# ---- block 1 ----
==> block_1/density.png <==
(3 px per um) 14 x 14 tiles, from dark blue (low) to red (high), 0 to 100% covered.
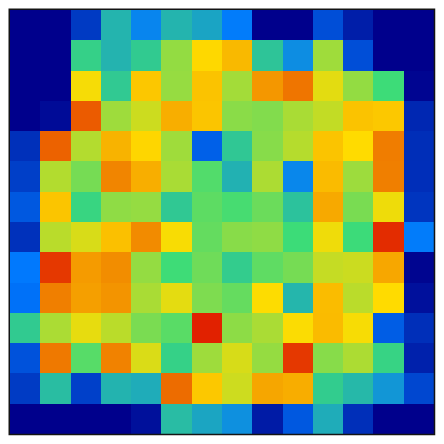
==> block_1/final_congestion.png <==
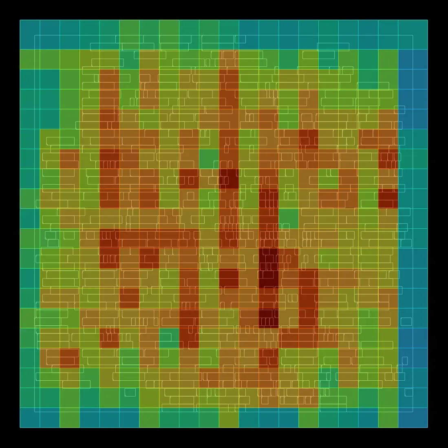
--- src/rtl/plru_pkg.sv ---
// rtl/plru_pkg.sv - shared types and tree-indexing helpers for the pseudo-LRU array
package plru_pkg;

    typedef enum logic {
        INIT  = 1'b0,
        READY = 1'b1
    } state_t;

    // A binary tree over W leaves has W-1 internal nodes.
    function automatic int num_nodes(input int ways);
        return ways - 1;
    endfunction

    // Node i has children 2i+1 (left, dir=0) and 2i+2 (right, dir=1).
    function automatic int child(input int node, input logic dir);
        return 2 * node + 1 + int'(dir);
    endfunction

endpackage

--- src/rtl/plru_tree.sv ---
// rtl/plru_tree.sv - combinational tree walk: victim selection and touch update of one set
module plru_tree
    import plru_pkg::*;
#(
    parameter int NUM_WAYS = 4,
    parameter int WAY_W    = $clog2(NUM_WAYS),
    parameter int NODES    = num_nodes(NUM_WAYS)
) (
    input  logic [NODES-1:0] i_bits,
    input  logic [WAY_W-1:0] i_way,
    output logic [WAY_W-1:0] o_victim,
    output logic [NODES-1:0] o_bits
);

    int               w_node_v;
    int               w_node_t;
    logic [WAY_W-1:0] w_way_sh;
    logic             w_dir;

    always_comb begin
        o_victim = '0;
        o_bits   = i_bits;
        w_node_v = 0;
        w_node_t = 0;
        w_way_sh = i_way;
        w_dir    = 1'b0;
        // Both walks visit one node per level; the touch walk follows the way's MSB-first path.
        for (int lvl = 0; lvl < WAY_W; lvl++) begin
            w_dir    = i_bits[w_node_v[WAY_W-1:0]];
            o_victim = (o_victim << 1) | WAY_W'(w_dir);
            w_node_v = child(w_node_v, w_dir);

            o_bits[w_node_t[WAY_W-1:0]] = ~w_way_sh[WAY_W-1];
            w_node_t = child(w_node_t, w_way_sh[WAY_W-1]);
            w_way_sh = w_way_sh << 1;
        end
    end

endmodule

--- src/rtl/plru_array.sv ---
// rtl/plru_array.sv - tree pseudo-LRU state array with clear sweep; PLRU_BYPASS_EN forwards same-set touches to lookups
module plru_array
    import plru_pkg::*;
#(
    parameter int NUM_SETS = 64,
    parameter int NUM_WAYS = 4,
    parameter int SET_W    = $clog2(NUM_SETS),
    parameter int WAY_W    = $clog2(NUM_WAYS)
) (
    input  logic             i_clk,
    input  logic             i_rst,
    input  logic             i_flush,
    output logic             o_ready,
    input  logic             i_touch_en,
    input  logic [SET_W-1:0] i_touch_set,
    input  logic [WAY_W-1:0] i_touch_way,
    input  logic             i_lookup_en,
    input  logic [SET_W-1:0] i_lookup_set,
    output logic             o_victim_valid,
    output logic [WAY_W-1:0] o_victim_way
);

    localparam int NODES = num_nodes(NUM_WAYS);

    state_t           r_state;
    state_t           w_state_nxt;
    logic [SET_W-1:0] r_cnt;
    logic [SET_W-1:0] w_cnt_nxt;
    logic             w_clr;
    logic             w_accept;

    logic [NODES-1:0] r_mem [NUM_SETS];
    logic [NODES-1:0] w_touch_rd;
    logic [NODES-1:0] w_touch_wr;
    logic [NODES-1:0] w_lk_bits;
    logic [NODES-1:0] w_lk_bits_unused;
    logic [WAY_W-1:0] w_lk_victim;
    logic [WAY_W-1:0] w_touch_victim_unused;

    logic             r_valid;
    logic [WAY_W-1:0] r_victim;

    always_comb begin
        w_state_nxt = r_state;
        w_cnt_nxt   = r_cnt;
        w_clr       = 1'b0;
        case (r_state)
            INIT: begin
                w_clr     = 1'b1;
                w_cnt_nxt = r_cnt + 1'b1;
                if (r_cnt == SET_W'(NUM_SETS - 1)) begin
                    w_state_nxt = READY;
                end
            end
            READY:   w_state_nxt = READY;
            default: w_state_nxt = INIT;
        endcase
        if (i_flush) begin
            w_state_nxt = INIT;
            w_cnt_nxt   = '0;
        end
    end

    assign w_accept = (r_state == READY) && !i_flush;
    assign o_ready  = (r_state == READY);

    always_ff @(posedge i_clk or posedge i_rst) begin
        if (i_rst) begin
            r_state  <= INIT;
            r_cnt    <= '0;
            r_valid  <= 1'b0;
            r_victim <= '0;
        end else begin
            r_state <= w_state_nxt;
            r_cnt   <= w_cnt_nxt;
            r_valid <= w_accept && i_lookup_en;
            if (w_accept && i_lookup_en) begin
                r_victim <= w_lk_victim;
            end
        end
    end

    // Storage is never reset: the sweep clears it instead.
    always_ff @(posedge i_clk) begin
        if (w_clr) begin
            r_mem[r_cnt] <= '0;
        end else if (w_accept && i_touch_en) begin
            r_mem[i_touch_set] <= w_touch_wr;
        end
    end

    assign w_touch_rd = r_mem[i_touch_set];

`ifdef PLRU_BYPASS_EN
    assign w_lk_bits = (i_touch_en && (i_touch_set == i_lookup_set)) ? w_touch_wr : r_mem[i_lookup_set];
`else
    assign w_lk_bits = r_mem[i_lookup_set];
`endif

    plru_tree #(.NUM_WAYS(NUM_WAYS)) u_touch_tree (
        .i_bits   (w_touch_rd),
        .i_way    (i_touch_way),
        .o_victim (w_touch_victim_unused),
        .o_bits   (w_touch_wr)
    );

    plru_tree #(.NUM_WAYS(NUM_WAYS)) u_lookup_tree (
        .i_bits   (w_lk_bits),
        .i_way    ({WAY_W{1'b0}}),
        .o_victim (w_lk_victim),
        .o_bits   (w_lk_bits_unused)
    );

    assign o_victim_valid = r_valid;
    assign o_victim_way   = r_victim;

endmodule

--- config.mk ---
export PLATFORM = sky130hd
export DESIGN_NAME = plru_array
export DESIGN_NICKNAME = d
export VERILOG_FILES = /design/src/rtl/plru_pkg.sv /design/src/rtl/plru_tree.sv /design/src/rtl/plru_array.sv
export SDC_FILE = /design/constraint.sdc
export NUM_CORES = 1
export LEC_CHECK = 0
export CORE_MARGIN = 5
export CORE_UTILIZATION = 55
export CTS_CLUSTER_DIAMETER = 120
export CTS_CLUSTER_SIZE = 40
export DETAILED_ROUTE_END_ITERATION = 16
export PLACE_DENSITY_LB_ADDON = 0.15
export REMOVE_ABC_BUFFERS = 1
export SYNTH_ARGS = -nofsm -noshare
export SYNTH_HDL_FRONTEND = slang
export SYNTH_SLANG_ARGS = --single-unit
--- constraint.sdc ---
create_clock -name i_clk -period 5.13 [get_ports i_clk]
set_input_delay 0.513 -clock i_clk [delete_from_list [all_inputs] [get_ports i_clk]]
set_output_delay 0.513 -clock i_clk [all_outputs]
set_load 0.02 [all_outputs]
==> results.sh <==
# flow metrics
export IMPL_synthMuxAreaShare_pct=21.1
export IMPL_place_inst=797
export IMPL_path_class="in -> reg"
export IMPL_die_y_um=141
export IMPL_grt_pass1_vias=5538
export IMPL_comb_cells=334
export IMPL_rows=48
export IMPL_top_area_share_pct=60.8
export IMPL_setup_viol=0
export IMPL_grt_antenna_before_repair=0
export IMPL_period_minus_slack_ps=3410
export IMPL_stdcell_area_um2=10100
export IMPL_warnings=25
export IMPL_nWellTaps=225
export IMPL_seq_power_share_pct=63.4
export IMPL_finClkSkew_ps=66.3
export IMPL_p_int_mw=2.22
export IMPL_die_area_um2=20000
export IMPL_r2r_cells=5
export IMPL_cts_sinks=202
export IMPL_startpoint_type="input pin"
export IMPL_status="completed"
export IMPL_avgSynthCellArea_um2=16.4
export IMPL_yosysWarningCount=0
Notes on block_1/density.png above:
22% of the tiles are over 75% full. The fullest tile reaches 96%. The mean over all tiles is 49%. 11% of the tiles are nearly empty.
area of the core: 17100 um2
FP Util: 55.4%

Notes on block_1/final_congestion.png above:
Top Usage Layer GRT: met2
met2 usage: 38.3%
Layout Utilization: 59.1%
global router's overall resource usage: 23.4%

==> registers in the layout (all words and copies together) (netlist names) <==
register	cells
o_victim_way	2
r_cnt	6
r_mem	192
o_victim_valid	1
o_ready	1
==> layer usage <==
metal / track usage [%] / wire, um
met4: 5.97 / 670
met5: 0 / 0
met1: 34.0 / 9480
met3: 3.03 / 1480
met2: 38.3 / 11200
==> layout by cell type (no fill, tap or decap), types with 4 or more instances in the layout <==
master,instances
o21ai_0,10
nor3_1,4
inv_1,5
nand3b_1,6
a21oi_1,8
edfxtp_1,192
mux4_1,13
a221oi_1,13
a22oi_1,11
nor2b_1,10
nand2b_1,5
clkbuf_16,9
nand2_1,31
mux2i_1,35
nand3_1,6
a22o_1,4
buf_4,9
mux4_2,57
clkdlybuf4s50_1,19
nor2_1,76
dfrtp_1,10
==> final timing paths <==
kind / from / to / slack [ps]
worst max-delay path: i_touch_set[0] / r_mem[5][1] / 1720
max in group asynchronous: i_rst / r_cnt[2] / 4520
worst min-delay path: i_rst / o_victim_way[0] / 300
worst min register to register: o_victim_way[0] / o_victim_way[0] / 600
min in group i_clk: o_victim_way[0] / o_victim_way[0] / 600
worst max register to register: o_ready / r_mem[30][1] / 2050

# ---- block 2 ----
==> block_2/final_congestion.png <==
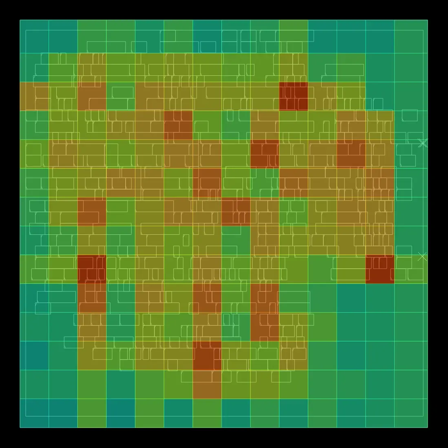
`config.mk`:
```
export PLATFORM = sky130hd
export DESIGN_NAME = pe_cycle_budget
export DESIGN_NICKNAME = d
export VERILOG_FILES = /design/src/rtl/pe_ctrl_pkg.sv /design/src/rtl/pe_idx_walker.sv /design/src/rtl/pe_cycle_budget.sv
export SDC_FILE = /design/constraint.sdc
export NUM_CORES = 1
export LEC_CHECK = 0
export CAP_MARGIN = 20
export CORE_UTILIZATION = 40
export CTS_BUF_LIST = sky130_fd_sc_hd__clkbuf_8
export DETAILED_ROUTE_END_ITERATION = 6
export PLACE_DENSITY = 0.65
export SETUP_SLACK_MARGIN = 0.2
export SLEW_MARGIN = 30
export SYNTH_ARGS = -nofsm -noshare
export SYNTH_HDL_FRONTEND = slang
export SYNTH_SLANG_ARGS = --single-unit
```
`constraint.sdc`:
```
create_clock -name clk -period 6.9 [get_ports clk]
set_input_delay 0.69 -clock clk [delete_from_list [all_inputs] [get_ports clk]]
set_output_delay 0.69 -clock clk [all_outputs]
set_load 0.05 [all_outputs]
```
`src/rtl/pe_ctrl_pkg.sv`:
```
// Shared PE_control definitions: sequencer FSM encoding, phase count and default widths.
package pe_ctrl_pkg;

  typedef enum logic [1:0] {
    IDLE = 2'd0,
    LOAD = 2'd1,
    RUN  = 2'd2,
    DONE = 2'd3
  } pe_state_e;

  localparam int PHASES    = 4;
  localparam int DEF_DIM_W = 4;
  localparam int DEF_CNT_W = 10;

endpackage

```
`src/rtl/pe_idx_walker.sv`:
```
// Cascaded wrap counters phase -> q -> p -> s; one advance per adv_i, cleared by clr_i.
// Zero latency: indices move at the edge that ends an advancing cycle.
module pe_idx_walker
  import pe_ctrl_pkg::*;
#(
  parameter int DIM_W = DEF_DIM_W
) (
  input  logic             clk,
  input  logic             rstn,
  input  logic             clr_i,
  input  logic             adv_i,
  input  logic [DIM_W-1:0] lim_q_i,
  input  logic [DIM_W-1:0] lim_p_i,
  output logic [1:0]       idx_phase_o,
  output logic [DIM_W-1:0] idx_q_o,
  output logic [DIM_W-1:0] idx_p_o,
  output logic [DIM_W-1:0] idx_s_o
);

  localparam logic [1:0] PH_LAST = 2'(PHASES - 1);

  logic [1:0]       phase_q, phase_d;
  logic [DIM_W-1:0] q_q, q_d, p_q, p_d, s_q, s_d;
  logic             ph_wrap, q_wrap, p_wrap;

  assign ph_wrap = (phase_q == PH_LAST);
  assign q_wrap  = (q_q == lim_q_i - DIM_W'(1));
  assign p_wrap  = (p_q == lim_p_i - DIM_W'(1));

  // s never needs a wrap: the sequencer stops advancing on the final step.
  always_comb begin
    phase_d = phase_q;
    q_d     = q_q;
    p_d     = p_q;
    s_d     = s_q;
    if (clr_i) begin
      phase_d = '0;
      q_d     = '0;
      p_d     = '0;
      s_d     = '0;
    end else if (adv_i) begin
      phase_d = ph_wrap ? '0 : phase_q + 2'd1;
      if (ph_wrap) begin
        q_d = q_wrap ? '0 : q_q + DIM_W'(1);
        if (q_wrap) begin
          p_d = p_wrap ? '0 : p_q + DIM_W'(1);
          if (p_wrap) begin
            s_d = s_q + DIM_W'(1);
          end
        end
      end
    end
  end

  always_ff @(posedge clk or negedge rstn) begin
    if (!rstn) begin
      phase_q <= '0;
      q_q     <= '0;
      p_q     <= '0;
      s_q     <= '0;
    end else begin
      phase_q <= phase_d;
      q_q     <= q_d;
      p_q     <= p_d;
      s_q     <= s_d;
    end
  end

  assign idx_phase_o = phase_q;
  assign idx_q_o     = q_q;
  assign idx_p_o     = p_q;
  assign idx_s_o     = s_q;

endmodule

```
`src/rtl/pe_cycle_budget.sv`:
```
// Down-counting work sequencer: budget 4*S*P*Q, one step per cycle, done at N+2+total.
// Stall holds progress only when PE_CYCLE_BUDGET_STALL_EN is defined; otherwise stall is inert.
module pe_cycle_budget
  import pe_ctrl_pkg::*;
#(
  parameter int DIM_W = DEF_DIM_W,
  parameter int CNT_W = DEF_CNT_W
) (
  input  logic             clk,
  input  logic             rstn,
  input  logic             start,
  input  logic [DIM_W-1:0] dim_s,
  input  logic [DIM_W-1:0] dim_p,
  input  logic [DIM_W-1:0] dim_q,
  input  logic             stall,
  output logic             busy,
  output logic             step,
  output logic [1:0]       idx_phase,
  output logic [DIM_W-1:0] idx_q,
  output logic [DIM_W-1:0] idx_p,
  output logic [DIM_W-1:0] idx_s,
  output logic [CNT_W-1:0] remaining,
  output logic             psum_last,
  output logic             done,
  output logic             err_ovf
);

  // Full product width, so an oversized job can never alias to a small budget.
  localparam int                 TOT_W      = 3 * DIM_W + 2;
  localparam logic [TOT_W-1:0]   MAX_BUDGET = TOT_W'((1 << CNT_W) - 1);

  pe_state_e        state_q, state_d;
  logic [DIM_W-1:0] s_q, s_d, p_q, p_d, q_q, q_d;
  logic [CNT_W-1:0] rem_q, rem_d;
  logic             err_q, err_d;
  logic [TOT_W-1:0] total;
  logic             stall_hold, run, last, adv, clr_idx;

`ifdef PE_CYCLE_BUDGET_STALL_EN
  assign stall_hold = stall;
`else
  assign stall_hold = stall & 1'b0;
`endif

  assign total = TOT_W'(PHASES) * TOT_W'(s_q) * TOT_W'(p_q) * TOT_W'(q_q);
  assign run   = (state_q == RUN);
  assign step  = run & ~stall_hold;
  assign last  = (rem_q == '0);
  assign adv   = step & ~last;

  always_comb begin
    state_d = state_q;
    rem_d   = rem_q;
    err_d   = err_q;
    s_d     = s_q;
    p_d     = p_q;
    q_d     = q_q;
    clr_idx = 1'b0;
    case (state_q)
      IDLE: begin
        if (start) begin
          s_d     = dim_s;
          p_d     = dim_p;
          q_d     = dim_q;
          err_d   = 1'b0;
          state_d = LOAD;
        end
      end
      LOAD: begin
        clr_idx = 1'b1;
        if (total == '0) begin
          rem_d   = '0;
          state_d = DONE;
        end else if (total > MAX_BUDGET) begin
          rem_d   = '0;
          err_d   = 1'b1;
          state_d = DONE;
        end else begin
          rem_d   = CNT_W'(total - TOT_W'(1));
          state_d = RUN;
        end
      end
      RUN: begin
        if (step) begin
          if (last) state_d = DONE;
          else      rem_d   = rem_q - CNT_W'(1);
        end
      end
      DONE:    state_d = IDLE;
      default: state_d = IDLE;
    endcase
  end

  always_ff @(posedge clk or negedge rstn) begin
    if (!rstn) begin
      state_q <= IDLE;
      rem_q   <= '0;
      err_q   <= 1'b0;
      s_q     <= '0;
      p_q     <= '0;
      q_q     <= '0;
    end else begin
      state_q <= state_d;
      rem_q   <= rem_d;
      err_q   <= err_d;
      s_q     <= s_d;
      p_q     <= p_d;
      q_q     <= q_d;
    end
  end

  pe_idx_walker #(.DIM_W(DIM_W)) u_walker (
    .clk         (clk),
    .rstn        (rstn),
    .clr_i       (clr_idx),
    .adv_i       (adv),
    .lim_q_i     (q_q),
    .lim_p_i     (p_q),
    .idx_phase_o (idx_phase),
    .idx_q_o     (idx_q),
    .idx_p_o     (idx_p),
    .idx_s_o     (idx_s)
  );

  assign busy      = (state_q == LOAD) | run;
  assign psum_last = run & last;
  assign done      = (state_q == DONE);
  assign remaining = rem_q;
  assign err_ovf   = err_q;

endmodule
```
==> results.sh <==
# flow metrics
export IMPL_m1WireLength_um=3310
export IMPL_grt_usage_pct=15.8
export IMPL_io_pins=45
export IMPL_aoi_share_pct=12.4
export IMPL_num_vias=2855
export IMPL_cts_buffer_depth=2
export IMPL_status="finished, violations left"
export IMPL_drt_total_wl_um=7060
export IMPL_seq_share_pct=22.8
export IMPL_nNonClkBuffers=43
export IMPL_worst_path_buf_inv=5
export IMPL_cts_root_buf="clkbuf_8"
export IMPL_synth_seq_share_pct=26.7
export IMPL_violations="design-rule violations"
export IMPL_largest_area_cell="dfrtp_1"
export IMPL_utilization_pct=48.7
export IMPL_top_area_share_pct=26.7
export IMPL_cp_required_ps=7090
export IMPL_drt_drc_violations_left=3
export IMPL_cp_num_cells=23
About block_2/final_congestion.png:
Top Usage Layer GRT: met2
M1 GR Usage: 19.5%
post-DR wirelength/cell: 12.9 um

## cells by family after synthesis
| family | count (synthesis) |
|---|---|
| buf+inv | 49 |
| fa+ha+maj | 56 |
| mux | 17 |
| simple gates | 136 |
| xor+xnor | 31 |
| compound gates | 69 |
| flops | 39 |
## sequential cells by signal (all words and copies together) (netlist names)
name / count
err_ovf: 1
p_q: 4
q_q: 4
remaining: 10
s_q: 4
state_q: 2
u_walker.idx_p_o: 4
u_walker.idx_phase_o: 2
u_walker.idx_q_o: 4
u_walker.idx_s_o: 4
## cell usage in the layout, fill, tap and decap left out, types with 10 or more instances in the layout
cell type        synthesis  layout
clkdlybuf4s50_1          0      42
inv_1                   39      40
ha_1                    40      40
dfrtp_1                 39      39
nand2_1                 34      34
and2_1                  30      30
nor2_1                  21      21
a21oi_1                 19      19
o21ai_0                 17      17
fa_1                    16      16
xnor2_1                 15      15
xor2_1                  15      15
mux2_2                  15      15
nand3_1                 12      12
o31ai_1                 10      10

# ---- block 3 ----
==> block_3/density.png <==
(1.5 px per um) 17 x 26 tiles, from dark blue (low) to red (high), 0 to 100% covered.
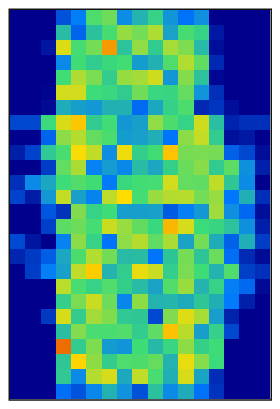
==> block_3/port_nets.png <==
(1 px per um)
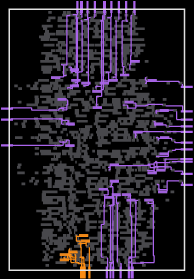
==> block_3/met4.png <==
(1.5 px per um) Supply wires on this layer in grey.
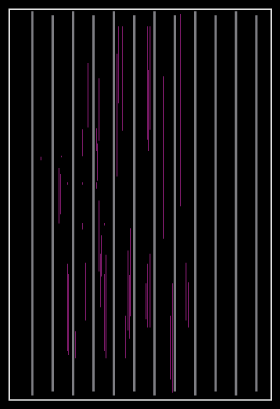
## src/rtl/wb_write_queue_if.sv

```systemverilog
// Bundle of the ALU/load write ports, register-file write port, forwarding lookup and occupancy.
// The master modport is the requester side; the slave modport is the queue.
interface wb_write_queue_if #(
    parameter int unsigned DEPTH = 4
);
    localparam int unsigned CW = $clog2(DEPTH) + 1;

    logic          a_valid;
    logic          a_ready;
    logic [4:0]    a_rd;
    logic [31:0]   a_data;

    logic          b_valid;
    logic          b_ready;
    logic [4:0]    b_rd;
    logic [31:0]   b_data;

    logic          wb_we;
    logic [4:0]    wb_addr;
    logic [31:0]   wb_data;

    logic [4:0]    q_addr;
    logic          q_hit;
    logic [31:0]   q_data;

    logic [CW-1:0] count;

    modport master (
        output a_valid, a_rd, a_data,
        output b_valid, b_rd, b_data,
        output q_addr,
        input  a_ready, b_ready,
        input  wb_we, wb_addr, wb_data,
        input  q_hit, q_data,
        input  count
    );

    modport slave (
        input  a_valid, a_rd, a_data,
        input  b_valid, b_rd, b_data,
        input  q_addr,
        output a_ready, b_ready,
        output wb_we, wb_addr, wb_data,
        output q_hit, q_data,
        output count
    );
endinterface

```

## src/rtl/wb_write_queue.sv

```systemverilog
// Register-file write-back queue: merges ALU and load results into an in-order FIFO,
// retires one entry per cycle onto the register-file write port, and forwards pending data.
module wb_write_queue #(
    parameter int unsigned DEPTH = 4
) (
    input logic              clk,
    input logic              rst,
    wb_write_queue_if.slave  bus
);
    localparam int unsigned PW = $clog2(DEPTH);
    localparam int unsigned CW = PW + 1;

    logic [PW-1:0] wptr_q;
    logic [PW-1:0] rptr_q;
    logic [PW-1:0] wptr_a;
    logic [CW-1:0] count_q;
    logic [CW-1:0] count_d;
    logic [CW-1:0] free;

    logic [4:0]    rd_q   [DEPTH];
    logic [31:0]   data_q [DEPTH];

    logic          wb_we_q;
    logic [4:0]    wb_addr_q;
    logic [31:0]   wb_data_q;

    logic          a_ready;
    logic          b_ready;
    logic          a_fire;
    logic          b_fire;
    logic          enq_a;
    logic          enq_b;
    logic          pop;

    logic          q_hit;
    logic [31:0]   q_data;
    logic [PW-1:0] fwd_idx;

    // Free space is taken from the registered count, so a pop this cycle never opens a slot.
    always_comb begin
        free    = CW'(DEPTH) - count_q;
        b_ready = !rst && (free >= CW'(1));
        a_ready = !rst && ((free >= CW'(2)) || ((free >= CW'(1)) && !bus.b_valid));
    end

    always_comb begin
        b_fire  = bus.b_valid && b_ready;
        a_fire  = bus.a_valid && a_ready;
        // Writes to x0 complete the handshake but are dropped.
        enq_b   = b_fire && (bus.b_rd != 5'd0);
        enq_a   = a_fire && (bus.a_rd != 5'd0);
        pop     = (count_q != '0);
        wptr_a  = wptr_q + PW'(enq_b);
        count_d = count_q + CW'(enq_a) + CW'(enq_b) - CW'(pop);
    end

    always_ff @(posedge clk or posedge rst) begin
        if (rst) begin
            wptr_q    <= '0;
            rptr_q    <= '0;
            count_q   <= '0;
            wb_we_q   <= 1'b0;
            wb_addr_q <= '0;
            wb_data_q <= '0;
        end else begin
            wptr_q  <= wptr_q + PW'(enq_a) + PW'(enq_b);
            rptr_q  <= rptr_q + PW'(pop);
            count_q <= count_d;
            wb_we_q <= pop;
            if (pop) begin
                wb_addr_q <= rd_q[rptr_q];
                wb_data_q <= data_q[rptr_q];
            end
        end
    end

    // Storage needs no reset: only entries covered by count are ever read.
    // The load entry takes the older slot when both ports enqueue together.
    always_ff @(posedge clk) begin
        if (enq_b) begin
            rd_q[wptr_q]   <= bus.b_rd;
            data_q[wptr_q] <= bus.b_data;
        end
        if (enq_a) begin
            rd_q[wptr_a]   <= bus.a_rd;
            data_q[wptr_a] <= bus.a_data;
        end
    end

    // Scan oldest to youngest so the last match wins; the wb register is older than any entry.
    always_comb begin
        q_hit   = 1'b0;
        q_data  = '0;
        fwd_idx = '0;
        if (bus.q_addr != 5'd0) begin
            if (wb_we_q && (wb_addr_q == bus.q_addr)) begin
                q_hit  = 1'b1;
                q_data = wb_data_q;
            end
            for (int unsigned i = 0; i < DEPTH; i++) begin
                fwd_idx = rptr_q + PW'(i);
                if ((CW'(i) < count_q) && (rd_q[fwd_idx] == bus.q_addr)) begin
                    q_hit  = 1'b1;
                    q_data = data_q[fwd_idx];
                end
            end
        end
    end

    assign bus.a_ready = a_ready;
    assign bus.b_ready = b_ready;
    assign bus.wb_we   = wb_we_q;
    assign bus.wb_addr = wb_addr_q;
    assign bus.wb_data = wb_data_q;
    assign bus.q_hit   = q_hit;
    assign bus.q_data  = q_data;
    assign bus.count   = count_q;
endmodule

```

## src/flat_wrapper.sv

```systemverilog
// flat-port wrapper written by rule: the top's interface ports become plain ports
module wb_write_queue_flat 
#(
    parameter int unsigned DEPTH = 4
)
  (clk, rst, bus_a_valid, bus_a_rd, bus_a_data, bus_b_valid, bus_b_rd, bus_b_data, bus_q_addr, bus_a_ready, bus_b_ready, bus_wb_we, bus_wb_addr, bus_wb_data, bus_q_hit, bus_q_data, bus_count);
  wb_write_queue_if #(.DEPTH(DEPTH)) bus_i ();
  input logic clk;
  input logic rst;
  input wire logic [$bits(bus_i.a_valid)-1:0] bus_a_valid;
  input wire logic [$bits(bus_i.a_rd)-1:0] bus_a_rd;
  input wire logic [$bits(bus_i.a_data)-1:0] bus_a_data;
  input wire logic [$bits(bus_i.b_valid)-1:0] bus_b_valid;
  input wire logic [$bits(bus_i.b_rd)-1:0] bus_b_rd;
  input wire logic [$bits(bus_i.b_data)-1:0] bus_b_data;
  input wire logic [$bits(bus_i.q_addr)-1:0] bus_q_addr;
  output wire logic [$bits(bus_i.a_ready)-1:0] bus_a_ready;
  output wire logic [$bits(bus_i.b_ready)-1:0] bus_b_ready;
  output wire logic [$bits(bus_i.wb_we)-1:0] bus_wb_we;
  output wire logic [$bits(bus_i.wb_addr)-1:0] bus_wb_addr;
  output wire logic [$bits(bus_i.wb_data)-1:0] bus_wb_data;
  output wire logic [$bits(bus_i.q_hit)-1:0] bus_q_hit;
  output wire logic [$bits(bus_i.q_data)-1:0] bus_q_data;
  output wire logic [$bits(bus_i.count)-1:0] bus_count;
  assign bus_i.a_valid = bus_a_valid;
  assign bus_i.a_rd = bus_a_rd;
  assign bus_i.a_data = bus_a_data;
  assign bus_i.b_valid = bus_b_valid;
  assign bus_i.b_rd = bus_b_rd;
  assign bus_i.b_data = bus_b_data;
  assign bus_i.q_addr = bus_q_addr;
  assign bus_a_ready = bus_i.a_ready;
  assign bus_b_ready = bus_i.b_ready;
  assign bus_wb_we = bus_i.wb_we;
  assign bus_wb_addr = bus_i.wb_addr;
  assign bus_wb_data = bus_i.wb_data;
  assign bus_q_hit = bus_i.q_hit;
  assign bus_q_data = bus_i.q_data;
  assign bus_count = bus_i.count;
  wb_write_queue #(.DEPTH(DEPTH)) u_core (.clk(clk), .rst(rst), .bus(bus_i));
endmodule
```

## config.mk

```make
export PLATFORM = sky130hd
export DESIGN_NAME = wb_write_queue_flat
export DESIGN_NICKNAME = d
export VERILOG_FILES = /design/src/rtl/wb_write_queue_if.sv /design/src/rtl/wb_write_queue.sv /design/src/flat_wrapper.sv
export SDC_FILE = /design/constraint.sdc
export NUM_CORES = 1
export LEC_CHECK = 0
export ABC_CLOCK_PERIOD_IN_PS = 8600
export CAP_MARGIN = 5
export CORE_ASPECT_RATIO = 1.5
export CORE_UTILIZATION = 30
export DETAILED_ROUTE_END_ITERATION = 8
export PLACE_DENSITY = 0.53
export SYNTH_ARGS = -nofsm -noshare
export SYNTH_HDL_FRONTEND = slang
export SYNTH_SLANG_ARGS = --single-unit
```

## constraint.sdc

```tcl
create_clock -name clk -period 8.6 [get_ports clk]
set_input_delay 0.86 -clock clk [delete_from_list [all_inputs] [get_ports clk]]
set_output_delay 0.86 -clock clk [all_outputs]
set_load 0.01 [all_outputs]
```

==> results.sh <==
# flow metrics
export IMPL_clk_share_pct=3.57
export IMPL_n_antenna_cell=0
export IMPL_crit_family="simple AND/OR/NAND/NOR gates"
export IMPL_setup_viol=0
export IMPL_nWellTaps=576
export IMPL_slew_violations=0
export IMPL_tns_ps=0
export IMPL_rows=94
export IMPL_flop_area_um2=5580
export IMPL_status="completed"
export IMPL_aoi_share_pct=10.3
export IMPL_hold_path_end="u_core.bus.wb_data[11]"
export IMPL_cts_sinks=193
export IMPL_largest_area_cell="edfxtp_1"
export IMPL_firstDrtPassIters=4
export IMPL_seq_share_pct=35.0
export IMPL_clkLatencyLatePin_ps=450
export IMPL_drive_gt1_share_pct=35.2
export IMPL_post_cts_buffers=0
export IMPL_die_x_um=174
export IMPL_ys_sh_adder_pct=1.30
About block_3/density.png:
The mean over all tiles is 34%. The fullest tile reaches 88%. The emptiest ninth of the die: top right. 21% of the tiles are nearly empty. 1.8% of the tiles are over 75% full.

About block_3/port_nets.png:
Key: bus_wb_addr = orange [bits 5, direction output, end cells 5, buffers 5, wire 194 um]; bus_wb_data = purple [bits 32, direction output, end cells 32, buffers 32, wire 2330 um]

About block_3/met4.png:
The layer carries 1730 um of wire. The wires run mostly vertical. The layer holds 4.3% of the routed length. The longest straight run is 128 um. 30 nets have wire on it.
routed vias: 9151
Routed WL: 40000 um

[sequential cells by signal, summed over array words and instances (netlist names)]
name                cells
u_core.bus.wb_we        1
u_core.rd_q            20
u_core.bus.wb_addr      5
u_core.bus.wb_data     32
u_core.wptr_q           2
u_core.rptr_q           2
u_core.bus.count        3
u_core.data_q         128
[through the flow]
| stage | util [%] | hold slack, ps | instances | instance area (um2) |
|---|---|---|---|---|
| after global placement | 35.1 | 483 | 1652 | 15300 |
| final | 36.4 | 507 | 1684 | 15900 |
| after global routing | 36.4 | 546 | 1684 | 15900 |
| after detailed placement | 35.1 | 500 | 1652 | 15300 |
| after floorplan | - | 501 | 995 | 13300 |
| after CTS | 36.4 | 520 | 1684 | 15900 |
[power by group]
part,internal (mW),switching (mW),total [mW]
logic,1.48,1.38,2.85
clock network,0.411,0.384,0.795
registers,1.35,0.309,1.66
[layout by cell type (no fill, tap or decap), types with 24 or more instances in the layout]
cell type and instances:
and2_1 29, mux4_2 72, o211ai_1 24, clkdlybuf4s50_1 158, dfrtp_1 43, xor2_1 24, o21ai_0 65, o22ai_1 32
mux2_2 211, mux2i_1 77, a221oi_2 29, edfxtp_1 148, nand2_1 52

# ---- block 4 ----
==> block_4/met4.png <==
(3 px per um) Supply wires on this layer in grey.
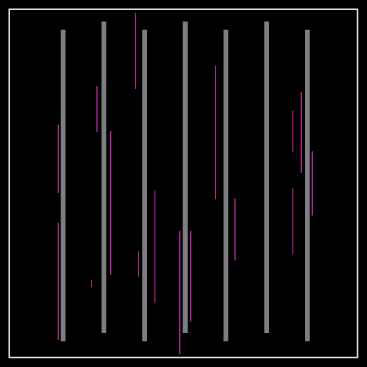
File: src/rtl/bus_lsu.sv
// bus_lsu: single-beat load/store unit on a strobe/ack bus; define LSU_TIMEOUT_EN to add a STROBE watchdog
module bus_lsu #(
  parameter int DATA_W  = 32,
  parameter int ADDR_W  = 32,
  parameter int TIMEOUT = 255
) (
  input  logic                clk,
  input  logic                rst_i,
  input  logic                req,
  input  logic                we,
  input  logic [1:0]          size,
  input  logic                sgn,
  input  logic [ADDR_W-1:0]   addr,
  input  logic [DATA_W-1:0]   wdata,
  output logic [DATA_W-1:0]   rdata,
  output logic                done,
  output logic [1:0]          err,
  output logic                busy,
  output logic [ADDR_W-1:0]   adr_o,
  output logic [DATA_W-1:0]   dat_o,
  output logic [DATA_W/8-1:0] sel_o,
  output logic                we_o,
  output logic                stb_o,
  input  logic [DATA_W-1:0]   dat_i,
  input  logic                ack_i
);
  localparam int SW = DATA_W / 8;
  localparam int LB = $clog2(SW);
  typedef enum logic [1:0] {IDLE, STROBE, RELEASE, RESP} state_t;
  state_t state, state_n;
  logic r_we, r_sgn, mis, tmo, sbit;
  logic [1:0] r_size;
  logic [LB-1:0] r_off;
  logic [SW-1:0] sel_n;
  logic [6:0] nb;
  logic [DATA_W-1:0] sh, mask, ld;
  assign mis = (|(addr[2:0] & ((3'd1 << size) - 3'd1))) || (size == 2'b11 && DATA_W == 32);
  assign sel_n = ((SW'(1) << (4'd1 << size)) - SW'(1)) << addr[LB-1:0];
`ifdef LSU_TIMEOUT_EN
  localparam int CW = $clog2(TIMEOUT + 1);
  logic [CW-1:0] cnt;
  // watchdog: counts cycles spent in STROBE, cleared everywhere else
  always_ff @(posedge clk) begin
    cnt <= (rst_i || state != STROBE) ? '0 : cnt + 1'b1;
  end
  assign tmo = !ack_i && (cnt == CW'(TIMEOUT - 1));
`else
  logic unused_timeout;
  assign unused_timeout = |TIMEOUT;
  assign tmo = 1'b0;
`endif
  // load alignment: shift selected lanes down, then zero- or sign-fill above the access width
  always_comb begin
    nb = 7'd8 << r_size;
    sh = dat_i >> {r_off, 3'b000};
    mask = (DATA_W'(1) << nb) - DATA_W'(1);
    sbit = |(sh & (mask ^ (mask >> 1)));
    ld = (sh & mask) | (~mask & {DATA_W{r_sgn & sbit}});
  end
  // state register
  always_ff @(posedge clk) begin
    state <= rst_i ? IDLE : state_n;
  end
  // next-state: RELEASE waits for the slave to drop ack before completing
  always_comb begin
    state_n = (state == IDLE)    ? (req ? (mis ? RESP : STROBE) : IDLE) :
              (state == STROBE)  ? (ack_i ? RELEASE : (tmo ? RESP : STROBE)) :
              (state == RELEASE) ? (ack_i ? RELEASE : RESP) : IDLE;
  end
  // state-decoded outputs
  always_comb begin
    done = state == RESP;
    busy = state != IDLE;
  end
  // request latch, bus drive and load capture
  always_ff @(posedge clk) begin
    if (rst_i) begin
      {r_we, r_sgn, r_size, r_off, err, stb_o, we_o} <= '0;
      adr_o <= '0;
      dat_o <= '0;
      sel_o <= '0;
      rdata <= '0;
    end else begin
      if (state == IDLE && req) begin
        r_we <= we;
        r_size <= size;
        r_sgn <= sgn;
        r_off <= addr[LB-1:0];
        err <= mis ? 2'b01 : 2'b00;
        if (!mis) begin
          stb_o <= 1'b1;
          we_o <= we;
          adr_o <= {addr[ADDR_W-1:LB], {LB{1'b0}}};
          sel_o <= sel_n;
          dat_o <= wdata << {addr[LB-1:0], 3'b000};
        end
      end
      if (state == STROBE && (ack_i || tmo)) begin
        stb_o <= 1'b0;
        we_o <= 1'b0;
        if (tmo) err <= 2'b10;
        if (ack_i && !r_we) rdata <= ld;
      end
    end
  end
endmodule

File: config.mk
export PLATFORM = sky130hd
export DESIGN_NAME = bus_lsu
export DESIGN_NICKNAME = d
export VERILOG_FILES = /design/src/rtl/bus_lsu.sv
export SDC_FILE = /design/constraint.sdc
export NUM_CORES = 1
export LEC_CHECK = 0
export ABC_CLOCK_PERIOD_IN_PS = 3000
export CAP_MARGIN = 20
export CORE_MARGIN = 4
export CORE_UTILIZATION = 43
export DETAILED_ROUTE_END_ITERATION = 12
export GPL_ROUTABILITY_DRIVEN = 0
export PLACE_DENSITY = 0.88
export REMOVE_ABC_BUFFERS = 1
export SETUP_SLACK_MARGIN = 0.05
export SYNTH_ARGS = -nofsm -noshare
export SYNTH_HDL_FRONTEND = slang
export SYNTH_SLANG_ARGS = --single-unit
File: constraint.sdc
create_clock -name clk -period 3 [get_ports clk]
set_clock_uncertainty 0.15 [all_clocks]
set_input_delay 0.6 -clock clk [delete_from_list [all_inputs] [get_ports clk]]
set_output_delay 0.6 -clock clk [all_outputs]
set_load 0.02 [all_outputs]
==> results.sh <==
# flow metrics
export IMPL_status="completed"
export IMPL_crit_family="simple AND/OR/NAND/NOR gates"
export IMPL_cp_num_cells=7
export IMPL_ir_drop_mv=0.289
export IMPL_dp_hpwl_um=12200
export IMPL_startpoint_type="register"
export IMPL_clk_share_pct=3.85
export IMPL_r2r_slack_ps=270
export IMPL_area_delta_synth_final_pct=49.6
export IMPL_relSlewSlack_pct=35.7
export IMPL_use_met1_pct=26.8
export IMPL_rows=39
export IMPL_stdcell_area_um2=7450
export IMPL_drt_drc_violations_left=0
export IMPL_syn_inst=600
export IMPL_cts_sinks=109
export IMPL_holdBufCountCts=0
export IMPL_drv_cap=0
export IMPL_timing_fmax_ghz=0.366
About block_4/met4.png:
The wires run mostly vertical. 12 nets have wire on it. The longest straight run is 47.6 um.

==> flip-flops by register name, summed over array words and instances (netlist names) <==
register  cells
r_size        2
stb_o         1
adr_o        30
r_off         2
we_o          1
r_sgn         1
r_we          1
dat_o        32
state         2
rdata        32
sel_o         4
err           1
==> cells by family after synthesis <==
group | share of synthesized area, %
AND/OR/NAND/NOR | 20.0
AND-OR/OR-AND | 17.5
flip-flops | 43.8
multiplexers | 12.1
buffers and inverters | 4.55
adder cells (fa/ha/maj) | 1.46
XOR/XNOR | 0.528
other | 0.0753
==> through the flow <==
| step | TNS (ps) | hold WS [ps] |
|---|---|---|
| after CTS | 0 | 306 |
| after global placement | -661 | 287 |
| after detailed placement | -3880 | 298 |
| after floorplan | -101990 | 289 |
| final | 0 | 305 |
| after global routing | 0 | 324 |
==> power groups by stage <==
stage,combinational [mW],clock (mW),sequential [mW]
after detailed placement,0.828,0,1.61
after global routing,0.900,1.22,1.59
after global placement,0.807,0,1.61
final,0.838,1.15,1.58
after floorplan,0.307,0,1.70
after CTS,0.833,1.16,1.58

# ---- block 5 ----
[src/rtl/du_reg_dumper.sv]
// rtl/du_reg_dumper.sv - streams the 32-entry register file (plus PC when DU_DUMP_PC_EN is defined) out as bytes, MSB first
module du_reg_dumper (
    input  logic        i_clk,
    input  logic        i_reset,
    input  logic        i_start,
    output logic [4:0]  o_du_reg_addr,
    input  logic [31:0] i_du_reg_data,
    input  logic [31:0] i_pc,
    output logic [7:0]  o_tx_data,
    output logic        o_tx_valid,
    input  logic        i_tx_ready,
    output logic        o_busy,
    output logic        o_done
);

    localparam logic [2:0] S_IDLE     = 3'd0;
    localparam logic [2:0] S_LATCH    = 3'd1;
    localparam logic [2:0] S_SEND     = 3'd2;
`ifdef DU_DUMP_PC_EN
    localparam logic [2:0] S_PC_LATCH = 3'd3;
`endif
    localparam logic [2:0] S_DONE     = 3'd4;

    logic [2:0]  state_q, state_d;
    logic [4:0]  idx_q, idx_d;
    logic [31:0] shift_q, shift_d;
    logic [1:0]  cnt_q, cnt_d;

`ifdef DU_DUMP_PC_EN
    // Set once the PC word is loaded so the last byte of it terminates the dump.
    logic pc_phase_q, pc_phase_d;
`else
    logic unused_pc;
    assign unused_pc = ^i_pc;
`endif

    always_comb begin
        state_d = state_q;
        idx_d   = idx_q;
        shift_d = shift_q;
        cnt_d   = cnt_q;
`ifdef DU_DUMP_PC_EN
        pc_phase_d = pc_phase_q;
`endif
        case (state_q)
            S_IDLE: begin
                if (i_start) begin
                    idx_d   = 5'd0;
                    state_d = S_LATCH;
`ifdef DU_DUMP_PC_EN
                    pc_phase_d = 1'b0;
`endif
                end
            end
            S_LATCH: begin
                shift_d = i_du_reg_data;
                cnt_d   = 2'd0;
                state_d = S_SEND;
            end
            S_SEND: begin
                if (i_tx_ready) begin
                    shift_d = {shift_q[23:0], 8'h00};
                    cnt_d   = cnt_q + 2'd1;
                    if (cnt_q == 2'd3) begin
`ifdef DU_DUMP_PC_EN
                        if (pc_phase_q) begin
                            state_d = S_DONE;
                        end else if (idx_q != 5'd31) begin
                            idx_d   = idx_q + 5'd1;
                            state_d = S_LATCH;
                        end else begin
                            state_d = S_PC_LATCH;
                        end
`else
                        if (idx_q != 5'd31) begin
                            idx_d   = idx_q + 5'd1;
                            state_d = S_LATCH;
                        end else begin
                            state_d = S_DONE;
                        end
`endif
                    end
                end
            end
`ifdef DU_DUMP_PC_EN
            S_PC_LATCH: begin
                shift_d    = i_pc;
                cnt_d      = 2'd0;
                pc_phase_d = 1'b1;
                state_d    = S_SEND;
            end
`endif
            S_DONE: begin
                state_d = S_IDLE;
            end
            default: begin
                state_d = S_IDLE;
            end
        endcase
    end

    always_ff @(posedge i_clk) begin
        if (i_reset) begin
            state_q <= S_IDLE;
            idx_q   <= 5'd0;
            shift_q <= 32'd0;
            cnt_q   <= 2'd0;
`ifdef DU_DUMP_PC_EN
            pc_phase_q <= 1'b0;
`endif
        end else begin
            state_q <= state_d;
            idx_q   <= idx_d;
            shift_q <= shift_d;
            cnt_q   <= cnt_d;
`ifdef DU_DUMP_PC_EN
            pc_phase_q <= pc_phase_d;
`endif
        end
    end

    assign o_du_reg_addr = idx_q;
    assign o_tx_data     = shift_q[31:24];
    assign o_tx_valid    = (state_q == S_SEND);
    assign o_busy        = (state_q != S_IDLE);
    assign o_done        = (state_q == S_DONE);

endmodule
[config.mk]
export PLATFORM = sky130hd
export DESIGN_NAME = du_reg_dumper
export DESIGN_NICKNAME = d
export VERILOG_FILES = /design/src/rtl/du_reg_dumper.sv
export SDC_FILE = /design/constraint.sdc
export NUM_CORES = 1
export LEC_CHECK = 0
export CAP_MARGIN = 20
export CORE_MARGIN = 5
export CORE_UTILIZATION = 45
export CTS_CLUSTER_DIAMETER = 100
export DETAILED_ROUTE_END_ITERATION = 8
export HOLD_SLACK_MARGIN = 0.15
export PLACE_DENSITY_LB_ADDON = 0.2
export SYNTH_ARGS = -nofsm -noshare
export SYNTH_HDL_FRONTEND = slang
export SYNTH_SLANG_ARGS = --single-unit
[constraint.sdc]
create_clock -name i_clk -period 4.86 [get_ports i_clk]
set_input_delay 0.729 -clock i_clk [delete_from_list [all_inputs] [get_ports i_clk]]
set_output_delay 0.729 -clock i_clk [all_outputs]
set_load 0.05 [all_outputs]
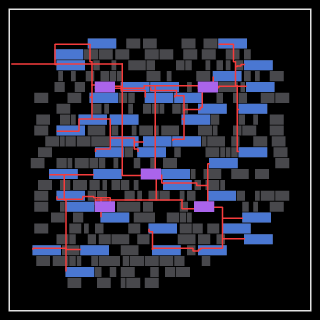
(block_5/clock_map.png)
(4 px per um)
Key: cells driving clock nets = purple [count 5]; clock wires = red [length 467 um]; flip-flops = blue [count 42]
There are 6 routed clock nets. Position of the flops: spread over the die.
skew final: 4.37 ps
clock share of power: 29.7%

==> results.sh <==
# flow metrics
export IMPL_seq_power_share_pct=49.7
export IMPL_worstPathCellList="nor3b_2 > clkdlybuf4s50_1"
export IMPL_ys_cells=201
export IMPL_warnings=58
export IMPL_ys_sh_adder_pct=1.97
export IMPL_clkLatencyLatePin_ps=290
export IMPL_slew_violations=0
export IMPL_die_x_um=75.0
export IMPL_gp_congestion=0.774
export IMPL_ant_nets=0
export IMPL_grt_ovfl_total=0
export IMPL_vias_per_cell=5.38
export IMPL_drv_cap=0
export IMPL_top_area_share_pct=44.2
export IMPL_xor_share_pct=0
export IMPL_cts_repair_resized=0
export IMPL_status="completed"
export IMPL_nonClkBufAreaFrac_pct=21.5
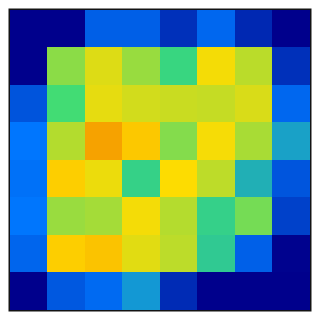
(block_5/density.png)
(4 px per um) 8 x 8 tiles, from dark blue (low) to red (high), 0 to 100% covered.
7.8% of the tiles are over 75% full. The emptiest ninth of the die: bottom right. The mean over all tiles is 42%. 14% of the tiles are nearly empty. The fullest tile reaches 82%.
FP Util: 46.9%
Layout Utilization: 59.5%
area of the core: 4060 um2

## tightest hold or removal path, delay by kind of cell, from the launching register on
kind          cells  cell delay [ps]
simple gates      2              150
flops             1              310
## sequential cells by signal (all words and copies together), names as in the netlist
| name | cells |
|---|---|
| cnt_q | 2 |
| state_q | 3 |
| o_du_reg_addr | 5 |
| shift_q | 32 |
## cell usage after synthesis (all sizes together)
master,instances
dfxtp,42
nor2,35
nor3,25
o22ai,24
buf,18
a22oi,9
clkbuf,5
a21oi,3
a22o,3
ha,3
nand2b,3
nand3,3
a21o,2
and2,2
inv,2
nand2,2
nor3b,2
o32ai,2
a211o,1
a211oi,1
a221oi,1
a32oi,1
and3,1
and3b,1
and4,1
mux2,1
mux2i,1
nand3b,1
nor2b,1
nor4,1
nor4b,1
o21ai,1
or2b,1
or3,1
## per-stage QoR
step	total power, mW	setup WS, ps	hold WS [ps]	instances	utilization (%)
after floorplan	0.508	2450	466	201	-
after global placement	0.552	2210	479	280	57.1
after detailed placement	0.554	2190	480	280	57.1
after CTS	0.784	2110	495	288	59.5
after global routing	0.817	2020	518	288	59.5
final	0.777	2120	492	288	59.5

# ---- block 6 ----
### src/rtl/ex1_4_onehot_seg7.sv
// One-hot to 7-segment decoder: shows index of the single set bit of d, flags zero/multi-hot input.
// Latency: one clock (d sampled at edge k is visible on y/err/zero after edge k).
// Backpressure: none; d is sampled every cycle, outputs hold between edges.
// Optional build macro: SEG7_ACTIVE_LOW_EN inverts y for common-anode displays.
module ex1_4_onehot_seg7 #(
    parameter bit         BLANK_ON_ZERO = 1'b1,
    parameter logic [6:0] ERR_GLYPH     = 7'b1111001
) (
    input  logic       clk,
    input  logic       rst_n,
    input  logic [7:0] d,
    output logic [6:0] y,
    output logic       err,
    output logic       zero
);

    // Glyph shown for all-zero d: blank, or a single dash on segment g.
    localparam logic [6:0] ZERO_GLYPH = BLANK_ON_ZERO ? 7'b0000000 : 7'b1000000;

`ifdef SEG7_ACTIVE_LOW_EN
    // Common-anode: every pattern, including reset blank, is inverted.
    localparam logic [6:0] SEG_POL = 7'b1111111;
`else
    localparam logic [6:0] SEG_POL = 7'b0000000;
`endif

    logic [3:0] ones;
    logic [2:0] idx;
    logic       is_zero;
    logic       is_multi;
    logic [6:0] digit_glyph;
    logic [6:0] y_nxt;

    // Population count of d; classification needs no priority logic.
    always_comb begin
        ones = 4'd0;
        for (int i = 0; i < 8; i++) begin
            ones = ones + {3'b000, d[i]};
        end
    end

    assign is_zero  = (ones == 4'd0);
    assign is_multi = (ones >= 4'd2);

    // Index of the set bit; only meaningful when d is exactly one-hot.
    always_comb begin
        idx = 3'd0;
        for (int i = 0; i < 8; i++) begin
            if (d[i]) begin
                idx = 3'(i);
            end
        end
    end

    // Digit glyph table, gfedcba order, active-high.
    always_comb begin
        case (idx)
            3'd0:    digit_glyph = 7'b0111111;
            3'd1:    digit_glyph = 7'b0000110;
            3'd2:    digit_glyph = 7'b1011011;
            3'd3:    digit_glyph = 7'b1001111;
            3'd4:    digit_glyph = 7'b1100110;
            3'd5:    digit_glyph = 7'b1101101;
            3'd6:    digit_glyph = 7'b1111101;
            default: digit_glyph = 7'b0000111;
        endcase
    end

    // Select displayed pattern: multi-hot shows the error glyph, never a partial decode.
    always_comb begin
        y_nxt = digit_glyph;
        if (is_zero) begin
            y_nxt = ZERO_GLYPH;
        end else if (is_multi) begin
            y_nxt = ERR_GLYPH;
        end
    end

    // Register outputs; synchronous active-low reset blanks the digit and clears flags.
    always_ff @(posedge clk) begin
        if (!rst_n) begin
            y    <= SEG_POL;
            err  <= 1'b0;
            zero <= 1'b0;
        end else begin
            y    <= y_nxt ^ SEG_POL;
            err  <= is_multi;
            zero <= is_zero;
        end
    end

endmodule

### config.mk
export PLATFORM = sky130hd
export DESIGN_NAME = ex1_4_onehot_seg7
export DESIGN_NICKNAME = d
export VERILOG_FILES = /design/src/rtl/ex1_4_onehot_seg7.sv
export SDC_FILE = /design/constraint.sdc
export NUM_CORES = 1
export LEC_CHECK = 0
export CORE_MARGIN = 2
export CORE_UTILIZATION = 38
export DETAILED_ROUTE_END_ITERATION = 7
export GPL_TIMING_DRIVEN = 0
export PLACE_DENSITY = 0.81
export SLEW_MARGIN = 0
export SYNTH_ARGS = -nofsm -noshare
export SYNTH_HDL_FRONTEND = slang
export SYNTH_SLANG_ARGS = --single-unit
export TNS_END_PERCENT = 5
### constraint.sdc
create_clock -name clk -period 3.9 [get_ports clk]
set_clock_uncertainty 0.1 [all_clocks]
set_input_delay 0.78 -clock clk [delete_from_list [all_inputs] [get_ports clk]]
set_output_delay 0.78 -clock clk [all_outputs]
set_load 0.005 [all_outputs]
==> results.sh <==
# flow metrics
export IMPL_yosys_stat_area_um2=561
export IMPL_firstDrtPassIters=4
export IMPL_ir_drop_mv=0.199
export IMPL_largest_area_cell="dfxtp_1"
export IMPL_path_class="in -> reg"
export IMPL_timing_hold_ws_ps=847
export IMPL_status="completed"
export IMPL_utilization_pct=61.7
export IMPL_cts_htree_levels=1
export IMPL_ys_cells=53
export IMPL_grt_pass1_vias=531
export IMPL_p_sw_mw=0.131
export IMPL_yosys_area_share_simple_pct=20.3
export IMPL_power_density_nw_per_um2=482
export IMPL_gp_congestion=0.768
export IMPL_comb_cells=36
==> registers in the layout, summed over array words and instances (netlist names) <==
register / cells
err: 1
y: 7
zero: 1
==> critical path, cell delays in order <==
cell and delay [ps]:
buf_2 120, fa_1 500, inv_1 50, fa_1 440, fa_1 500, inv_2 50, ha_4 150, fa_1 510
and4bb_4 380, a21oi_4 80, nor4bb_1 250
==> synth_stat cells, types with 2 or more instances <==
cell,number
fa_1,4
inv_1,8
nor4bb_1,2
nand2_1,3
o2bb2ai_1,2
o21a_1,4
nor3_1,3
dfxtp_1,9
ha_1,3
==> per-layer routing <==
metal / global-route usage (%) / vias to the layer above / routed length [um]
li1: - / 236 / -
met1: 20.3 / 252 / 539
met2: 29.2 / 16 / 642
met3: 3.45 / 5 / 62
met4: 12.5 / 0 / 41
met5: 0 / - / 0
==> path summary, 6_finish.rpt <==
check	start	to	slack (ps)
worst min-delay path	d[3]	y[6]	850
worst max-delay path	d[1]	y[2]	140
==> cell families after synthesis <==
family	after synthesis
adders and majority gates	7
buffers and inverters	9
and+or+nand+nor	16
DFF	9
AOI/OAI and AO/OA	12
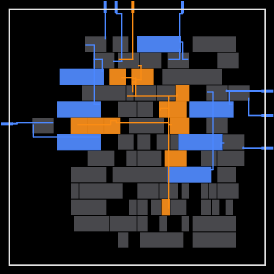
(block_6/port_nets.png)
(6 px per um)
Key: rst_n = orange [bits 1, direction input, end cells 11, buffers 2, wire 68.6 um]; y = blue [bits 7, direction output, end cells 7, buffers 7, wire 96.1 um]
Buffers on Ports: 18
I/O pin count: 19

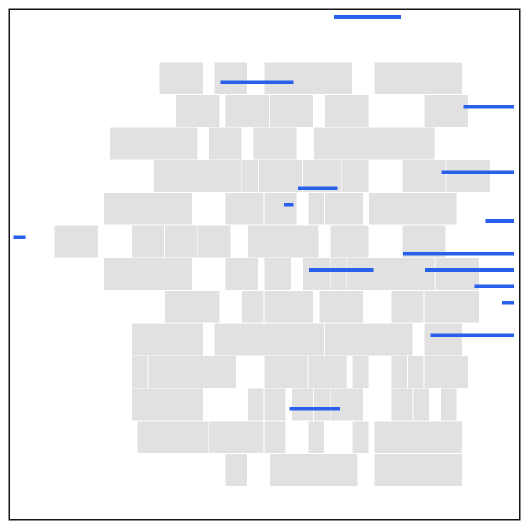
(block_6/met3.png)
(12 px per um) Cells faint in the background.
The wires run mostly horizontal. The layer holds 4.8% of the routed length.
Routed WL: 1290 um
met3 Track Usage GR: 3.45%
routed vias: 509

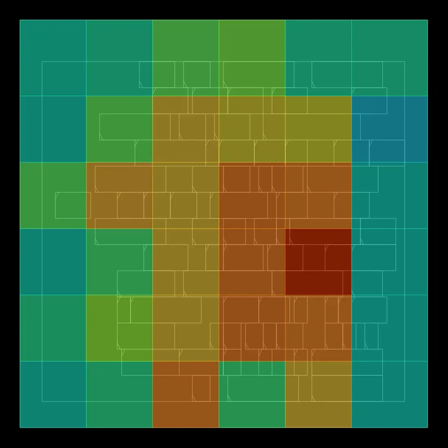
(block_6/final_congestion.png)
Top Usage Layer GRT: met2
post-DR wirelength/cell: 14.1 um


# ---- block 7 ----
<file path="src/rtl/nvdla_pdp_rdma_pkg.sv">
// ---------------------------------------------------------------------------
// Module : nvdla_pdp_rdma_pkg
// Brief  : shared types for the PDP RDMA request generator.
// Rev    : 1.0
// ---------------------------------------------------------------------------
`default_nettype none

package nvdla_pdp_rdma_pkg;

   typedef enum logic [1:0] {
      PDP_IDLE  = 2'd0,
      PDP_REQ   = 2'd1,
      PDP_DRAIN = 2'd2,
      PDP_DONE  = 2'd3
   } pdp_state_e;

   localparam int CQ_PD_W = 7;
   localparam int LEN_W   = 4;
   localparam int DIM_W   = 13;

   typedef struct packed {
      logic [LEN_W-1:0] len;
      logic             last_line;
      logic             last_surf;
      logic             last_cube;
   } cq_entry_t;

   // Counter width able to hold 0..max_outs inclusive.
   function automatic int outs_w(input int max_outs);
      return (max_outs < 1) ? 1 : $clog2(max_outs + 1);
   endfunction

endpackage

`default_nettype wire

</file>
<file path="src/rtl/nvdla_pdp_rdma_outs_cnt.sv">
// ---------------------------------------------------------------------------
// Module : nvdla_pdp_rdma_outs_cnt
// Brief  : outstanding-request tracker, saturating at zero on stray decrements.
// Rev    : 1.0
// ---------------------------------------------------------------------------
`default_nettype none

module nvdla_pdp_rdma_outs_cnt
   import nvdla_pdp_rdma_pkg::*;
#(
   parameter int MAX_OUTS = 16
)(
   input  logic                          clk,
   input  logic                          rst,
   input  logic                          inc,
   input  logic                          dec,
   output logic [outs_w(MAX_OUTS)-1:0]   cnt,
   output logic                          full,
   output logic                          empty
);

   localparam int CW = outs_w(MAX_OUTS);
   localparam logic [CW-1:0] MAX_CNT = CW'(MAX_OUTS);

   logic [CW-1:0] r_cnt;
   logic          w_dec_ok;

   // A response with nothing outstanding is dropped rather than wrapping.
   assign w_dec_ok = dec && (r_cnt != '0);

   always_ff @(posedge clk or posedge rst) begin
      if (rst) begin
         r_cnt <= '0;
      end else if (inc && !w_dec_ok) begin
         r_cnt <= r_cnt + 1'b1;
      end else if (!inc && w_dec_ok) begin
         r_cnt <= r_cnt - 1'b1;
      end
   end

   assign cnt   = r_cnt;
   assign full  = (r_cnt >= MAX_CNT);
   assign empty = (r_cnt == '0);

endmodule

`default_nettype wire

</file>
<file path="src/rtl/nvdla_pdp_rdma_reqgen.sv">
// ---------------------------------------------------------------------------
// Module : nvdla_pdp_rdma_reqgen
// Brief  : walks a cube atom/line/surface and issues burst read requests.
//          Define NVDLA_PDP_RDMA_PERF_EN to build the read-stall counter.
// Rev    : 1.0
// ---------------------------------------------------------------------------
`default_nettype none

module nvdla_pdp_rdma_reqgen
   import nvdla_pdp_rdma_pkg::*;
#(
   parameter int AW         = 64,
   parameter int BURST_MAX  = 8,
   parameter int MAX_OUTS   = 16,
   parameter int ATOM_BYTES = 32
)(
   input  logic                 nvdla_core_clk,
   input  logic                 nvdla_core_rst,
   input  logic                 op_en,
   input  logic [AW-1:0]        cfg_base_addr,
   input  logic [31:0]          cfg_line_stride,
   input  logic [31:0]          cfg_surf_stride,
   input  logic [DIM_W-1:0]     cfg_width,
   input  logic [DIM_W-1:0]     cfg_height,
   input  logic [DIM_W-1:0]     cfg_surfaces,
   output logic                 req_valid,
   input  logic                 req_ready,
   output logic [AW-1:0]        req_addr,
   output logic [LEN_W-1:0]     req_len,
   input  logic                 cq_ready,
   output logic                 cq_valid,
   output logic [CQ_PD_W-1:0]   cq_pd,
   input  logic                 rsp_done,
   output logic                 busy,
   output logic                 done,
   output logic [31:0]          perf_read_stall
);

   localparam int OW = outs_w(MAX_OUTS);

   localparam logic [1:0] ST_IDLE  = PDP_IDLE;
   localparam logic [1:0] ST_REQ   = PDP_REQ;
   localparam logic [1:0] ST_DRAIN = PDP_DRAIN;
   localparam logic [1:0] ST_DONE  = PDP_DONE;

   localparam logic [DIM_W:0]   BURST_ATOMS = (DIM_W+1)'(BURST_MAX);
   localparam logic [DIM_W-1:0] BURST_STEP  = DIM_W'(BURST_MAX);
   localparam logic [LEN_W-1:0] BURST_LEN   = LEN_W'(BURST_MAX - 1);
   localparam logic [AW-1:0]    BURST_BYTES = AW'(BURST_MAX * ATOM_BYTES);

   logic [1:0]        r_state;

   logic [AW-1:0]     r_line_stride;
   logic [AW-1:0]     r_surf_stride;
   logic [DIM_W-1:0]  r_width;
   logic [DIM_W-1:0]  r_height;
   logic [DIM_W-1:0]  r_surfaces;

   logic [DIM_W-1:0]  r_atom;
   logic [DIM_W-1:0]  r_line;
   logic [DIM_W-1:0]  r_surf;
   logic [AW-1:0]     r_surf_base;
   logic [AW-1:0]     r_line_base;
   logic [AW-1:0]     r_addr;

   logic [DIM_W:0]    w_rem;
   logic              w_last_line;
   logic              w_last_surf;
   logic              w_last_cube;
   logic [LEN_W-1:0]  w_len;
   logic              w_issue;
   logic [AW-1:0]     w_next_line_base;
   logic [AW-1:0]     w_next_surf_base;
   cq_entry_t         w_entry;

   logic [OW-1:0]     w_outs;
   logic              w_full;
   logic              w_empty;
   logic              w_drain_zero;

   // Atoms left in the current line, always >= 1 while requesting.
   assign w_rem       = {1'b0, r_width} + 1'b1 - {1'b0, r_atom};
   assign w_last_line = (w_rem <= BURST_ATOMS);
   assign w_last_surf = w_last_line && (r_line == r_height);
   assign w_last_cube = w_last_surf && (r_surf == r_surfaces);
   assign w_len       = w_last_line ? (w_rem[LEN_W-1:0] - 1'b1) : BURST_LEN;

   assign w_next_line_base = r_line_base + r_line_stride;
   assign w_next_surf_base = r_surf_base + r_surf_stride;

   assign req_valid = (r_state == ST_REQ) && cq_ready && !w_full;
   assign w_issue   = req_valid && req_ready;
   assign req_addr  = r_addr;
   assign req_len   = w_len;

   assign w_entry.len       = w_len;
   assign w_entry.last_line = w_last_line;
   assign w_entry.last_surf = w_last_surf;
   assign w_entry.last_cube = w_last_cube;

   assign cq_valid = w_issue;
   assign cq_pd    = w_issue ? w_entry : '0;

   assign busy = (r_state != ST_IDLE);
   assign done = (r_state == ST_DONE);

   nvdla_pdp_rdma_outs_cnt #(
      .MAX_OUTS (MAX_OUTS)
   ) u_outs (
      .clk   (nvdla_core_clk),
      .rst   (nvdla_core_rst),
      .inc   (w_issue),
      .dec   (rsp_done),
      .cnt   (w_outs),
      .full  (w_full),
      .empty (w_empty)
   );

   // Leave DRAIN in the same cycle the last response retires.
   assign w_drain_zero = w_empty || ((w_outs == OW'(1)) && rsp_done);

   always_ff @(posedge nvdla_core_clk or posedge nvdla_core_rst) begin
      if (nvdla_core_rst) begin
         r_state       <= ST_IDLE;
         r_line_stride <= '0;
         r_surf_stride <= '0;
         r_width       <= '0;
         r_height      <= '0;
         r_surfaces    <= '0;
         r_atom        <= '0;
         r_line        <= '0;
         r_surf        <= '0;
         r_surf_base   <= '0;
         r_line_base   <= '0;
         r_addr        <= '0;
      end else begin
         case (r_state)
            ST_IDLE: begin
               if (op_en) begin
                  r_state       <= ST_REQ;
                  r_line_stride <= AW'(cfg_line_stride);
                  r_surf_stride <= AW'(cfg_surf_stride);
                  r_width       <= cfg_width;
                  r_height      <= cfg_height;
                  r_surfaces    <= cfg_surfaces;
                  r_atom        <= '0;
                  r_line        <= '0;
                  r_surf        <= '0;
                  r_surf_base   <= cfg_base_addr;
                  r_line_base   <= cfg_base_addr;
                  r_addr        <= cfg_base_addr;
               end
            end
            ST_REQ: begin
               if (w_issue) begin
                  if (!w_last_line) begin
                     r_atom <= r_atom + BURST_STEP;
                     r_addr <= r_addr + BURST_BYTES;
                  end else if (!w_last_surf) begin
                     r_atom      <= '0;
                     r_line      <= r_line + 1'b1;
                     r_line_base <= w_next_line_base;
                     r_addr      <= w_next_line_base;
                  end else if (!w_last_cube) begin
                     r_atom      <= '0;
                     r_line      <= '0;
                     r_surf      <= r_surf + 1'b1;
                     r_surf_base <= w_next_surf_base;
                     r_line_base <= w_next_surf_base;
                     r_addr      <= w_next_surf_base;
                  end else begin
                     r_state <= ST_DRAIN;
                  end
               end
            end
            ST_DRAIN: begin
               if (w_drain_zero) begin
                  r_state <= ST_DONE;
               end
            end
            ST_DONE: begin
               r_state <= ST_IDLE;
            end
            default: begin
               r_state <= ST_IDLE;
            end
         endcase
      end
   end

`ifdef NVDLA_PDP_RDMA_PERF_EN
   logic [31:0] r_perf;

   always_ff @(posedge nvdla_core_clk or posedge nvdla_core_rst) begin
      if (nvdla_core_rst) begin
         r_perf <= '0;
      end else if ((r_state == ST_IDLE) && op_en) begin
         r_perf <= '0;
      end else if (req_valid && !req_ready && (r_perf != 32'hFFFF_FFFF)) begin
         r_perf <= r_perf + 1'b1;
      end
   end

   assign perf_read_stall = r_perf;
`else
   assign perf_read_stall = 32'd0;
`endif

endmodule

`default_nettype wire

</file>
<file path="config.mk">
export PLATFORM = sky130hd
export DESIGN_NAME = nvdla_pdp_rdma_reqgen
export DESIGN_NICKNAME = d
export VERILOG_FILES = /design/src/rtl/nvdla_pdp_rdma_pkg.sv /design/src/rtl/nvdla_pdp_rdma_outs_cnt.sv /design/src/rtl/nvdla_pdp_rdma_reqgen.sv
export SDC_FILE = /design/constraint.sdc
export NUM_CORES = 1
export LEC_CHECK = 0
export CELL_PAD_IN_SITES_DETAIL_PLACEMENT = 1
export CELL_PAD_IN_SITES_GLOBAL_PLACEMENT = 1
export CORE_UTILIZATION = 40
export CTS_BUF_LIST = sky130_fd_sc_hd__clkbuf_4 sky130_fd_sc_hd__clkbuf_8
export DETAILED_ROUTE_END_ITERATION = 12
export PLACE_DENSITY = 0.88
export REMOVE_ABC_BUFFERS = 1
export SYNTH_ARGS = -nofsm -noshare
export SYNTH_HDL_FRONTEND = slang
export SYNTH_SLANG_ARGS = --single-unit
</file>
<file path="constraint.sdc">
create_clock -name nvdla_core_clk -period 10.05 [get_ports nvdla_core_clk]
set_input_delay 1.005 -clock nvdla_core_clk [delete_from_list [all_inputs] [get_ports nvdla_core_clk]]
set_output_delay 1.005 -clock nvdla_core_clk [all_outputs]
set_load 0.02 [all_outputs]
</file>
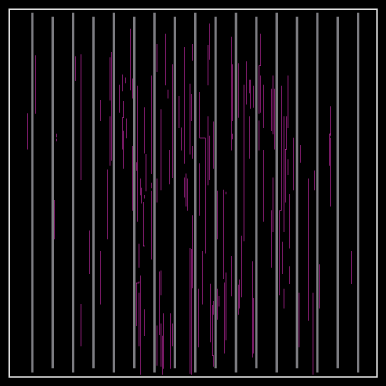
(block_7/met4.png)
(1.5 px per um) Supply wires on this layer in grey.
94 nets have wire on it. The layer holds 4.7% of the routed length. The longest straight run is 104 um. The wires run mostly vertical. The layer carries 4460 um of wire.

==> results.sh <==
# flow metrics
export IMPL_cts_buffer_depth=3
export IMPL_yosys_stat_area_um2=23400
export IMPL_grt_ovfl_total=0
export IMPL_status="completed"
export IMPL_final_cell_mix="338 x dfrtp_1, 266 x nand2_1, 251 x clkdlybuf4s50_1, 243 x a21oi_1, 214 x nor2_1"
export IMPL_grt_usage_pct=31.3
export IMPL_p_int_mw=2.52
export IMPL_clk_share_pct=5.04
export IMPL_synth_seq_share_pct=36.1
export IMPL_synthTopCellsByArea="dfrtp_1 36%, ha_1 5.3%, a21oi_1 5.2%"
export IMPL_top_cell="dfrtp_1"
export IMPL_dp_hpwl_um=67300
export IMPL_layout_setup_ws_ps=4530
export IMPL_hold_depth=2
export IMPL_cts_root_buf="clkbuf_8"
export IMPL_post_cts_buffers=0
export IMPL_dpl_worst_slack_ps=4630
export IMPL_ant_nets=0
export IMPL_final_cell_count_no_fill=3718
export IMPL_comb_cell_share_pct=50.6
## path summary, 6_finish.rpt
kind / startpoint / end / slack (ps)
min in group asynchronous: nvdla_core_rst / r_line_base[15] / 840
worst max register to register: r_atom[5] / req_addr[54] / 4530
worst min register to register: req_addr[0] / req_addr[0] / 490
worst max-delay path: r_atom[5] / req_addr[54] / 4530
worst min-delay path: req_addr[0] / req_addr[0] / 490
max in group asynchronous: nvdla_core_rst / r_surf[10] / 6990
## kinds of logic after synthesis
group,Yosys count,share of synthesized area (%)
mux,125,5.91
other cells,2,0.0320
compound gates,804,21.9
fa+ha+maj,103,5.59
flops,338,36.1
simple gates,903,18.8
buf+inv,237,4.51
xor+xnor,193,7.21
## per-stage QoR
| step | hold WS (ps) | total power [mW] | utilization (%) |
|---|---|---|---|
| 2_1_floorplan | 450 | 1.86 | - |
| 3_3_place_gp | 462 | 2.13 | 45.8 |
| 3_5_place_dp | 476 | 2.16 | 45.8 |
| 4_1_cts | 491 | 3.69 | 48.2 |
| 5_1_grt | 499 | 3.80 | 48.2 |
| 6_report | 486 | 3.67 | 48.2 |

# ---- block 8 ----
==> block_8/final_congestion.png <==
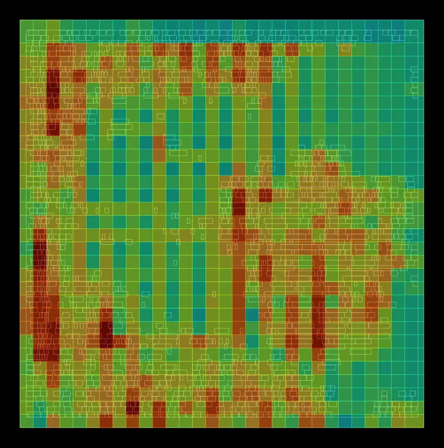
==> block_8/clock_map.png <==
(2 px per um)
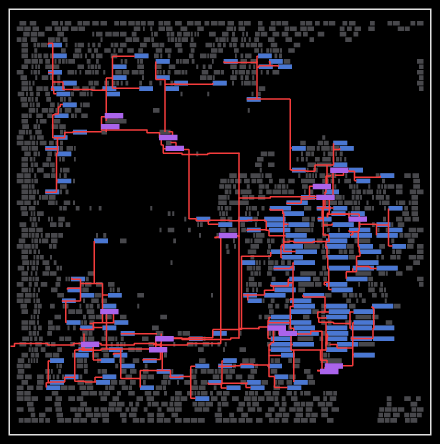
`config.mk`:
```
export PLATFORM = sky130hd
export DESIGN_NAME = scratch_pad_port_arbiter
export DESIGN_NICKNAME = d
export VERILOG_FILES = /design/src/rtl/scratch_pad_port_arbiter_pkg.sv /design/src/rtl/arbiter_tag_fifo.sv /design/src/rtl/scratch_pad_port_arbiter.sv
export SDC_FILE = /design/constraint.sdc
export NUM_CORES = 1
export LEC_CHECK = 0
export CORE_AREA = 3 3 207 209
export DETAILED_ROUTE_END_ITERATION = 6
export DIE_AREA = 0 0 210 212
export GPL_TIMING_DRIVEN = 0
export HOLD_SLACK_MARGIN = 0.05
export PLACE_DENSITY = 0.63
export SLEW_MARGIN = 0
export SYNTH_ARGS = -nofsm -noshare
export SYNTH_HDL_FRONTEND = slang
export SYNTH_SLANG_ARGS = --single-unit
```
`constraint.sdc`:
```
create_clock -name clk -period 10 [get_ports clk]
set_clock_uncertainty 0.05 [all_clocks]
set_input_delay 1 -clock clk [delete_from_list [all_inputs] [get_ports clk]]
set_output_delay 1 -clock clk [all_outputs]
set_load 0.005 [all_outputs]
```
`src/rtl/scratch_pad_port_arbiter_pkg.sv`:
```
// rtl/scratch_pad_port_arbiter_pkg.sv - shared types and sizing helpers for the scratch pad port arbiter
package scratch_pad_port_arbiter_pkg;

  // Operation issued to the scratch pad port in a given cycle
  typedef enum logic [1:0] {
    OP_NONE  = 2'd0,
    OP_READ  = 2'd1,
    OP_WRITE = 2'd2
  } sp_op_e;

  // Ceiling log2, never below 1 so that derived vectors stay legal
  function automatic int unsigned clog2_min1(input int unsigned n);
    int unsigned r;
    r = 0;
    for (int i = 0; i < 32; i++) begin
      if ((64'd1 << i) < 64'(n)) r = i + 1;
    end
    return (r == 0) ? 1 : r;
  endfunction

endpackage

```
`src/rtl/arbiter_tag_fifo.sv`:
```
// rtl/arbiter_tag_fifo.sv - in-order FIFO of requester IDs for outstanding reads
module arbiter_tag_fifo
  import scratch_pad_port_arbiter_pkg::*;
#(
  parameter int TAG_WIDTH = 2,
  parameter int DEPTH     = 32,
  parameter int CNT_WIDTH = 6
) (
  input  logic                 clk,
  input  logic                 rst,
  input  logic                 push,
  input  logic                 pop,
  input  logic [TAG_WIDTH-1:0] din,
  output logic [TAG_WIDTH-1:0] head,
  output logic [CNT_WIDTH-1:0] count
);

  localparam int PTR_WIDTH = clog2_min1(DEPTH);

  logic [TAG_WIDTH-1:0] mem [DEPTH];
  logic [PTR_WIDTH-1:0] wr_ptr;
  logic [PTR_WIDTH-1:0] rd_ptr;
  logic                 do_push;
  logic                 do_pop;

  function automatic logic [PTR_WIDTH-1:0] next_ptr(input logic [PTR_WIDTH-1:0] p);
    return (p == PTR_WIDTH'(DEPTH - 1)) ? '0 : p + 1'b1;
  endfunction

  // Guard against popping an empty FIFO or pushing into a full one without a matching pop
  always_comb begin
    do_pop  = pop && (count != '0);
    do_push = push && ((count != CNT_WIDTH'(DEPTH)) || do_pop);
  end

  // First-word-fall-through: the oldest tag is always visible
  assign head = mem[rd_ptr];

  // Circular pointers and occupancy; a simultaneous push and pop leaves count unchanged
  always_ff @(posedge clk) begin
    if (!rst) begin
      wr_ptr <= '0;
      rd_ptr <= '0;
      count  <= '0;
    end else begin
      if (do_push) begin
        mem[wr_ptr] <= din;
        wr_ptr      <= next_ptr(wr_ptr);
      end
      if (do_pop) begin
        rd_ptr <= next_ptr(rd_ptr);
      end
      case ({do_push, do_pop})
        2'b10:   count <= count + 1'b1;
        2'b01:   count <= count - 1'b1;
        default: count <= count;
      endcase
    end
  end

endmodule

```
`src/rtl/scratch_pad_port_arbiter.sv`:
```
// rtl/scratch_pad_port_arbiter.sv - round-robin sharing of one scratch_pad port with read response steering
module scratch_pad_port_arbiter
  import scratch_pad_port_arbiter_pkg::*;
#(
  parameter int REQUESTERS  = 4,
  parameter int WIDTH       = 64,
  parameter int ADDR_WIDTH  = 12,
  parameter int OUTSTANDING = 32
) (
  input  logic                             clk,
  input  logic                             rst,
  input  logic [REQUESTERS-1:0]            req_rd,
  input  logic [REQUESTERS-1:0]            req_wr,
  input  logic [REQUESTERS*ADDR_WIDTH-1:0] req_addr,
  input  logic [REQUESTERS*WIDTH-1:0]      req_d,
  output logic [REQUESTERS-1:0]            gnt,
  output logic [WIDTH-1:0]                 resp_q,
  output logic [REQUESTERS-1:0]            resp_valid,
  input  logic [REQUESTERS-1:0]            resp_stall,
  output logic                             err,
  output logic                             sp_rd_en,
  output logic                             sp_wr_en,
  output logic [ADDR_WIDTH-1:0]            sp_addr,
  output logic [WIDTH-1:0]                 sp_d,
  input  logic [WIDTH-1:0]                 sp_q,
  input  logic                             sp_valid,
  input  logic                             sp_full,
  output logic                             sp_stall
);

  localparam int TAG_WIDTH = clog2_min1(REQUESTERS);
  localparam int CNT_WIDTH = clog2_min1(OUTSTANDING) + 1;

  logic [TAG_WIDTH-1:0]  rr_ptr;
  logic [TAG_WIDTH-1:0]  win;
  logic                  found;
  sp_op_e                win_op;
  logic [REQUESTERS-1:0] cand;
  logic                  read_blocked;
  logic [ADDR_WIDTH-1:0] sel_addr;
  logic [WIDTH-1:0]      sel_d;
  logic [TAG_WIDTH-1:0]  head_tag;
  logic [CNT_WIDTH-1:0]  tag_count;
  logic                  fifo_empty;
  logic                  tag_push;
  logic                  tag_pop;

  // Candidate set: eligible clients minus reads that would overflow the tag FIFO
  always_comb begin
    read_blocked = (tag_count == CNT_WIDTH'(OUTSTANDING));
    cand = (req_rd | req_wr) & ~(req_rd & {REQUESTERS{read_blocked}});
    if (sp_full || !rst) cand = '0;
  end

  // Round-robin pick: smallest distance from the slot after the last winner
  always_comb begin
    int best_d;
    int d;
    best_d = REQUESTERS;
    d      = 0;
    win    = '0;
    for (int i = 0; i < REQUESTERS; i++) begin
      if (cand[i]) begin
        d = (i + REQUESTERS - 1 - int'(rr_ptr)) % REQUESTERS;
        if (d < best_d) begin
          best_d = d;
          win    = TAG_WIDTH'(i);
        end
      end
    end
    found = (best_d < REQUESTERS);
  end

  // One-hot grant, operation type and the winner's address/data
  always_comb begin
    gnt      = '0;
    win_op   = OP_NONE;
    sel_addr = '0;
    sel_d    = '0;
    for (int i = 0; i < REQUESTERS; i++) begin
      if (found && (win == TAG_WIDTH'(i))) begin
        gnt[i]   = 1'b1;
        win_op   = req_rd[i] ? OP_READ : OP_WRITE;
        sel_addr = req_addr[i*ADDR_WIDTH +: ADDR_WIDTH];
        sel_d    = req_d[i*WIDTH +: WIDTH];
      end
    end
  end

  assign tag_push = (win_op == OP_READ);

  // Steer returned data to the client whose tag is oldest; nothing is routed when no read is pending
  always_comb begin
    resp_valid = '0;
    sp_stall   = 1'b0;
    if (!fifo_empty) begin
      resp_valid[head_tag] = sp_valid;
      sp_stall             = resp_stall[head_tag];
    end
  end

  assign resp_q     = sp_q;
  assign fifo_empty = (tag_count == '0);
  assign tag_pop    = sp_valid && !sp_stall && !fifo_empty;

  // Port registers and RR pointer; address/data hold when nothing is granted
  always_ff @(posedge clk) begin
    if (!rst) begin
      sp_rd_en <= 1'b0;
      sp_wr_en <= 1'b0;
      sp_addr  <= '0;
      sp_d     <= '0;
      rr_ptr   <= TAG_WIDTH'(REQUESTERS - 1);
    end else begin
      sp_rd_en <= (win_op == OP_READ);
      sp_wr_en <= (win_op == OP_WRITE);
      if (win_op != OP_NONE) begin
        sp_addr <= sel_addr;
        sp_d    <= sel_d;
        rr_ptr  <= win;
      end
    end
  end

  // Sticky error on simultaneous read+write requests or on a response with no read pending
  always_ff @(posedge clk) begin
    if (!rst) begin
      err <= 1'b0;
    end else if ((|(req_rd & req_wr)) || (sp_valid && fifo_empty)) begin
      err <= 1'b1;
    end
  end

  arbiter_tag_fifo #(
    .TAG_WIDTH (TAG_WIDTH),
    .DEPTH     (OUTSTANDING),
    .CNT_WIDTH (CNT_WIDTH)
  ) u_tag_fifo (
    .clk   (clk),
    .rst   (rst),
    .push  (tag_push),
    .pop   (tag_pop),
    .din   (win),
    .head  (head_tag),
    .count (tag_count)
  );

endmodule

```
==> results.sh <==
# flow metrics
export IMPL_synth_flops=166
export IMPL_ys_sh_adder_pct=2.21
export IMPL_top_area_share_pct=21.7
export IMPL_ant_nets=0
export IMPL_startpoint_type="input pin"
export IMPL_status="completed"
export IMPL_dpl_worst_slack_ps=-303
export IMPL_rows=74
export IMPL_yosys_area_share_simple_pct=16.8
export IMPL_hold_depth=2
export IMPL_ir_drop_mv=0.0967
export IMPL_drv_cap=0
export IMPL_n_antenna_cell=0
export IMPL_arrival_ps=8270
export IMPL_cp_required_ps=8950
export IMPL_logic_family="AND-OR/OR-AND gates"
About block_8/final_congestion.png:
M1 GR Usage: 21.7%
global router's overall resource usage: 18.9%
met3 Track Usage GR: 5.00%
met2 usage: 34.5%
Top Usage Layer GRT: met2

About block_8/clock_map.png:
Key: cells driving clock nets = purple [count 17]; clock wires = red [length 2480 um]; flip-flops = blue [count 166]
Position of the flops: spread over the die.
Skew-Pair Late Insertion Delay: 440 ps
P_clk: 0.682 mW
clock share of power: 31.4%

[worst max-delay path by stage]
stage                 start                  end  slack [ps]  cells past startpoint
detailed placement  sp_full               gnt[2]        -300                     26
global placement    sp_full               gnt[2]        -220                     26
CTS                 sp_full               gnt[2]          80                     26
floorplan               rst  u_tag_fifo.count[5]        2360                     35
finish              sp_full               gnt[2]         680                     25
global route        sp_full               gnt[2]          70                     25
[routing by layer]
layer	vias up	share of wire [%]	wire length (um)	GRT usage [%]
li1	4781	-	-	-
met1	4730	39	17000	21.7
met2	371	52	22700	34.5
met3	60	6.9	3020	5.00
met4	2	2.7	1170	5.58
met5	-	0.020	9	0
[worst register-to-register path, delay by kind of cell, from the launching register on]
kind / cells / cell delay [ps]
AND/OR/NAND/NOR: 5 / 880
adder cells (fa/ha/maj): 5 / 1370
XOR/XNOR: 1 / 100
flip-flops: 1 / 480
AND-OR/OR-AND: 16 / 3880
buffers and inverters: 6 / 1670
[cell type report]
type	count	area (um2)	share of cell area, %
clock inverter	13	160	1.04
sequential	166	3960	25.8
clock buffer	19	433	2.82
inverter	15	56.3	0.366
tap	532	666	4.33
timing repair buffer	471	4720	30.7
buffer	148	837	5.44
multi-input combinational	713	4540	29.5

# ---- block 9 ----
==> block_9/met4.png <==
(3 px per um) Supply wires on this layer in grey.
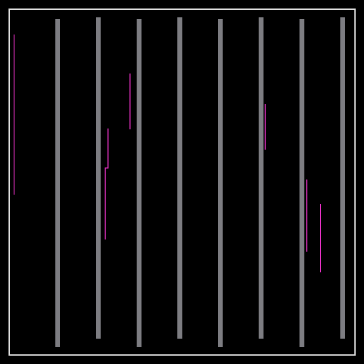
==> src/rtl/display_pkg.sv <==
// Shared constants for the BCD display path: segment bit layout, 7-seg codes
// and the serializer FSM state encoding.
package display_pkg;
   localparam int SEG_W = 8;
   localparam int BCD_W = 4;

   localparam int SEG_A  = 0;
   localparam int SEG_B  = 1;
   localparam int SEG_C  = 2;
   localparam int SEG_D  = 3;
   localparam int SEG_E  = 4;
   localparam int SEG_F  = 5;
   localparam int SEG_G  = 6;
   localparam int SEG_DP = 7;

   localparam logic [SEG_W-1:0] SEG_CODE_0 = 8'h3F;
   localparam logic [SEG_W-1:0] SEG_CODE_1 = 8'h06;
   localparam logic [SEG_W-1:0] SEG_CODE_2 = 8'h5B;
   localparam logic [SEG_W-1:0] SEG_CODE_3 = 8'h4F;
   localparam logic [SEG_W-1:0] SEG_CODE_4 = 8'h66;
   localparam logic [SEG_W-1:0] SEG_CODE_5 = 8'h6D;
   localparam logic [SEG_W-1:0] SEG_CODE_6 = 8'h7D;
   localparam logic [SEG_W-1:0] SEG_CODE_7 = 8'h07;
   localparam logic [SEG_W-1:0] SEG_CODE_8 = 8'h7F;
   localparam logic [SEG_W-1:0] SEG_CODE_9 = 8'h6F;
   localparam logic [SEG_W-1:0] SEG_OFF    = 8'h00;

   typedef enum logic [1:0] {
      ST_IDLE,
      ST_SHIFT,
      ST_LATCH
   } ser_state_t;
endpackage

==> src/rtl/bcd_seg_encoder.sv <==
// One digit: BCD to segment byte with decimal point, forced blank and output polarity.
module bcd_seg_encoder
   import display_pkg::*;
#(
   parameter bit ACTIVE_LOW = 1'b0
) (
   input  logic [BCD_W-1:0] bcd,
   input  logic             dp,
   input  logic             blank,
   output logic [SEG_W-1:0] seg_byte
);

   logic [SEG_W-1:0] lit;

   always_comb begin
      unique case (bcd)
         4'd0:    lit = SEG_CODE_0;
         4'd1:    lit = SEG_CODE_1;
         4'd2:    lit = SEG_CODE_2;
         4'd3:    lit = SEG_CODE_3;
         4'd4:    lit = SEG_CODE_4;
         4'd5:    lit = SEG_CODE_5;
         4'd6:    lit = SEG_CODE_6;
         4'd7:    lit = SEG_CODE_7;
         4'd8:    lit = SEG_CODE_8;
         4'd9:    lit = SEG_CODE_9;
         default: lit = SEG_OFF;
      endcase
      lit[SEG_DP] = dp;
      // Blank mask kills the dp as well, so it is applied last.
      if (blank) lit = SEG_OFF;
      seg_byte = ACTIVE_LOW ? ~lit : lit;
   end

endmodule

==> src/rtl/bcd_display_serializer.sv <==
// Snapshots a frame of BCD digits, encodes to segment bytes and shifts them out
// MSB-first to a chained external shift register, followed by a latch pulse.
module bcd_display_serializer
   import display_pkg::*;
#(
   parameter int NUM_DIGITS     = 6,
   parameter int CLK_DIV        = 2,
   parameter bit ACTIVE_LOW_SEG = 1'b0
) (
   input  logic                        i_clk,
   input  logic                        i_reset_n,
   input  logic                        i_en,
   input  logic                        i_start,
   input  logic [BCD_W*NUM_DIGITS-1:0] i_bcd,
   input  logic [NUM_DIGITS-1:0]       i_blank_mask,
   input  logic [NUM_DIGITS-1:0]       i_dp_mask,
   input  logic                        i_lzb_en,
   output logic                        o_busy,
   output logic                        o_done,
   output logic                        o_sclk,
   output logic                        o_sdata,
   output logic                        o_latch
);

   localparam int NBITS = SEG_W * NUM_DIGITS;
   localparam int BIT_W = $clog2(NBITS);
   localparam int DIV_W = (CLK_DIV > 1) ? $clog2(CLK_DIV) : 1;
   localparam logic [BIT_W-1:0] BIT_LAST = BIT_W'(NBITS - 1);
   localparam logic [DIV_W-1:0] DIV_LAST = DIV_W'(CLK_DIV - 1);

   logic [NUM_DIGITS-1:0] lzb_blank;
   logic                  zero_run;
   logic [NBITS-1:0]      enc_frame;
   logic [NBITS-1:0]      frame;
   logic [BIT_W-1:0]      bit_cnt;
   logic [DIV_W-1:0]      div_cnt;
   ser_state_t            state;

   // Zero run from the top digit down; digit 0 always stays visible.
   always_comb begin
      lzb_blank = '0;
      zero_run  = 1'b1;
      for (int k = NUM_DIGITS - 1; k >= 0; k--) begin
         zero_run     = zero_run & (i_bcd[k*BCD_W +: BCD_W] == '0);
         lzb_blank[k] = i_lzb_en & zero_run & (k != 0);
      end
   end

   // An LZB-blanked digit is fed as an off code so its dp still follows the mask.
   for (genvar k = 0; k < NUM_DIGITS; k++) begin : g_enc
      bcd_seg_encoder #(
         .ACTIVE_LOW (ACTIVE_LOW_SEG)
      ) u_enc (
         .bcd      (lzb_blank[k] ? 4'hF : i_bcd[k*BCD_W +: BCD_W]),
         .dp       (i_dp_mask[k]),
         .blank    (i_blank_mask[k]),
         .seg_byte (enc_frame[k*SEG_W +: SEG_W])
      );
   end

   always_ff @(posedge i_clk) begin
      if (!i_reset_n || !i_en) begin
         state   <= ST_IDLE;
         frame   <= '0;
         bit_cnt <= '0;
         div_cnt <= '0;
         o_busy  <= 1'b0;
         o_done  <= 1'b0;
         o_sclk  <= 1'b0;
         o_sdata <= 1'b0;
         o_latch <= 1'b0;
      end else begin
         o_done <= 1'b0;
         unique case (state)
            ST_IDLE: begin
               if (i_start) begin
                  frame   <= enc_frame << 1;
                  o_sdata <= enc_frame[NBITS-1];
                  o_busy  <= 1'b1;
                  o_sclk  <= 1'b0;
                  bit_cnt <= '0;
                  div_cnt <= '0;
                  state   <= ST_SHIFT;
               end
            end
            ST_SHIFT: begin
               if (div_cnt == DIV_LAST) begin
                  div_cnt <= '0;
                  if (!o_sclk) begin
                     o_sclk <= 1'b1;
                  end else if (bit_cnt == BIT_LAST) begin
                     o_sclk  <= 1'b0;
                     o_sdata <= 1'b0;
                     o_latch <= 1'b1;
                     state   <= ST_LATCH;
                  end else begin
                     o_sclk  <= 1'b0;
                     o_sdata <= frame[NBITS-1];
                     frame   <= frame << 1;
                     bit_cnt <= bit_cnt + 1'b1;
                  end
               end else begin
                  div_cnt <= div_cnt + 1'b1;
               end
            end
            ST_LATCH: begin
               if (div_cnt == DIV_LAST) begin
                  o_latch <= 1'b0;
                  o_busy  <= 1'b0;
                  o_done  <= 1'b1;
                  state   <= ST_IDLE;
               end else begin
                  div_cnt <= div_cnt + 1'b1;
               end
            end
            default: state <= ST_IDLE;
         endcase
      end
   end

endmodule
==> config.mk <==
export PLATFORM = sky130hd
export DESIGN_NAME = bcd_display_serializer
export DESIGN_NICKNAME = d
export VERILOG_FILES = /design/src/rtl/display_pkg.sv /design/src/rtl/bcd_seg_encoder.sv /design/src/rtl/bcd_display_serializer.sv
export SDC_FILE = /design/constraint.sdc
export NUM_CORES = 1
export LEC_CHECK = 0
export ABC_AREA = 1
export CORE_MARGIN = 2
export CORE_UTILIZATION = 39
export DETAILED_ROUTE_END_ITERATION = 8
export HOLD_SLACK_MARGIN = 0.15
export SETUP_SLACK_MARGIN = 0.5
export SLEW_MARGIN = 20
export SYNTH_ARGS = -nofsm -noshare
export SYNTH_HDL_FRONTEND = slang
export SYNTH_HIERARCHICAL = 1
export SYNTH_SLANG_ARGS = --single-unit
==> constraint.sdc <==
create_clock -name i_clk -period 3.1 [get_ports i_clk]
set_clock_uncertainty 0.2 [all_clocks]
set_input_delay 0.775 -clock i_clk [delete_from_list [all_inputs] [get_ports i_clk]]
set_output_delay 0.775 -clock i_clk [all_outputs]
set_load 0.01 [all_outputs]
==> results.sh <==
# flow metrics
export IMPL_busiest_layer="met2"
export IMPL_r2r_end="frame[40]"
export IMPL_grt_pass1_vias=4717
export IMPL_startpoint_type="input pin"
export IMPL_status="completed"
export IMPL_hold_depth=2
export IMPL_cts_buffer_depth=2
export IMPL_largest_register_ffs=47
export IMPL_worst_path_buf_inv=4
export IMPL_synth_flops=61
export IMPL_r2r_start="state[1]"
export IMPL_period_minus_slack_ps=2660
export IMPL_core_area_um2=12000
export IMPL_aoi_share_pct=11.3
export IMPL_ant_nets=0
export IMPL_final_cell_count_no_fill=1017
export IMPL_maxUsedRoutingLayer="met4"
export IMPL_yosys_area_share_simple_pct=42.4
export IMPL_timing_hold_ws_ps=265
export IMPL_nets=941
Notes on block_9/met4.png above:
The longest straight run is 53.0 um. The layer holds 1.4% of the routed length. 5 nets have wire on it. The layer carries 170 um of wire.
Routed WL: 11900 um
routed vias: 4800

## what timing repair did
| item | in CTS | in global routing |
|---|---|---|
| setup endpoints to repair | 35 | 35 |
| hold endpoints to repair | 0 | 0 |
| resized | 60 | 72 |
| buffers inserted | 22 | 7 |
| pin swaps | 27 | 61 |
## worst max-delay path by stage
stage          startpoint        end  slack [ps]  depth (start not counted)
2_1_floorplan   i_bcd[22]  frame[44]         490                         14
3_3_place_gp    i_bcd[22]  frame[12]        -170                         16
3_5_place_dp    i_bcd[22]  frame[12]        -210                         16
4_1_cts         i_bcd[16]  frame[12]         500                         16
5_1_grt          i_bcd[9]  frame[12]         270                         17
6_report        i_bcd[20]   frame[9]         440                         16
## cell type report
class / count / share of cell area [%]
tap: 147 / 2.91
clock inverter: 3 / 0.673
timing repair buffer: 121 / 16.1
clock buffer: 13 / 4.28
multi-input combinational: 576 / 50.7
inverter: 96 / 5.94
sequential: 61 / 19.3
## where the power goes
part           leakage (nW)  switching [mW]  internal [mW]
Sequential            0.496          0.0408          0.852
Combinational          2.38           0.553          0.347
Clock                 0.152           0.347          0.686
## worst min-delay path, stage by stage (launching register included)
cell	delay, ps
dfxtp_1	300
nand2_1	60
a21oi_1	50

# ---- block 10 ----
`config.mk`:
```
export PLATFORM = sky130hd
export DESIGN_NAME = frame_scan_out
export DESIGN_NICKNAME = d
export VERILOG_FILES = /design/src/rtl/frame_scan_out.sv
export SDC_FILE = /design/constraint.sdc
export NUM_CORES = 1
export LEC_CHECK = 0
export ABC_CLOCK_PERIOD_IN_PS = 1800
export CAP_MARGIN = 20
export CORE_ASPECT_RATIO = 0.5
export CORE_MARGIN = 10
export CORE_UTILIZATION = 41
export DETAILED_ROUTE_END_ITERATION = 10
export GPL_TIMING_DRIVEN = 1
export PLACE_DENSITY = 0.8
export SYNTH_ARGS = -nofsm -noshare
export SYNTH_HDL_FRONTEND = slang
export SYNTH_SLANG_ARGS = --single-unit
```
`constraint.sdc`:
```
create_clock -name rd_clk -period 1.8 [get_ports rd_clk]
set_clock_uncertainty 0.15 [all_clocks]
set_input_delay 0.36 -clock rd_clk [delete_from_list [all_inputs] [get_ports rd_clk]]
set_output_delay 0.36 -clock rd_clk [all_outputs]
set_load 0.03 [all_outputs]
```
`src/rtl/frame_scan_out.sv`:
```
// Raster scan-out for the RGB frame buffer read side: generates display timing,
// issues one read per active pixel and re-aligns returned pixels with delayed timing.
module frame_scan_out #(
    parameter int unsigned H_ACTIVE        = 8,
    parameter int unsigned H_FP            = 2,
    parameter int unsigned H_SYNC          = 2,
    parameter int unsigned H_BP            = 2,
    parameter int unsigned V_ACTIVE        = 4,
    parameter int unsigned V_FP            = 1,
    parameter int unsigned V_SYNC          = 1,
    parameter int unsigned V_BP            = 1,
    parameter bit          SYNC_POL        = 1'b0,
    parameter int unsigned RD_LAT          = 1,
    parameter logic [23:0] UNDERFLOW_COLOR = 24'hFF00FF
) (
    input  logic        rd_clk,
    input  logic        reset,
    input  logic        run,
    input  logic [23:0] data_in,
    input  logic        buf_empty,
    output logic        rd_en_out,
    output logic [23:0] pixel_out,
    output logic        de_out,
    output logic        hsync_out,
    output logic        vsync_out,
    output logic        frame_start,
    output logic        underflow
);

    localparam int unsigned H_TOTAL = H_ACTIVE + H_FP + H_SYNC + H_BP;
    localparam int unsigned V_TOTAL = V_ACTIVE + V_FP + V_SYNC + V_BP;
    localparam int unsigned HW      = $clog2(H_TOTAL);
    localparam int unsigned VW      = $clog2(V_TOTAL);

    localparam logic [HW-1:0] H_LAST = HW'(H_TOTAL - 1);
    localparam logic [VW-1:0] V_LAST = VW'(V_TOTAL - 1);

    localparam int unsigned HS_BEG = H_ACTIVE + H_FP;
    localparam int unsigned HS_END = H_ACTIVE + H_FP + H_SYNC;
    localparam int unsigned VS_BEG = V_ACTIVE + V_FP;
    localparam int unsigned VS_END = V_ACTIVE + V_FP + V_SYNC;

    typedef struct packed {
        logic act;
        logic hs;
        logic vs;
        logic starved;
        logic first;
    } tbits_t;

    logic [HW-1:0] h_cnt;
    logic [VW-1:0] v_cnt;

    logic active;
    logic hs;
    logic vs;

    tbits_t              cur;
    tbits_t              last;
    tbits_t [RD_LAT-1:0] pipe;
    tbits_t [RD_LAT:0]   pipe_next;

    // Counters sit at the origin while idle, so a run rising edge scans h=0,v=0 at once.
    always_ff @(posedge rd_clk) begin
        if (reset || !run) begin
            h_cnt <= '0;
            v_cnt <= '0;
        end else if (h_cnt == H_LAST) begin
            h_cnt <= '0;
            v_cnt <= (v_cnt == V_LAST) ? '0 : v_cnt + 1'b1;
        end else begin
            h_cnt <= h_cnt + 1'b1;
        end
    end

    always_comb begin
        active = (32'(h_cnt) < H_ACTIVE) && (32'(v_cnt) < V_ACTIVE);
        hs     = (32'(h_cnt) >= HS_BEG) && (32'(h_cnt) < HS_END);
        vs     = (32'(v_cnt) >= VS_BEG) && (32'(v_cnt) < VS_END);
    end

    always_comb begin
        cur = '0;
        if (run) begin
            cur.act     = active;
            cur.hs      = hs;
            cur.vs      = vs;
            cur.starved = active && buf_empty;
            cur.first   = (h_cnt == '0) && (v_cnt == '0);
        end
    end

    assign rd_en_out = run && !reset && active && !buf_empty;

    always_comb begin
        pipe_next = {pipe, cur};
        last      = pipe[RD_LAT-1];
    end

    // Output stage is pipeline stage RD_LAT; data_in is valid there for the read issued RD_LAT clocks earlier.
    always_ff @(posedge rd_clk) begin
        if (reset) begin
            pipe        <= '0;
            pixel_out   <= '0;
            de_out      <= 1'b0;
            hsync_out   <= ~SYNC_POL;
            vsync_out   <= ~SYNC_POL;
            frame_start <= 1'b0;
            underflow   <= 1'b0;
        end else begin
            pipe        <= pipe_next[RD_LAT-1:0];
            de_out      <= last.act;
            hsync_out   <= last.hs ? SYNC_POL : ~SYNC_POL;
            vsync_out   <= last.vs ? SYNC_POL : ~SYNC_POL;
            frame_start <= last.first;
            underflow   <= underflow | last.starved;
            if (!last.act) begin
                pixel_out <= '0;
            end else if (last.starved) begin
                pixel_out <= UNDERFLOW_COLOR;
            end else begin
                pixel_out <= data_in;
            end
        end
    end

endmodule

```
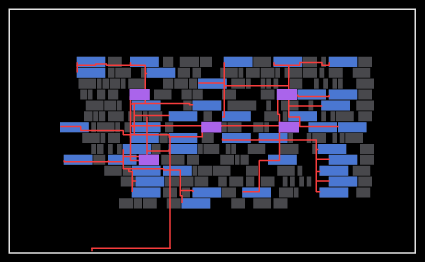
(block_10/clock_map.png)
(4 px per um)
Key: cells driving clock nets = purple [count 5]; flip-flops = blue [count 41]; clock wires = red [length 470 um]
There are 6 routed clock nets.

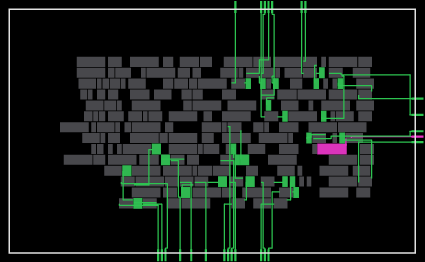
(block_10/port_nets.png)
(4 px per um)
Key: data_in = green [bits 24, direction input, end cells 24, buffers 24, wire 642 um]; de_out = magenta [bits 1, direction output, end cells 1, buffers 1, wire 17.3 um]
I/O pin count: 58
Buffers on Ports: 57

==> results.sh <==
# flow metrics
export IMPL_grt_ovfl_total=0
export IMPL_synth_flops=41
export IMPL_grt_antenna_before_repair=0
export IMPL_post_cts_buffers=0
export IMPL_status="completed"
export IMPL_avgSynthCellArea_um2=10.2
export IMPL_drv_cap=0
export IMPL_nets=232
export IMPL_cts_htree_levels=2
export IMPL_busiest_layer="met2"
export IMPL_firstDrtPassIters=4
export IMPL_fp_util_pct=43.8
export IMPL_hold_path_end="vsync_out"
export IMPL_ys_flop_type="dfxtp_1"
export IMPL_largest_area_cell="dfxtp_1"
export IMPL_final_cell_count_no_fill=238
export IMPL_wl_met3_um=238
export IMPL_cts_sinks=41
export IMPL_power_mw=1.72
export IMPL_ys_types=27
export IMPL_cts_buffer_depth=2
export IMPL_hp_start="last[2]"
export IMPL_cts_tree="built"
timing repair:
action                     in CTS  in global routing
setup endpoints to repair       5                 14
hold buffers                    0                  0
gates resized                   6                 14
pin swaps                       1                  0
area by class of cell:
| cell class | count | area, um2 |
|---|---|---|
| inverters | 5 | 18.8 |
| multi-input cells | 83 | 494 |
| clock buffers | 7 | 86.3 |
| fillers | 243 | 967 |
| repair buffers | 62 | 646 |
| well taps | 40 | 50.0 |
| flip-flops and latches | 41 | 821 |
power by group:
| group | total, mW | switching (mW) | internal [mW] |
|---|---|---|---|
| Combinational | 0.192 | 0.0873 | 0.105 |
| Clock | 0.589 | 0.285 | 0.304 |
| Sequential | 0.940 | 0.00928 | 0.931 |
| Total | 1.72 | 0.381 | 1.34 |
cell families (layout without fill, tap and decap cells):
kind of cell / after synthesis / after routing / share of synthesized area (%)
simple gates: 69 / 69 / 25.8
buf+inv: 9 / 74 / 3.06
fa+ha+maj: 6 / 6 / 5.56
flops: 41 / 41 / 60.8
compound gates: 6 / 6 / 3.52
xor+xnor: 2 / 2 / 1.30

# ---- block 11 ----
==> block_11/clock_map.png <==
(2 px per um)
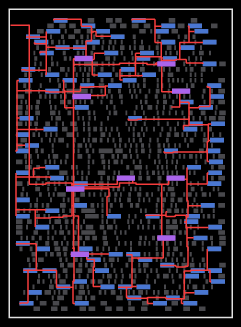
==> block_11/density.png <==
(2 px per um) 11 x 15 tiles, from dark blue (low) to red (high), 0 to 100% covered.
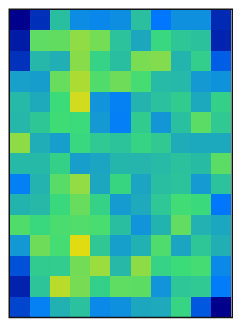
--- src/rtl/timer_target.sv ---
`default_nettype none
// +----------------------------------------------------------------------------+
// | timer_target: bus-target interval timer with one-shot/periodic down-count  |
// | Optional prescaler enabled by defining TIMER_PRESCALER_EN.                 |
// | Rev 1.0                                                                    |
// +----------------------------------------------------------------------------+
module timer_target #(
    parameter int counter_width = 32
) (
    input  logic        clk,
    input  logic        reset,
    input  logic        valid,
    input  logic [31:0] address,
    input  logic [3:0]  wstrobe,
    input  logic [31:0] wdata,
    output logic [31:0] rdata,
    output logic        ready,
    output logic        irq
);

    localparam logic [2:0] c_addr_ctrl     = 3'd0;
    localparam logic [2:0] c_addr_limit    = 3'd1;
    localparam logic [2:0] c_addr_count    = 3'd2;
    localparam logic [2:0] c_addr_status   = 3'd3;
    localparam logic [2:0] c_addr_prescale = 3'd4;

    typedef enum logic [0:0] {
        IDLE = 1'b0,
        ACK  = 1'b1
    } state_t;

    state_t r_state;
    state_t w_state_next;

    logic                     r_en;
    logic                     r_irq_en;
    logic                     r_periodic;
    logic                     r_event;
    logic [counter_width-1:0] r_limit;
    logic [counter_width-1:0] r_count;
    logic [31:0]              r_rdata;

    logic        w_access;
    logic        w_write;
    logic        w_wr_ctrl;
    logic        w_wr_limit;
    logic        w_wr_count;
    logic        w_wr_status;
    logic        w_tick;
    logic        w_expire;
    logic        w_clear_event;
    logic [31:0] w_wmask;
    logic [31:0] w_limit_new;
    logic [31:0] w_count_new;
    logic [2:0]  w_ctrl_new;
    logic [31:0] w_read_value;
    logic        w_unused;

    // ---------------------------------------------------------------- response FSM
    always_ff @(posedge clk) begin
        if (reset) begin
            r_state <= IDLE;
        end else begin
            r_state <= w_state_next;
        end
    end

    always_comb begin
        w_state_next = r_state;
        w_access     = 1'b0;
        ready        = 1'b0;
        case (r_state)
            IDLE: begin
                if (valid) begin
                    w_access     = 1'b1;
                    w_state_next = ACK;
                end
            end
            ACK: begin
                ready        = 1'b1;
                w_state_next = IDLE;
            end
            default: w_state_next = IDLE;
        endcase
    end

    // ---------------------------------------------------------------- write decode
    assign w_write       = w_access && (wstrobe != 4'b0000);
    assign w_wr_ctrl     = w_write && (address[4:2] == c_addr_ctrl);
    assign w_wr_limit    = w_write && (address[4:2] == c_addr_limit);
    assign w_wr_count    = w_write && (address[4:2] == c_addr_count);
    assign w_wr_status   = w_write && (address[4:2] == c_addr_status);
    assign w_clear_event = w_wr_status && wstrobe[0] && wdata[0];

    assign w_wmask     = {{8{wstrobe[3]}}, {8{wstrobe[2]}}, {8{wstrobe[1]}}, {8{wstrobe[0]}}};
    assign w_limit_new = (32'(r_limit) & ~w_wmask) | (wdata & w_wmask);
    assign w_count_new = (32'(r_count) & ~w_wmask) | (wdata & w_wmask);
    assign w_ctrl_new  = wstrobe[0] ? wdata[2:0] : {r_periodic, r_irq_en, r_en};

    // ---------------------------------------------------------------- tick source
`ifdef TIMER_PRESCALER_EN
    logic [15:0] r_prescale;
    logic [15:0] r_psc_cnt;
    logic        w_wr_prescale;

    assign w_wr_prescale = w_write && (address[4:2] == c_addr_prescale);
    assign w_tick        = r_en && (r_psc_cnt == r_prescale);

    always_ff @(posedge clk) begin
        if (reset) begin
            r_prescale <= 16'h0000;
        end else if (w_wr_prescale) begin
            r_prescale <= (r_prescale & ~w_wmask[15:0]) | (wdata[15:0] & w_wmask[15:0]);
        end
    end

    // Prescale counter sits at 0 while disabled so the first tick lands PRESCALE+1 cycles after enable.
    always_ff @(posedge clk) begin
        if (reset || !r_en || w_tick) begin
            r_psc_cnt <= 16'h0000;
        end else begin
            r_psc_cnt <= r_psc_cnt + 16'h0001;
        end
    end
`else
    assign w_tick = r_en;
`endif

    assign w_expire = w_tick && (r_count == '0);

    // ---------------------------------------------------------------- registers
    always_ff @(posedge clk) begin
        if (reset) begin
            r_en       <= 1'b0;
            r_irq_en   <= 1'b0;
            r_periodic <= 1'b0;
        end else if (w_wr_ctrl) begin
            {r_periodic, r_irq_en, r_en} <= w_ctrl_new;
        end else if (w_expire && !r_periodic) begin
            r_en <= 1'b0;
        end
    end

    always_ff @(posedge clk) begin
        if (reset) begin
            r_limit <= '0;
        end else if (w_wr_limit) begin
            r_limit <= w_limit_new[counter_width-1:0];
        end
    end

    always_ff @(posedge clk) begin
        if (reset) begin
            r_count <= '0;
        end else if (w_wr_count) begin
            r_count <= w_count_new[counter_width-1:0];
        end else if (w_tick) begin
            if (r_count != '0) begin
                r_count <= r_count - counter_width'(1);
            end else if (r_periodic) begin
                r_count <= r_limit;
            end
        end
    end

    // Hardware expiry takes priority over a simultaneous write-1-to-clear.
    always_ff @(posedge clk) begin
        if (reset) begin
            r_event <= 1'b0;
        end else if (w_expire) begin
            r_event <= 1'b1;
        end else if (w_clear_event) begin
            r_event <= 1'b0;
        end
    end

    // ---------------------------------------------------------------- read path
    always_comb begin
        w_read_value = 32'h0000_0000;
        case (address[4:2])
            c_addr_ctrl:     w_read_value = {29'd0, r_periodic, r_irq_en, r_en};
            c_addr_limit:    w_read_value = 32'(r_limit);
            c_addr_count:    w_read_value = 32'(r_count);
            c_addr_status:   w_read_value = {31'd0, r_event};
`ifdef TIMER_PRESCALER_EN
            c_addr_prescale: w_read_value = {16'd0, r_prescale};
`endif
            default:         w_read_value = 32'h0000_0000;
        endcase
    end

    // Captured from pre-write state; non-zero only during the ACK cycle.
    always_ff @(posedge clk) begin
        if (reset) begin
            r_rdata <= 32'h0000_0000;
        end else if (w_access) begin
            r_rdata <= w_read_value;
        end else begin
            r_rdata <= 32'h0000_0000;
        end
    end

    assign rdata = r_rdata;
    assign irq   = r_event && r_irq_en;

    assign w_unused = ^{address[31:5], address[1:0], w_limit_new, w_count_new};

endmodule
`default_nettype wire

--- config.mk ---
export PLATFORM = sky130hd
export DESIGN_NAME = timer_target
export DESIGN_NICKNAME = d
export VERILOG_FILES = /design/src/rtl/timer_target.sv
export SDC_FILE = /design/constraint.sdc
export NUM_CORES = 1
export LEC_CHECK = 0
export ABC_AREA = 1
export CELL_PAD_IN_SITES_DETAIL_PLACEMENT = 1
export CELL_PAD_IN_SITES_GLOBAL_PLACEMENT = 1
export CORE_ASPECT_RATIO = 1.4
export CORE_MARGIN = 2
export CORE_UTILIZATION = 36
export CTS_CLUSTER_SIZE = 10
export DETAILED_ROUTE_END_ITERATION = 16
export PLACE_DENSITY_LB_ADDON = 0.08
export SLEW_MARGIN = 5
export SYNTH_ARGS = -nofsm -noshare
export SYNTH_HDL_FRONTEND = slang
export SYNTH_SLANG_ARGS = --single-unit
--- constraint.sdc ---
create_clock -name clk -period 2.7 [get_ports clk]
set_clock_uncertainty 0.15 [all_clocks]
set_input_delay 0.81 -clock clk [delete_from_list [all_inputs] [get_ports clk]]
set_output_delay 0.81 -clock clk [all_outputs]
set_load 0.01 [all_outputs]
==> results.sh <==
# flow metrics
export IMPL_logic_family="simple AND/OR/NAND/NOR gates"
export IMPL_cp_required_ps=2810
export IMPL_cp_num_cells=11
export IMPL_aoi_share_pct=11.4
export IMPL_period_minus_slack_ps=2540
export IMPL_final_cell_count_no_fill=1235
export IMPL_status="completed"
export IMPL_die_x_um=111
export IMPL_power_density_nw_per_um2=701
export IMPL_die_y_um=153
export IMPL_path_common_cell="nand2_1"
export IMPL_hold_depth=2
export IMPL_holdCritPathClass="reg -> reg"
export IMPL_cp_max_fo=15
export IMPL_hold_path_end="rdata[24]"
export IMPL_grt_ovfl_total=0
export IMPL_yosys_area_share_simple_pct=42.9
export IMPL_max_stage_delay_ps=560
export IMPL_area_delta_synth_final_pct=26.6
export IMPL_dp_hpwl_um=15400
export IMPL_clk_pin_slew_worst_paths_ps=70
export IMPL_tns_ps=0
export IMPL_setup_viol=0
export IMPL_rsz0062_at_grt="no"
export IMPL_grt_first_pass_wirelength_um=32800
export IMPL_largest_area_cell="dfxtp_1"
About block_11/clock_map.png:
Key: flip-flops = blue [count 101]; clock wires = red [length 1560 um]; cells driving clock nets = purple [count 9]
There are 10 routed clock nets. Position of the flops: spread over the die.
clock share of power: 25.8%
P_clk: 1.32 mW
Skew-Pair Late Insertion Delay: 360 ps

About block_11/density.png:
The mean over all tiles is 41%. 1.2% of the tiles are nearly empty. The fullest tile reaches 71%.
FP Util: 36.8%
area of the core: 15600 um2
Layout Utilization: 46.6%

final cells by class:
cell class | instances | area, um2
Clock inverter | 4 | 50.0
Fill cell | 2132 | 8340
Inverter | 93 | 349
Timing Repair Buffer | 121 | 1150
Multi-Input combinational cell | 709 | 3220
Sequential cell | 101 | 2020
Clock buffer | 11 | 233
Tap cell | 196 | 245
repair_timing:
| action | CTS | global route |
|---|---|---|
| buffers inserted | 0 | 0 |
| gates resized | 0 | 3 |
| endpoints found under the setup margin | 0 | 16 |
tightest hold or removal path, cell delays in order, from the launching register on:
cell	delay, ps
dfxtp_1	310
nand2_1	60
a21oi_1	50
routing by layer:
metal | part of all wire, % | global-route usage (%) | vias to the layer above
li1 | - | - | 3170
met1 | 42 | 27.2 | 2984
met2 | 55 | 46.6 | 67
met3 | 1.8 | 2.62 | 21
met4 | 1.6 | 7.50 | 0
met5 | 0 | 0 | -
power by group:
part | internal [mW] | switching, mW | total, mW | leakage (nW)
Clock | 0.714 | 0.602 | 1.32 | 0.132
Sequential | 1.53 | 0.0505 | 1.58 | 0.816
Combinational | 0.765 | 1.43 | 2.20 | 2.32
Total | 3.01 | 2.08 | 5.09 | 3.27

# ---- block 12 ----
==> block_12/clock_map.png <==
(3 px per um)
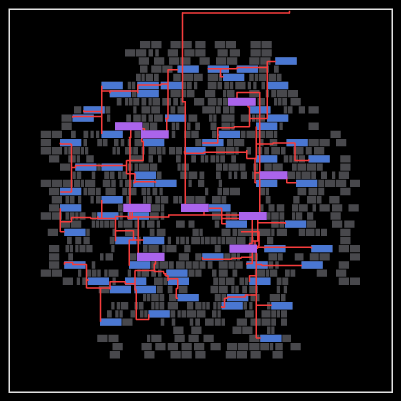
==> block_12/final_congestion.png <==
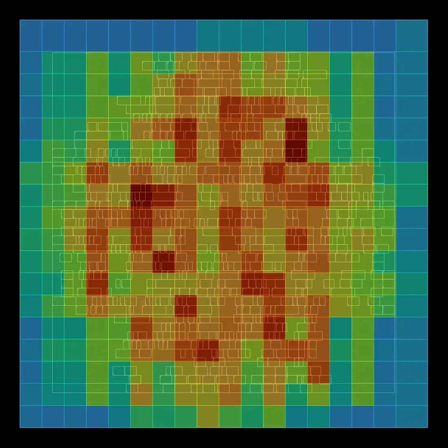
==> block_12/density.png <==
(3 px per um) 13 x 13 tiles, from dark blue (low) to red (high), 0 to 100% covered.
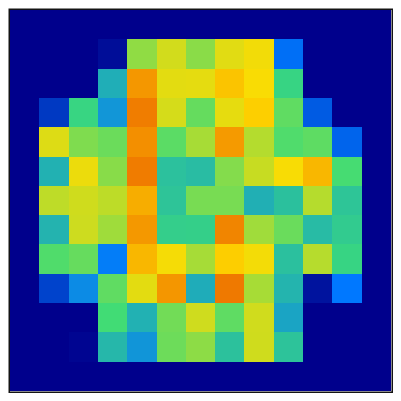
$ cat src/rtl/mips_pkg.sv
`default_nettype none
// ============================================================================
// Module   : mips_pkg
// Purpose  : Constants shared by the MIPS core blocks: fetch vectors, the
//            legal instruction-memory window and CP0 exception codes.
// Revision : 1.0 - initial release
// ============================================================================
package mips_pkg;

  localparam logic [31:0] RESET_VEC = 32'h0000_3000;
  localparam logic [31:0] EXC_VEC   = 32'h0000_4180;
  localparam logic [31:0] IMEM_BASE = 32'h0000_3000;
  localparam logic [31:0] IMEM_LAST = 32'h0000_6FFC;

  // ExcCode reported by CP0 for an address error on load or instruction fetch
  localparam logic [4:0]  EXC_ADEL  = 5'd4;

  localparam int unsigned INSTR_BYTES = 4;

endpackage : mips_pkg
`default_nettype wire

$ cat src/rtl/pc_unit_if.sv
`default_nettype none
// ============================================================================
// Module   : pc_unit_if
// Purpose  : Control and status bundle between the pipeline and the fetch
//            program counter. The pipeline side is the master.
// Revision : 1.0 - initial release
// ============================================================================
interface pc_unit_if #(
  parameter int ADDR_W = 32
) ();

  logic              stall;
  logic              br_valid;
  logic [ADDR_W-1:0] br_target;
  logic              exc_req;
  logic              eret_req;
  logic [ADDR_W-1:0] epc;
  logic [ADDR_W-1:0] pc;
  logic [ADDR_W-1:0] pc_plus4;
  logic              adel;
  logic              redirect_pending;

  modport master (
    output stall, br_valid, br_target, exc_req, eret_req, epc,
    input  pc, pc_plus4, adel, redirect_pending
  );

  modport slave (
    input  stall, br_valid, br_target, exc_req, eret_req, epc,
    output pc, pc_plus4, adel, redirect_pending
  );

endinterface : pc_unit_if
`default_nettype wire

$ cat src/rtl/pc_pend_buf.sv
`default_nettype none
// ============================================================================
// Module   : pc_pend_buf
// Purpose  : One-entry valid+target holding register for a redirect that
//            arrives while fetch is stalled. Capture overwrites any older
//            entry; clear empties the entry and takes precedence.
// Revision : 1.0 - initial release
// ============================================================================
module pc_pend_buf #(
  parameter int ADDR_W = 32
) (
  input  wire logic              clk,
  input  wire logic              reset,
  input  wire logic              capture,
  input  wire logic              clear,
  input  wire logic [ADDR_W-1:0] din,
  output logic                   valid,
  output logic [ADDR_W-1:0]      target
);

  // Entry update: reset/clear empty it, capture loads (or overwrites) it
  always_ff @(posedge clk) begin
    if (reset || clear) begin
      valid  <= 1'b0;
      target <= '0;
    end else if (capture) begin
      valid  <= 1'b1;
      target <= din;
    end
  end

endmodule : pc_pend_buf
`default_nettype wire

$ cat src/rtl/pc_unit.sv
`default_nettype none
// ============================================================================
// Module   : pc_unit
// Purpose  : Fetch-stage program counter. Next PC is chosen by priority:
//            exception, ERET, stall (hold, buffering any redirect), live
//            redirect, buffered redirect, sequential. Also flags fetch
//            address errors for the current PC.
// Revision : 1.0 - initial release
// ============================================================================
module pc_unit #(
  parameter int                ADDR_W    = 32,
  parameter logic [ADDR_W-1:0] RESET_VEC = ADDR_W'(mips_pkg::RESET_VEC),
  parameter logic [ADDR_W-1:0] EXC_VEC   = ADDR_W'(mips_pkg::EXC_VEC),
  parameter logic [ADDR_W-1:0] IMEM_BASE = ADDR_W'(mips_pkg::IMEM_BASE),
  parameter logic [ADDR_W-1:0] IMEM_LAST = ADDR_W'(mips_pkg::IMEM_LAST)
) (
  input  wire logic  clk,
  input  wire logic  reset,
  pc_unit_if.slave   bus
);

  localparam logic [ADDR_W-1:0] STEP = ADDR_W'(mips_pkg::INSTR_BYTES);

  logic [ADDR_W-1:0] r_pc;
  logic [ADDR_W-1:0] w_pc_plus4;
  logic [ADDR_W-1:0] w_next_pc;
  logic              w_capture;
  logic              w_clear;
  logic              w_pend_valid;
  logic [ADDR_W-1:0] w_pend_target;

  // Sequential successor wraps naturally modulo 2^ADDR_W
  assign w_pc_plus4 = r_pc + STEP;

  // Next-PC priority mux and pending-buffer control
  always_comb begin
    w_next_pc = w_pc_plus4;
    w_capture = 1'b0;
    w_clear   = 1'b0;
    if (bus.exc_req) begin
      w_next_pc = EXC_VEC;
      w_clear   = 1'b1;
    end else if (bus.eret_req) begin
      w_next_pc = bus.epc;
      w_clear   = 1'b1;
    end else if (bus.stall) begin
      // Hold fetch; a redirect seen now must survive until the stall lifts
      w_next_pc = r_pc;
      w_capture = bus.br_valid;
    end else if (bus.br_valid) begin
      // A live redirect is newer than anything buffered
      w_next_pc = bus.br_target;
      w_clear   = 1'b1;
    end else if (w_pend_valid) begin
      w_next_pc = w_pend_target;
      w_clear   = 1'b1;
    end
  end

  // Program counter register
  always_ff @(posedge clk) begin
    if (reset) begin
      r_pc <= RESET_VEC;
    end else begin
      r_pc <= w_next_pc;
    end
  end

  pc_pend_buf #(
    .ADDR_W (ADDR_W)
  ) u_pend_buf (
    .clk     (clk),
    .reset   (reset),
    .capture (w_capture),
    .clear   (w_clear),
    .din     (bus.br_target),
    .valid   (w_pend_valid),
    .target  (w_pend_target)
  );

  assign bus.pc               = r_pc;
  assign bus.pc_plus4         = w_pc_plus4;
  assign bus.redirect_pending = w_pend_valid;
  // Misaligned or outside the instruction memory window (unsigned compares)
  assign bus.adel             = (r_pc[1:0] != 2'b00) | (r_pc < IMEM_BASE) |
                                (r_pc > IMEM_LAST);

endmodule : pc_unit
`default_nettype wire

$ cat src/flat_wrapper.sv
// flat-port wrapper written by rule: the top's interface ports become plain ports
module pc_unit_flat 
#(
  parameter int                ADDR_W    = 32,
  parameter logic [ADDR_W-1:0] RESET_VEC = ADDR_W'(mips_pkg::RESET_VEC),
  parameter logic [ADDR_W-1:0] EXC_VEC   = ADDR_W'(mips_pkg::EXC_VEC),
  parameter logic [ADDR_W-1:0] IMEM_BASE = ADDR_W'(mips_pkg::IMEM_BASE),
  parameter logic [ADDR_W-1:0] IMEM_LAST = ADDR_W'(mips_pkg::IMEM_LAST)
)
  (clk, reset, bus_stall, bus_br_valid, bus_br_target, bus_exc_req, bus_eret_req, bus_epc, bus_pc, bus_pc_plus4, bus_adel, bus_redirect_pending);
  pc_unit_if #(.ADDR_W(ADDR_W)) bus_i ();
  input  wire logic clk;
  input  wire logic reset;
  input wire logic [$bits(bus_i.stall)-1:0] bus_stall;
  input wire logic [$bits(bus_i.br_valid)-1:0] bus_br_valid;
  input wire logic [$bits(bus_i.br_target)-1:0] bus_br_target;
  input wire logic [$bits(bus_i.exc_req)-1:0] bus_exc_req;
  input wire logic [$bits(bus_i.eret_req)-1:0] bus_eret_req;
  input wire logic [$bits(bus_i.epc)-1:0] bus_epc;
  output wire logic [$bits(bus_i.pc)-1:0] bus_pc;
  output wire logic [$bits(bus_i.pc_plus4)-1:0] bus_pc_plus4;
  output wire logic [$bits(bus_i.adel)-1:0] bus_adel;
  output wire logic [$bits(bus_i.redirect_pending)-1:0] bus_redirect_pending;
  assign bus_i.stall = bus_stall;
  assign bus_i.br_valid = bus_br_valid;
  assign bus_i.br_target = bus_br_target;
  assign bus_i.exc_req = bus_exc_req;
  assign bus_i.eret_req = bus_eret_req;
  assign bus_i.epc = bus_epc;
  assign bus_pc = bus_i.pc;
  assign bus_pc_plus4 = bus_i.pc_plus4;
  assign bus_adel = bus_i.adel;
  assign bus_redirect_pending = bus_i.redirect_pending;
  pc_unit #(.ADDR_W(ADDR_W), .RESET_VEC(RESET_VEC), .EXC_VEC(EXC_VEC), .IMEM_BASE(IMEM_BASE), .IMEM_LAST(IMEM_LAST)) u_core (.clk(clk), .reset(reset), .bus(bus_i));
endmodule
$ cat config.mk
export PLATFORM = sky130hd
export DESIGN_NAME = pc_unit_flat
export DESIGN_NICKNAME = d
export VERILOG_FILES = /design/src/rtl/mips_pkg.sv /design/src/rtl/pc_unit_if.sv /design/src/rtl/pc_pend_buf.sv /design/src/rtl/pc_unit.sv /design/src/flat_wrapper.sv
export SDC_FILE = /design/constraint.sdc
export NUM_CORES = 1
export LEC_CHECK = 0
export CELL_PAD_IN_SITES_DETAIL_PLACEMENT = 0
export CELL_PAD_IN_SITES_GLOBAL_PLACEMENT = 1
export CORE_MARGIN = 10
export CORE_UTILIZATION = 35
export DETAILED_ROUTE_END_ITERATION = 7
export PLACE_DENSITY = 0.95
export SLEW_MARGIN = 20
export SYNTH_ARGS = -nofsm -noshare
export SYNTH_HDL_FRONTEND = slang
export SYNTH_SLANG_ARGS = --single-unit
$ cat constraint.sdc
create_clock -name clk -period 5.25 [get_ports clk]
set_input_delay 1.575 -clock clk [delete_from_list [all_inputs] [get_ports clk]]
set_output_delay 1.575 -clock clk [all_outputs]
set_load 0.02 [all_outputs]
==> results.sh <==
# flow metrics
export IMPL_top_cell="nand2_1"
export IMPL_cts_root_buf="clkbuf_16"
export IMPL_drt_drc_violations_left=0
export IMPL_grt_pass1_vias=4738
export IMPL_gp_congestion=0.908
export IMPL_seq_share_pct=22.5
export IMPL_vias_per_cell=5.97
export IMPL_dominant_cells="multi-input combinational cells"
export IMPL_status="completed"
export IMPL_drive_gt1_share_pct=5.43
export IMPL_hp_start="u_core.u_pend_buf.target[7]"
export IMPL_grt_first_pass_wirelength_um=26900
export IMPL_synth_seq_share_pct=32.4
export IMPL_cts_made_buffers=9
export IMPL_aoi_share_pct=26.2
export IMPL_finalHoldViolCount=0
export IMPL_xor_share_pct=5.23
export IMPL_common_cells="110 x nand2_1, 65 x dfxtp_1, 62 x a21oi_1"
export IMPL_synth_net_count=633
export IMPL_nets=749
export IMPL_cts_repair_resized=0
export IMPL_r2r_end="u_core.u_pend_buf.valid"
export IMPL_avgSynthCellArea_um2=7.15
export IMPL_edf_count=0
export IMPL_die_x_um=127
export IMPL_die_area_um2=16200
export IMPL_yosysWarningCount=0
export IMPL_synth_flops=65
export IMPL_final_fill_count=1082
About block_12/clock_map.png:
Key: clock wires = red [length 968 um]; cells driving clock nets = purple [count 9]; flip-flops = blue [count 65]
There are 10 routed clock nets.
skew final: 3.16 ps
clock share of power: 42.4%
P_clk: 0.610 mW
Skew-Pair Late Insertion Delay: 330 ps

About block_12/final_congestion.png:
met2 usage: 32.5%
post-DR wirelength/cell: 21.2 um

About block_12/density.png:
The mean over all tiles is 35%. 39% of the tiles are nearly empty. The fullest tile reaches 86%. 8.9% of the tiles are over 75% full. The densest ninth of the die: middle.
Layout Utilization: 51.0%
FP Util: 35.5%

report_power, final:
group	switching (mW)	total, mW	internal, mW
Sequential	0.0280	0.536	0.508
Clock	0.221	0.610	0.389
Combinational	0.155	0.292	0.137
cells by family after synthesis:
group           count (synthesis)
fa+ha+maj                       1
flops                          65
mux                             6
xor+xnor                       24
compound gates                165
buf+inv                        58
simple gates                  243
metal layers:
layer	global-route usage, %	routed length (um)	vias up
met3	4.88	1580	43
met1	26.1	7330	2333
li1	-	-	2266
met2	32.5	8060	284
met5	0	0	-
met4	7.97	479	0
metrics by stage:
stage          cell area (um2)  std cells
2_1_floorplan             4020        562
3_3_place_gp              5480        810
3_5_place_dp              5480        810
4_1_cts                   5770        825
5_1_grt                   5770        825
6_report                  5770        825
state kept, by name, summed over array words and instances, names as in the netlist, named ones only:
signal	cells
u_core.bus.pc	30
u_core.u_pend_buf.valid	1
u_core.u_pend_buf.target	32
worst reg2reg max path, stage by stage (launching register included):
cell     delay, ps
dfxtp_1        340
buf_4          420
inv_1          420
nand2_1        390
a21oi_1        210
nand2_1        110
buf_4          380
a21oi_1         90


==> screenshots <==
Cell density map.
picture 1
(1.5 px per um) 24 x 24 tiles, from dark blue (low) to red (high), 0 to 100% covered.
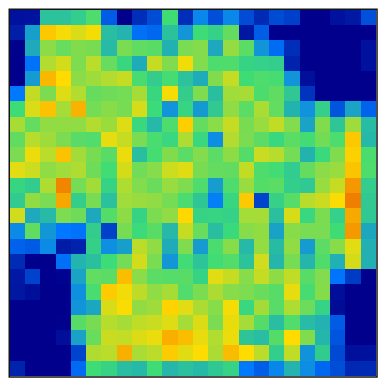
picture 2
(3 px per um) 12 x 12 tiles, from dark blue (low) to red (high), 0 to 100% covered.
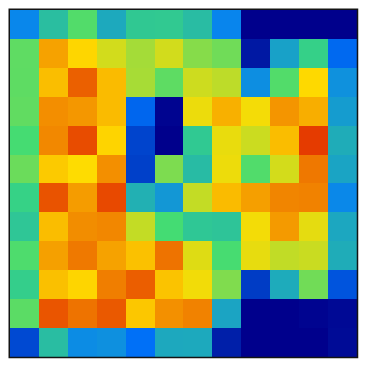
picture 3
(10 px per um) 8 x 8 tiles, from dark blue (low) to red (high), 0 to 100% covered.
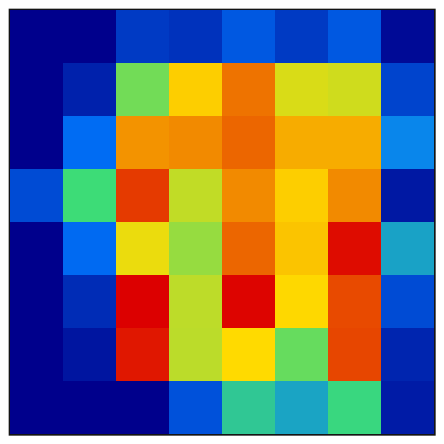
picture 4
(3 px per um) 11 x 11 tiles, from dark blue (low) to red (high), 0 to 100% covered.
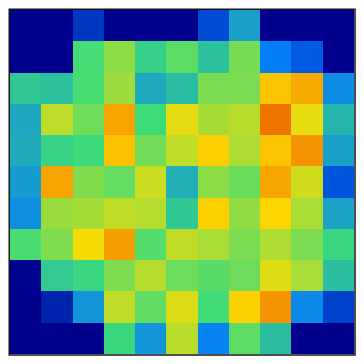
picture 5
(2 px per um) 21 x 21 tiles, from dark blue (low) to red (high), 0 to 100% covered.
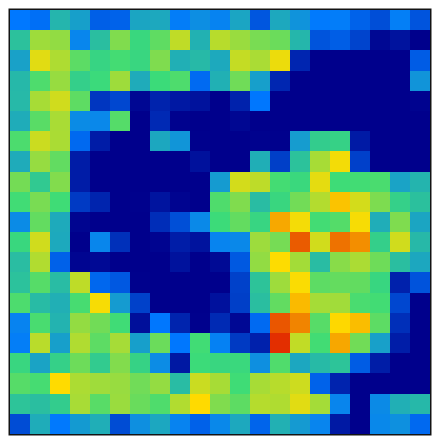
picture 6
(4 px per um) 10 x 10 tiles, from dark blue (low) to red (high), 0 to 100% covered.
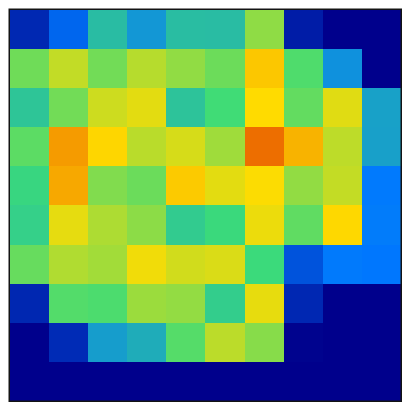
block 2 -> picture 6
block 6 -> picture 3
block 9 -> picture 4
block 8 -> picture 5
block 7 -> picture 1
block 4 -> picture 2
The one with the smallest die is picture 3.

Key to picture 6:
The fullest tile reaches 88%. 19% of the tiles are nearly empty. The emptiest ninth of the die: bottom right. 9.0% of the tiles are over 75% full. The mean over all tiles is 44%.


## Gallery

M4 wires.
panel A
(2 px per um) Supply wires on this layer in grey.
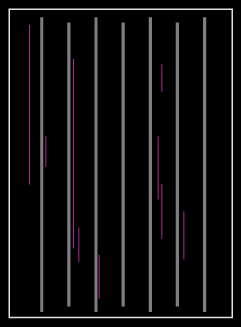
panel B
(3 px per um) Supply wires on this layer in grey.
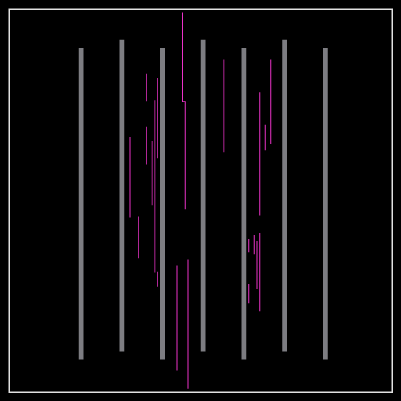
panel C
(3 px per um) Supply wires on this layer in grey.
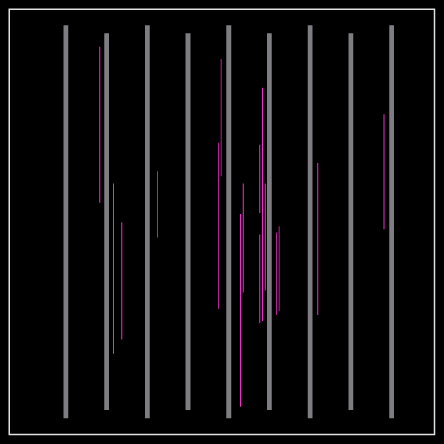
panel D
(2 px per um) Supply wires on this layer in grey.
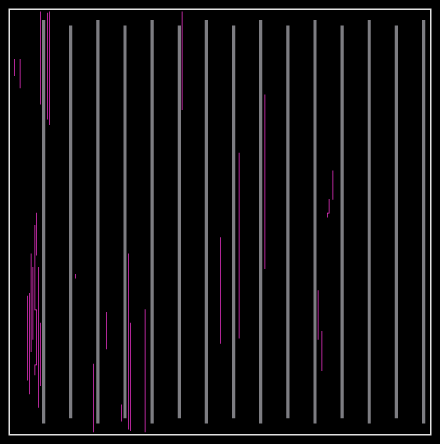
Panel C is block 1.
Panel B is block 12.
Panel D is block 8.
Panel A is block 11.
The one with the largest die is panel D.

Power is estimated from default activity; no workload was simulated.
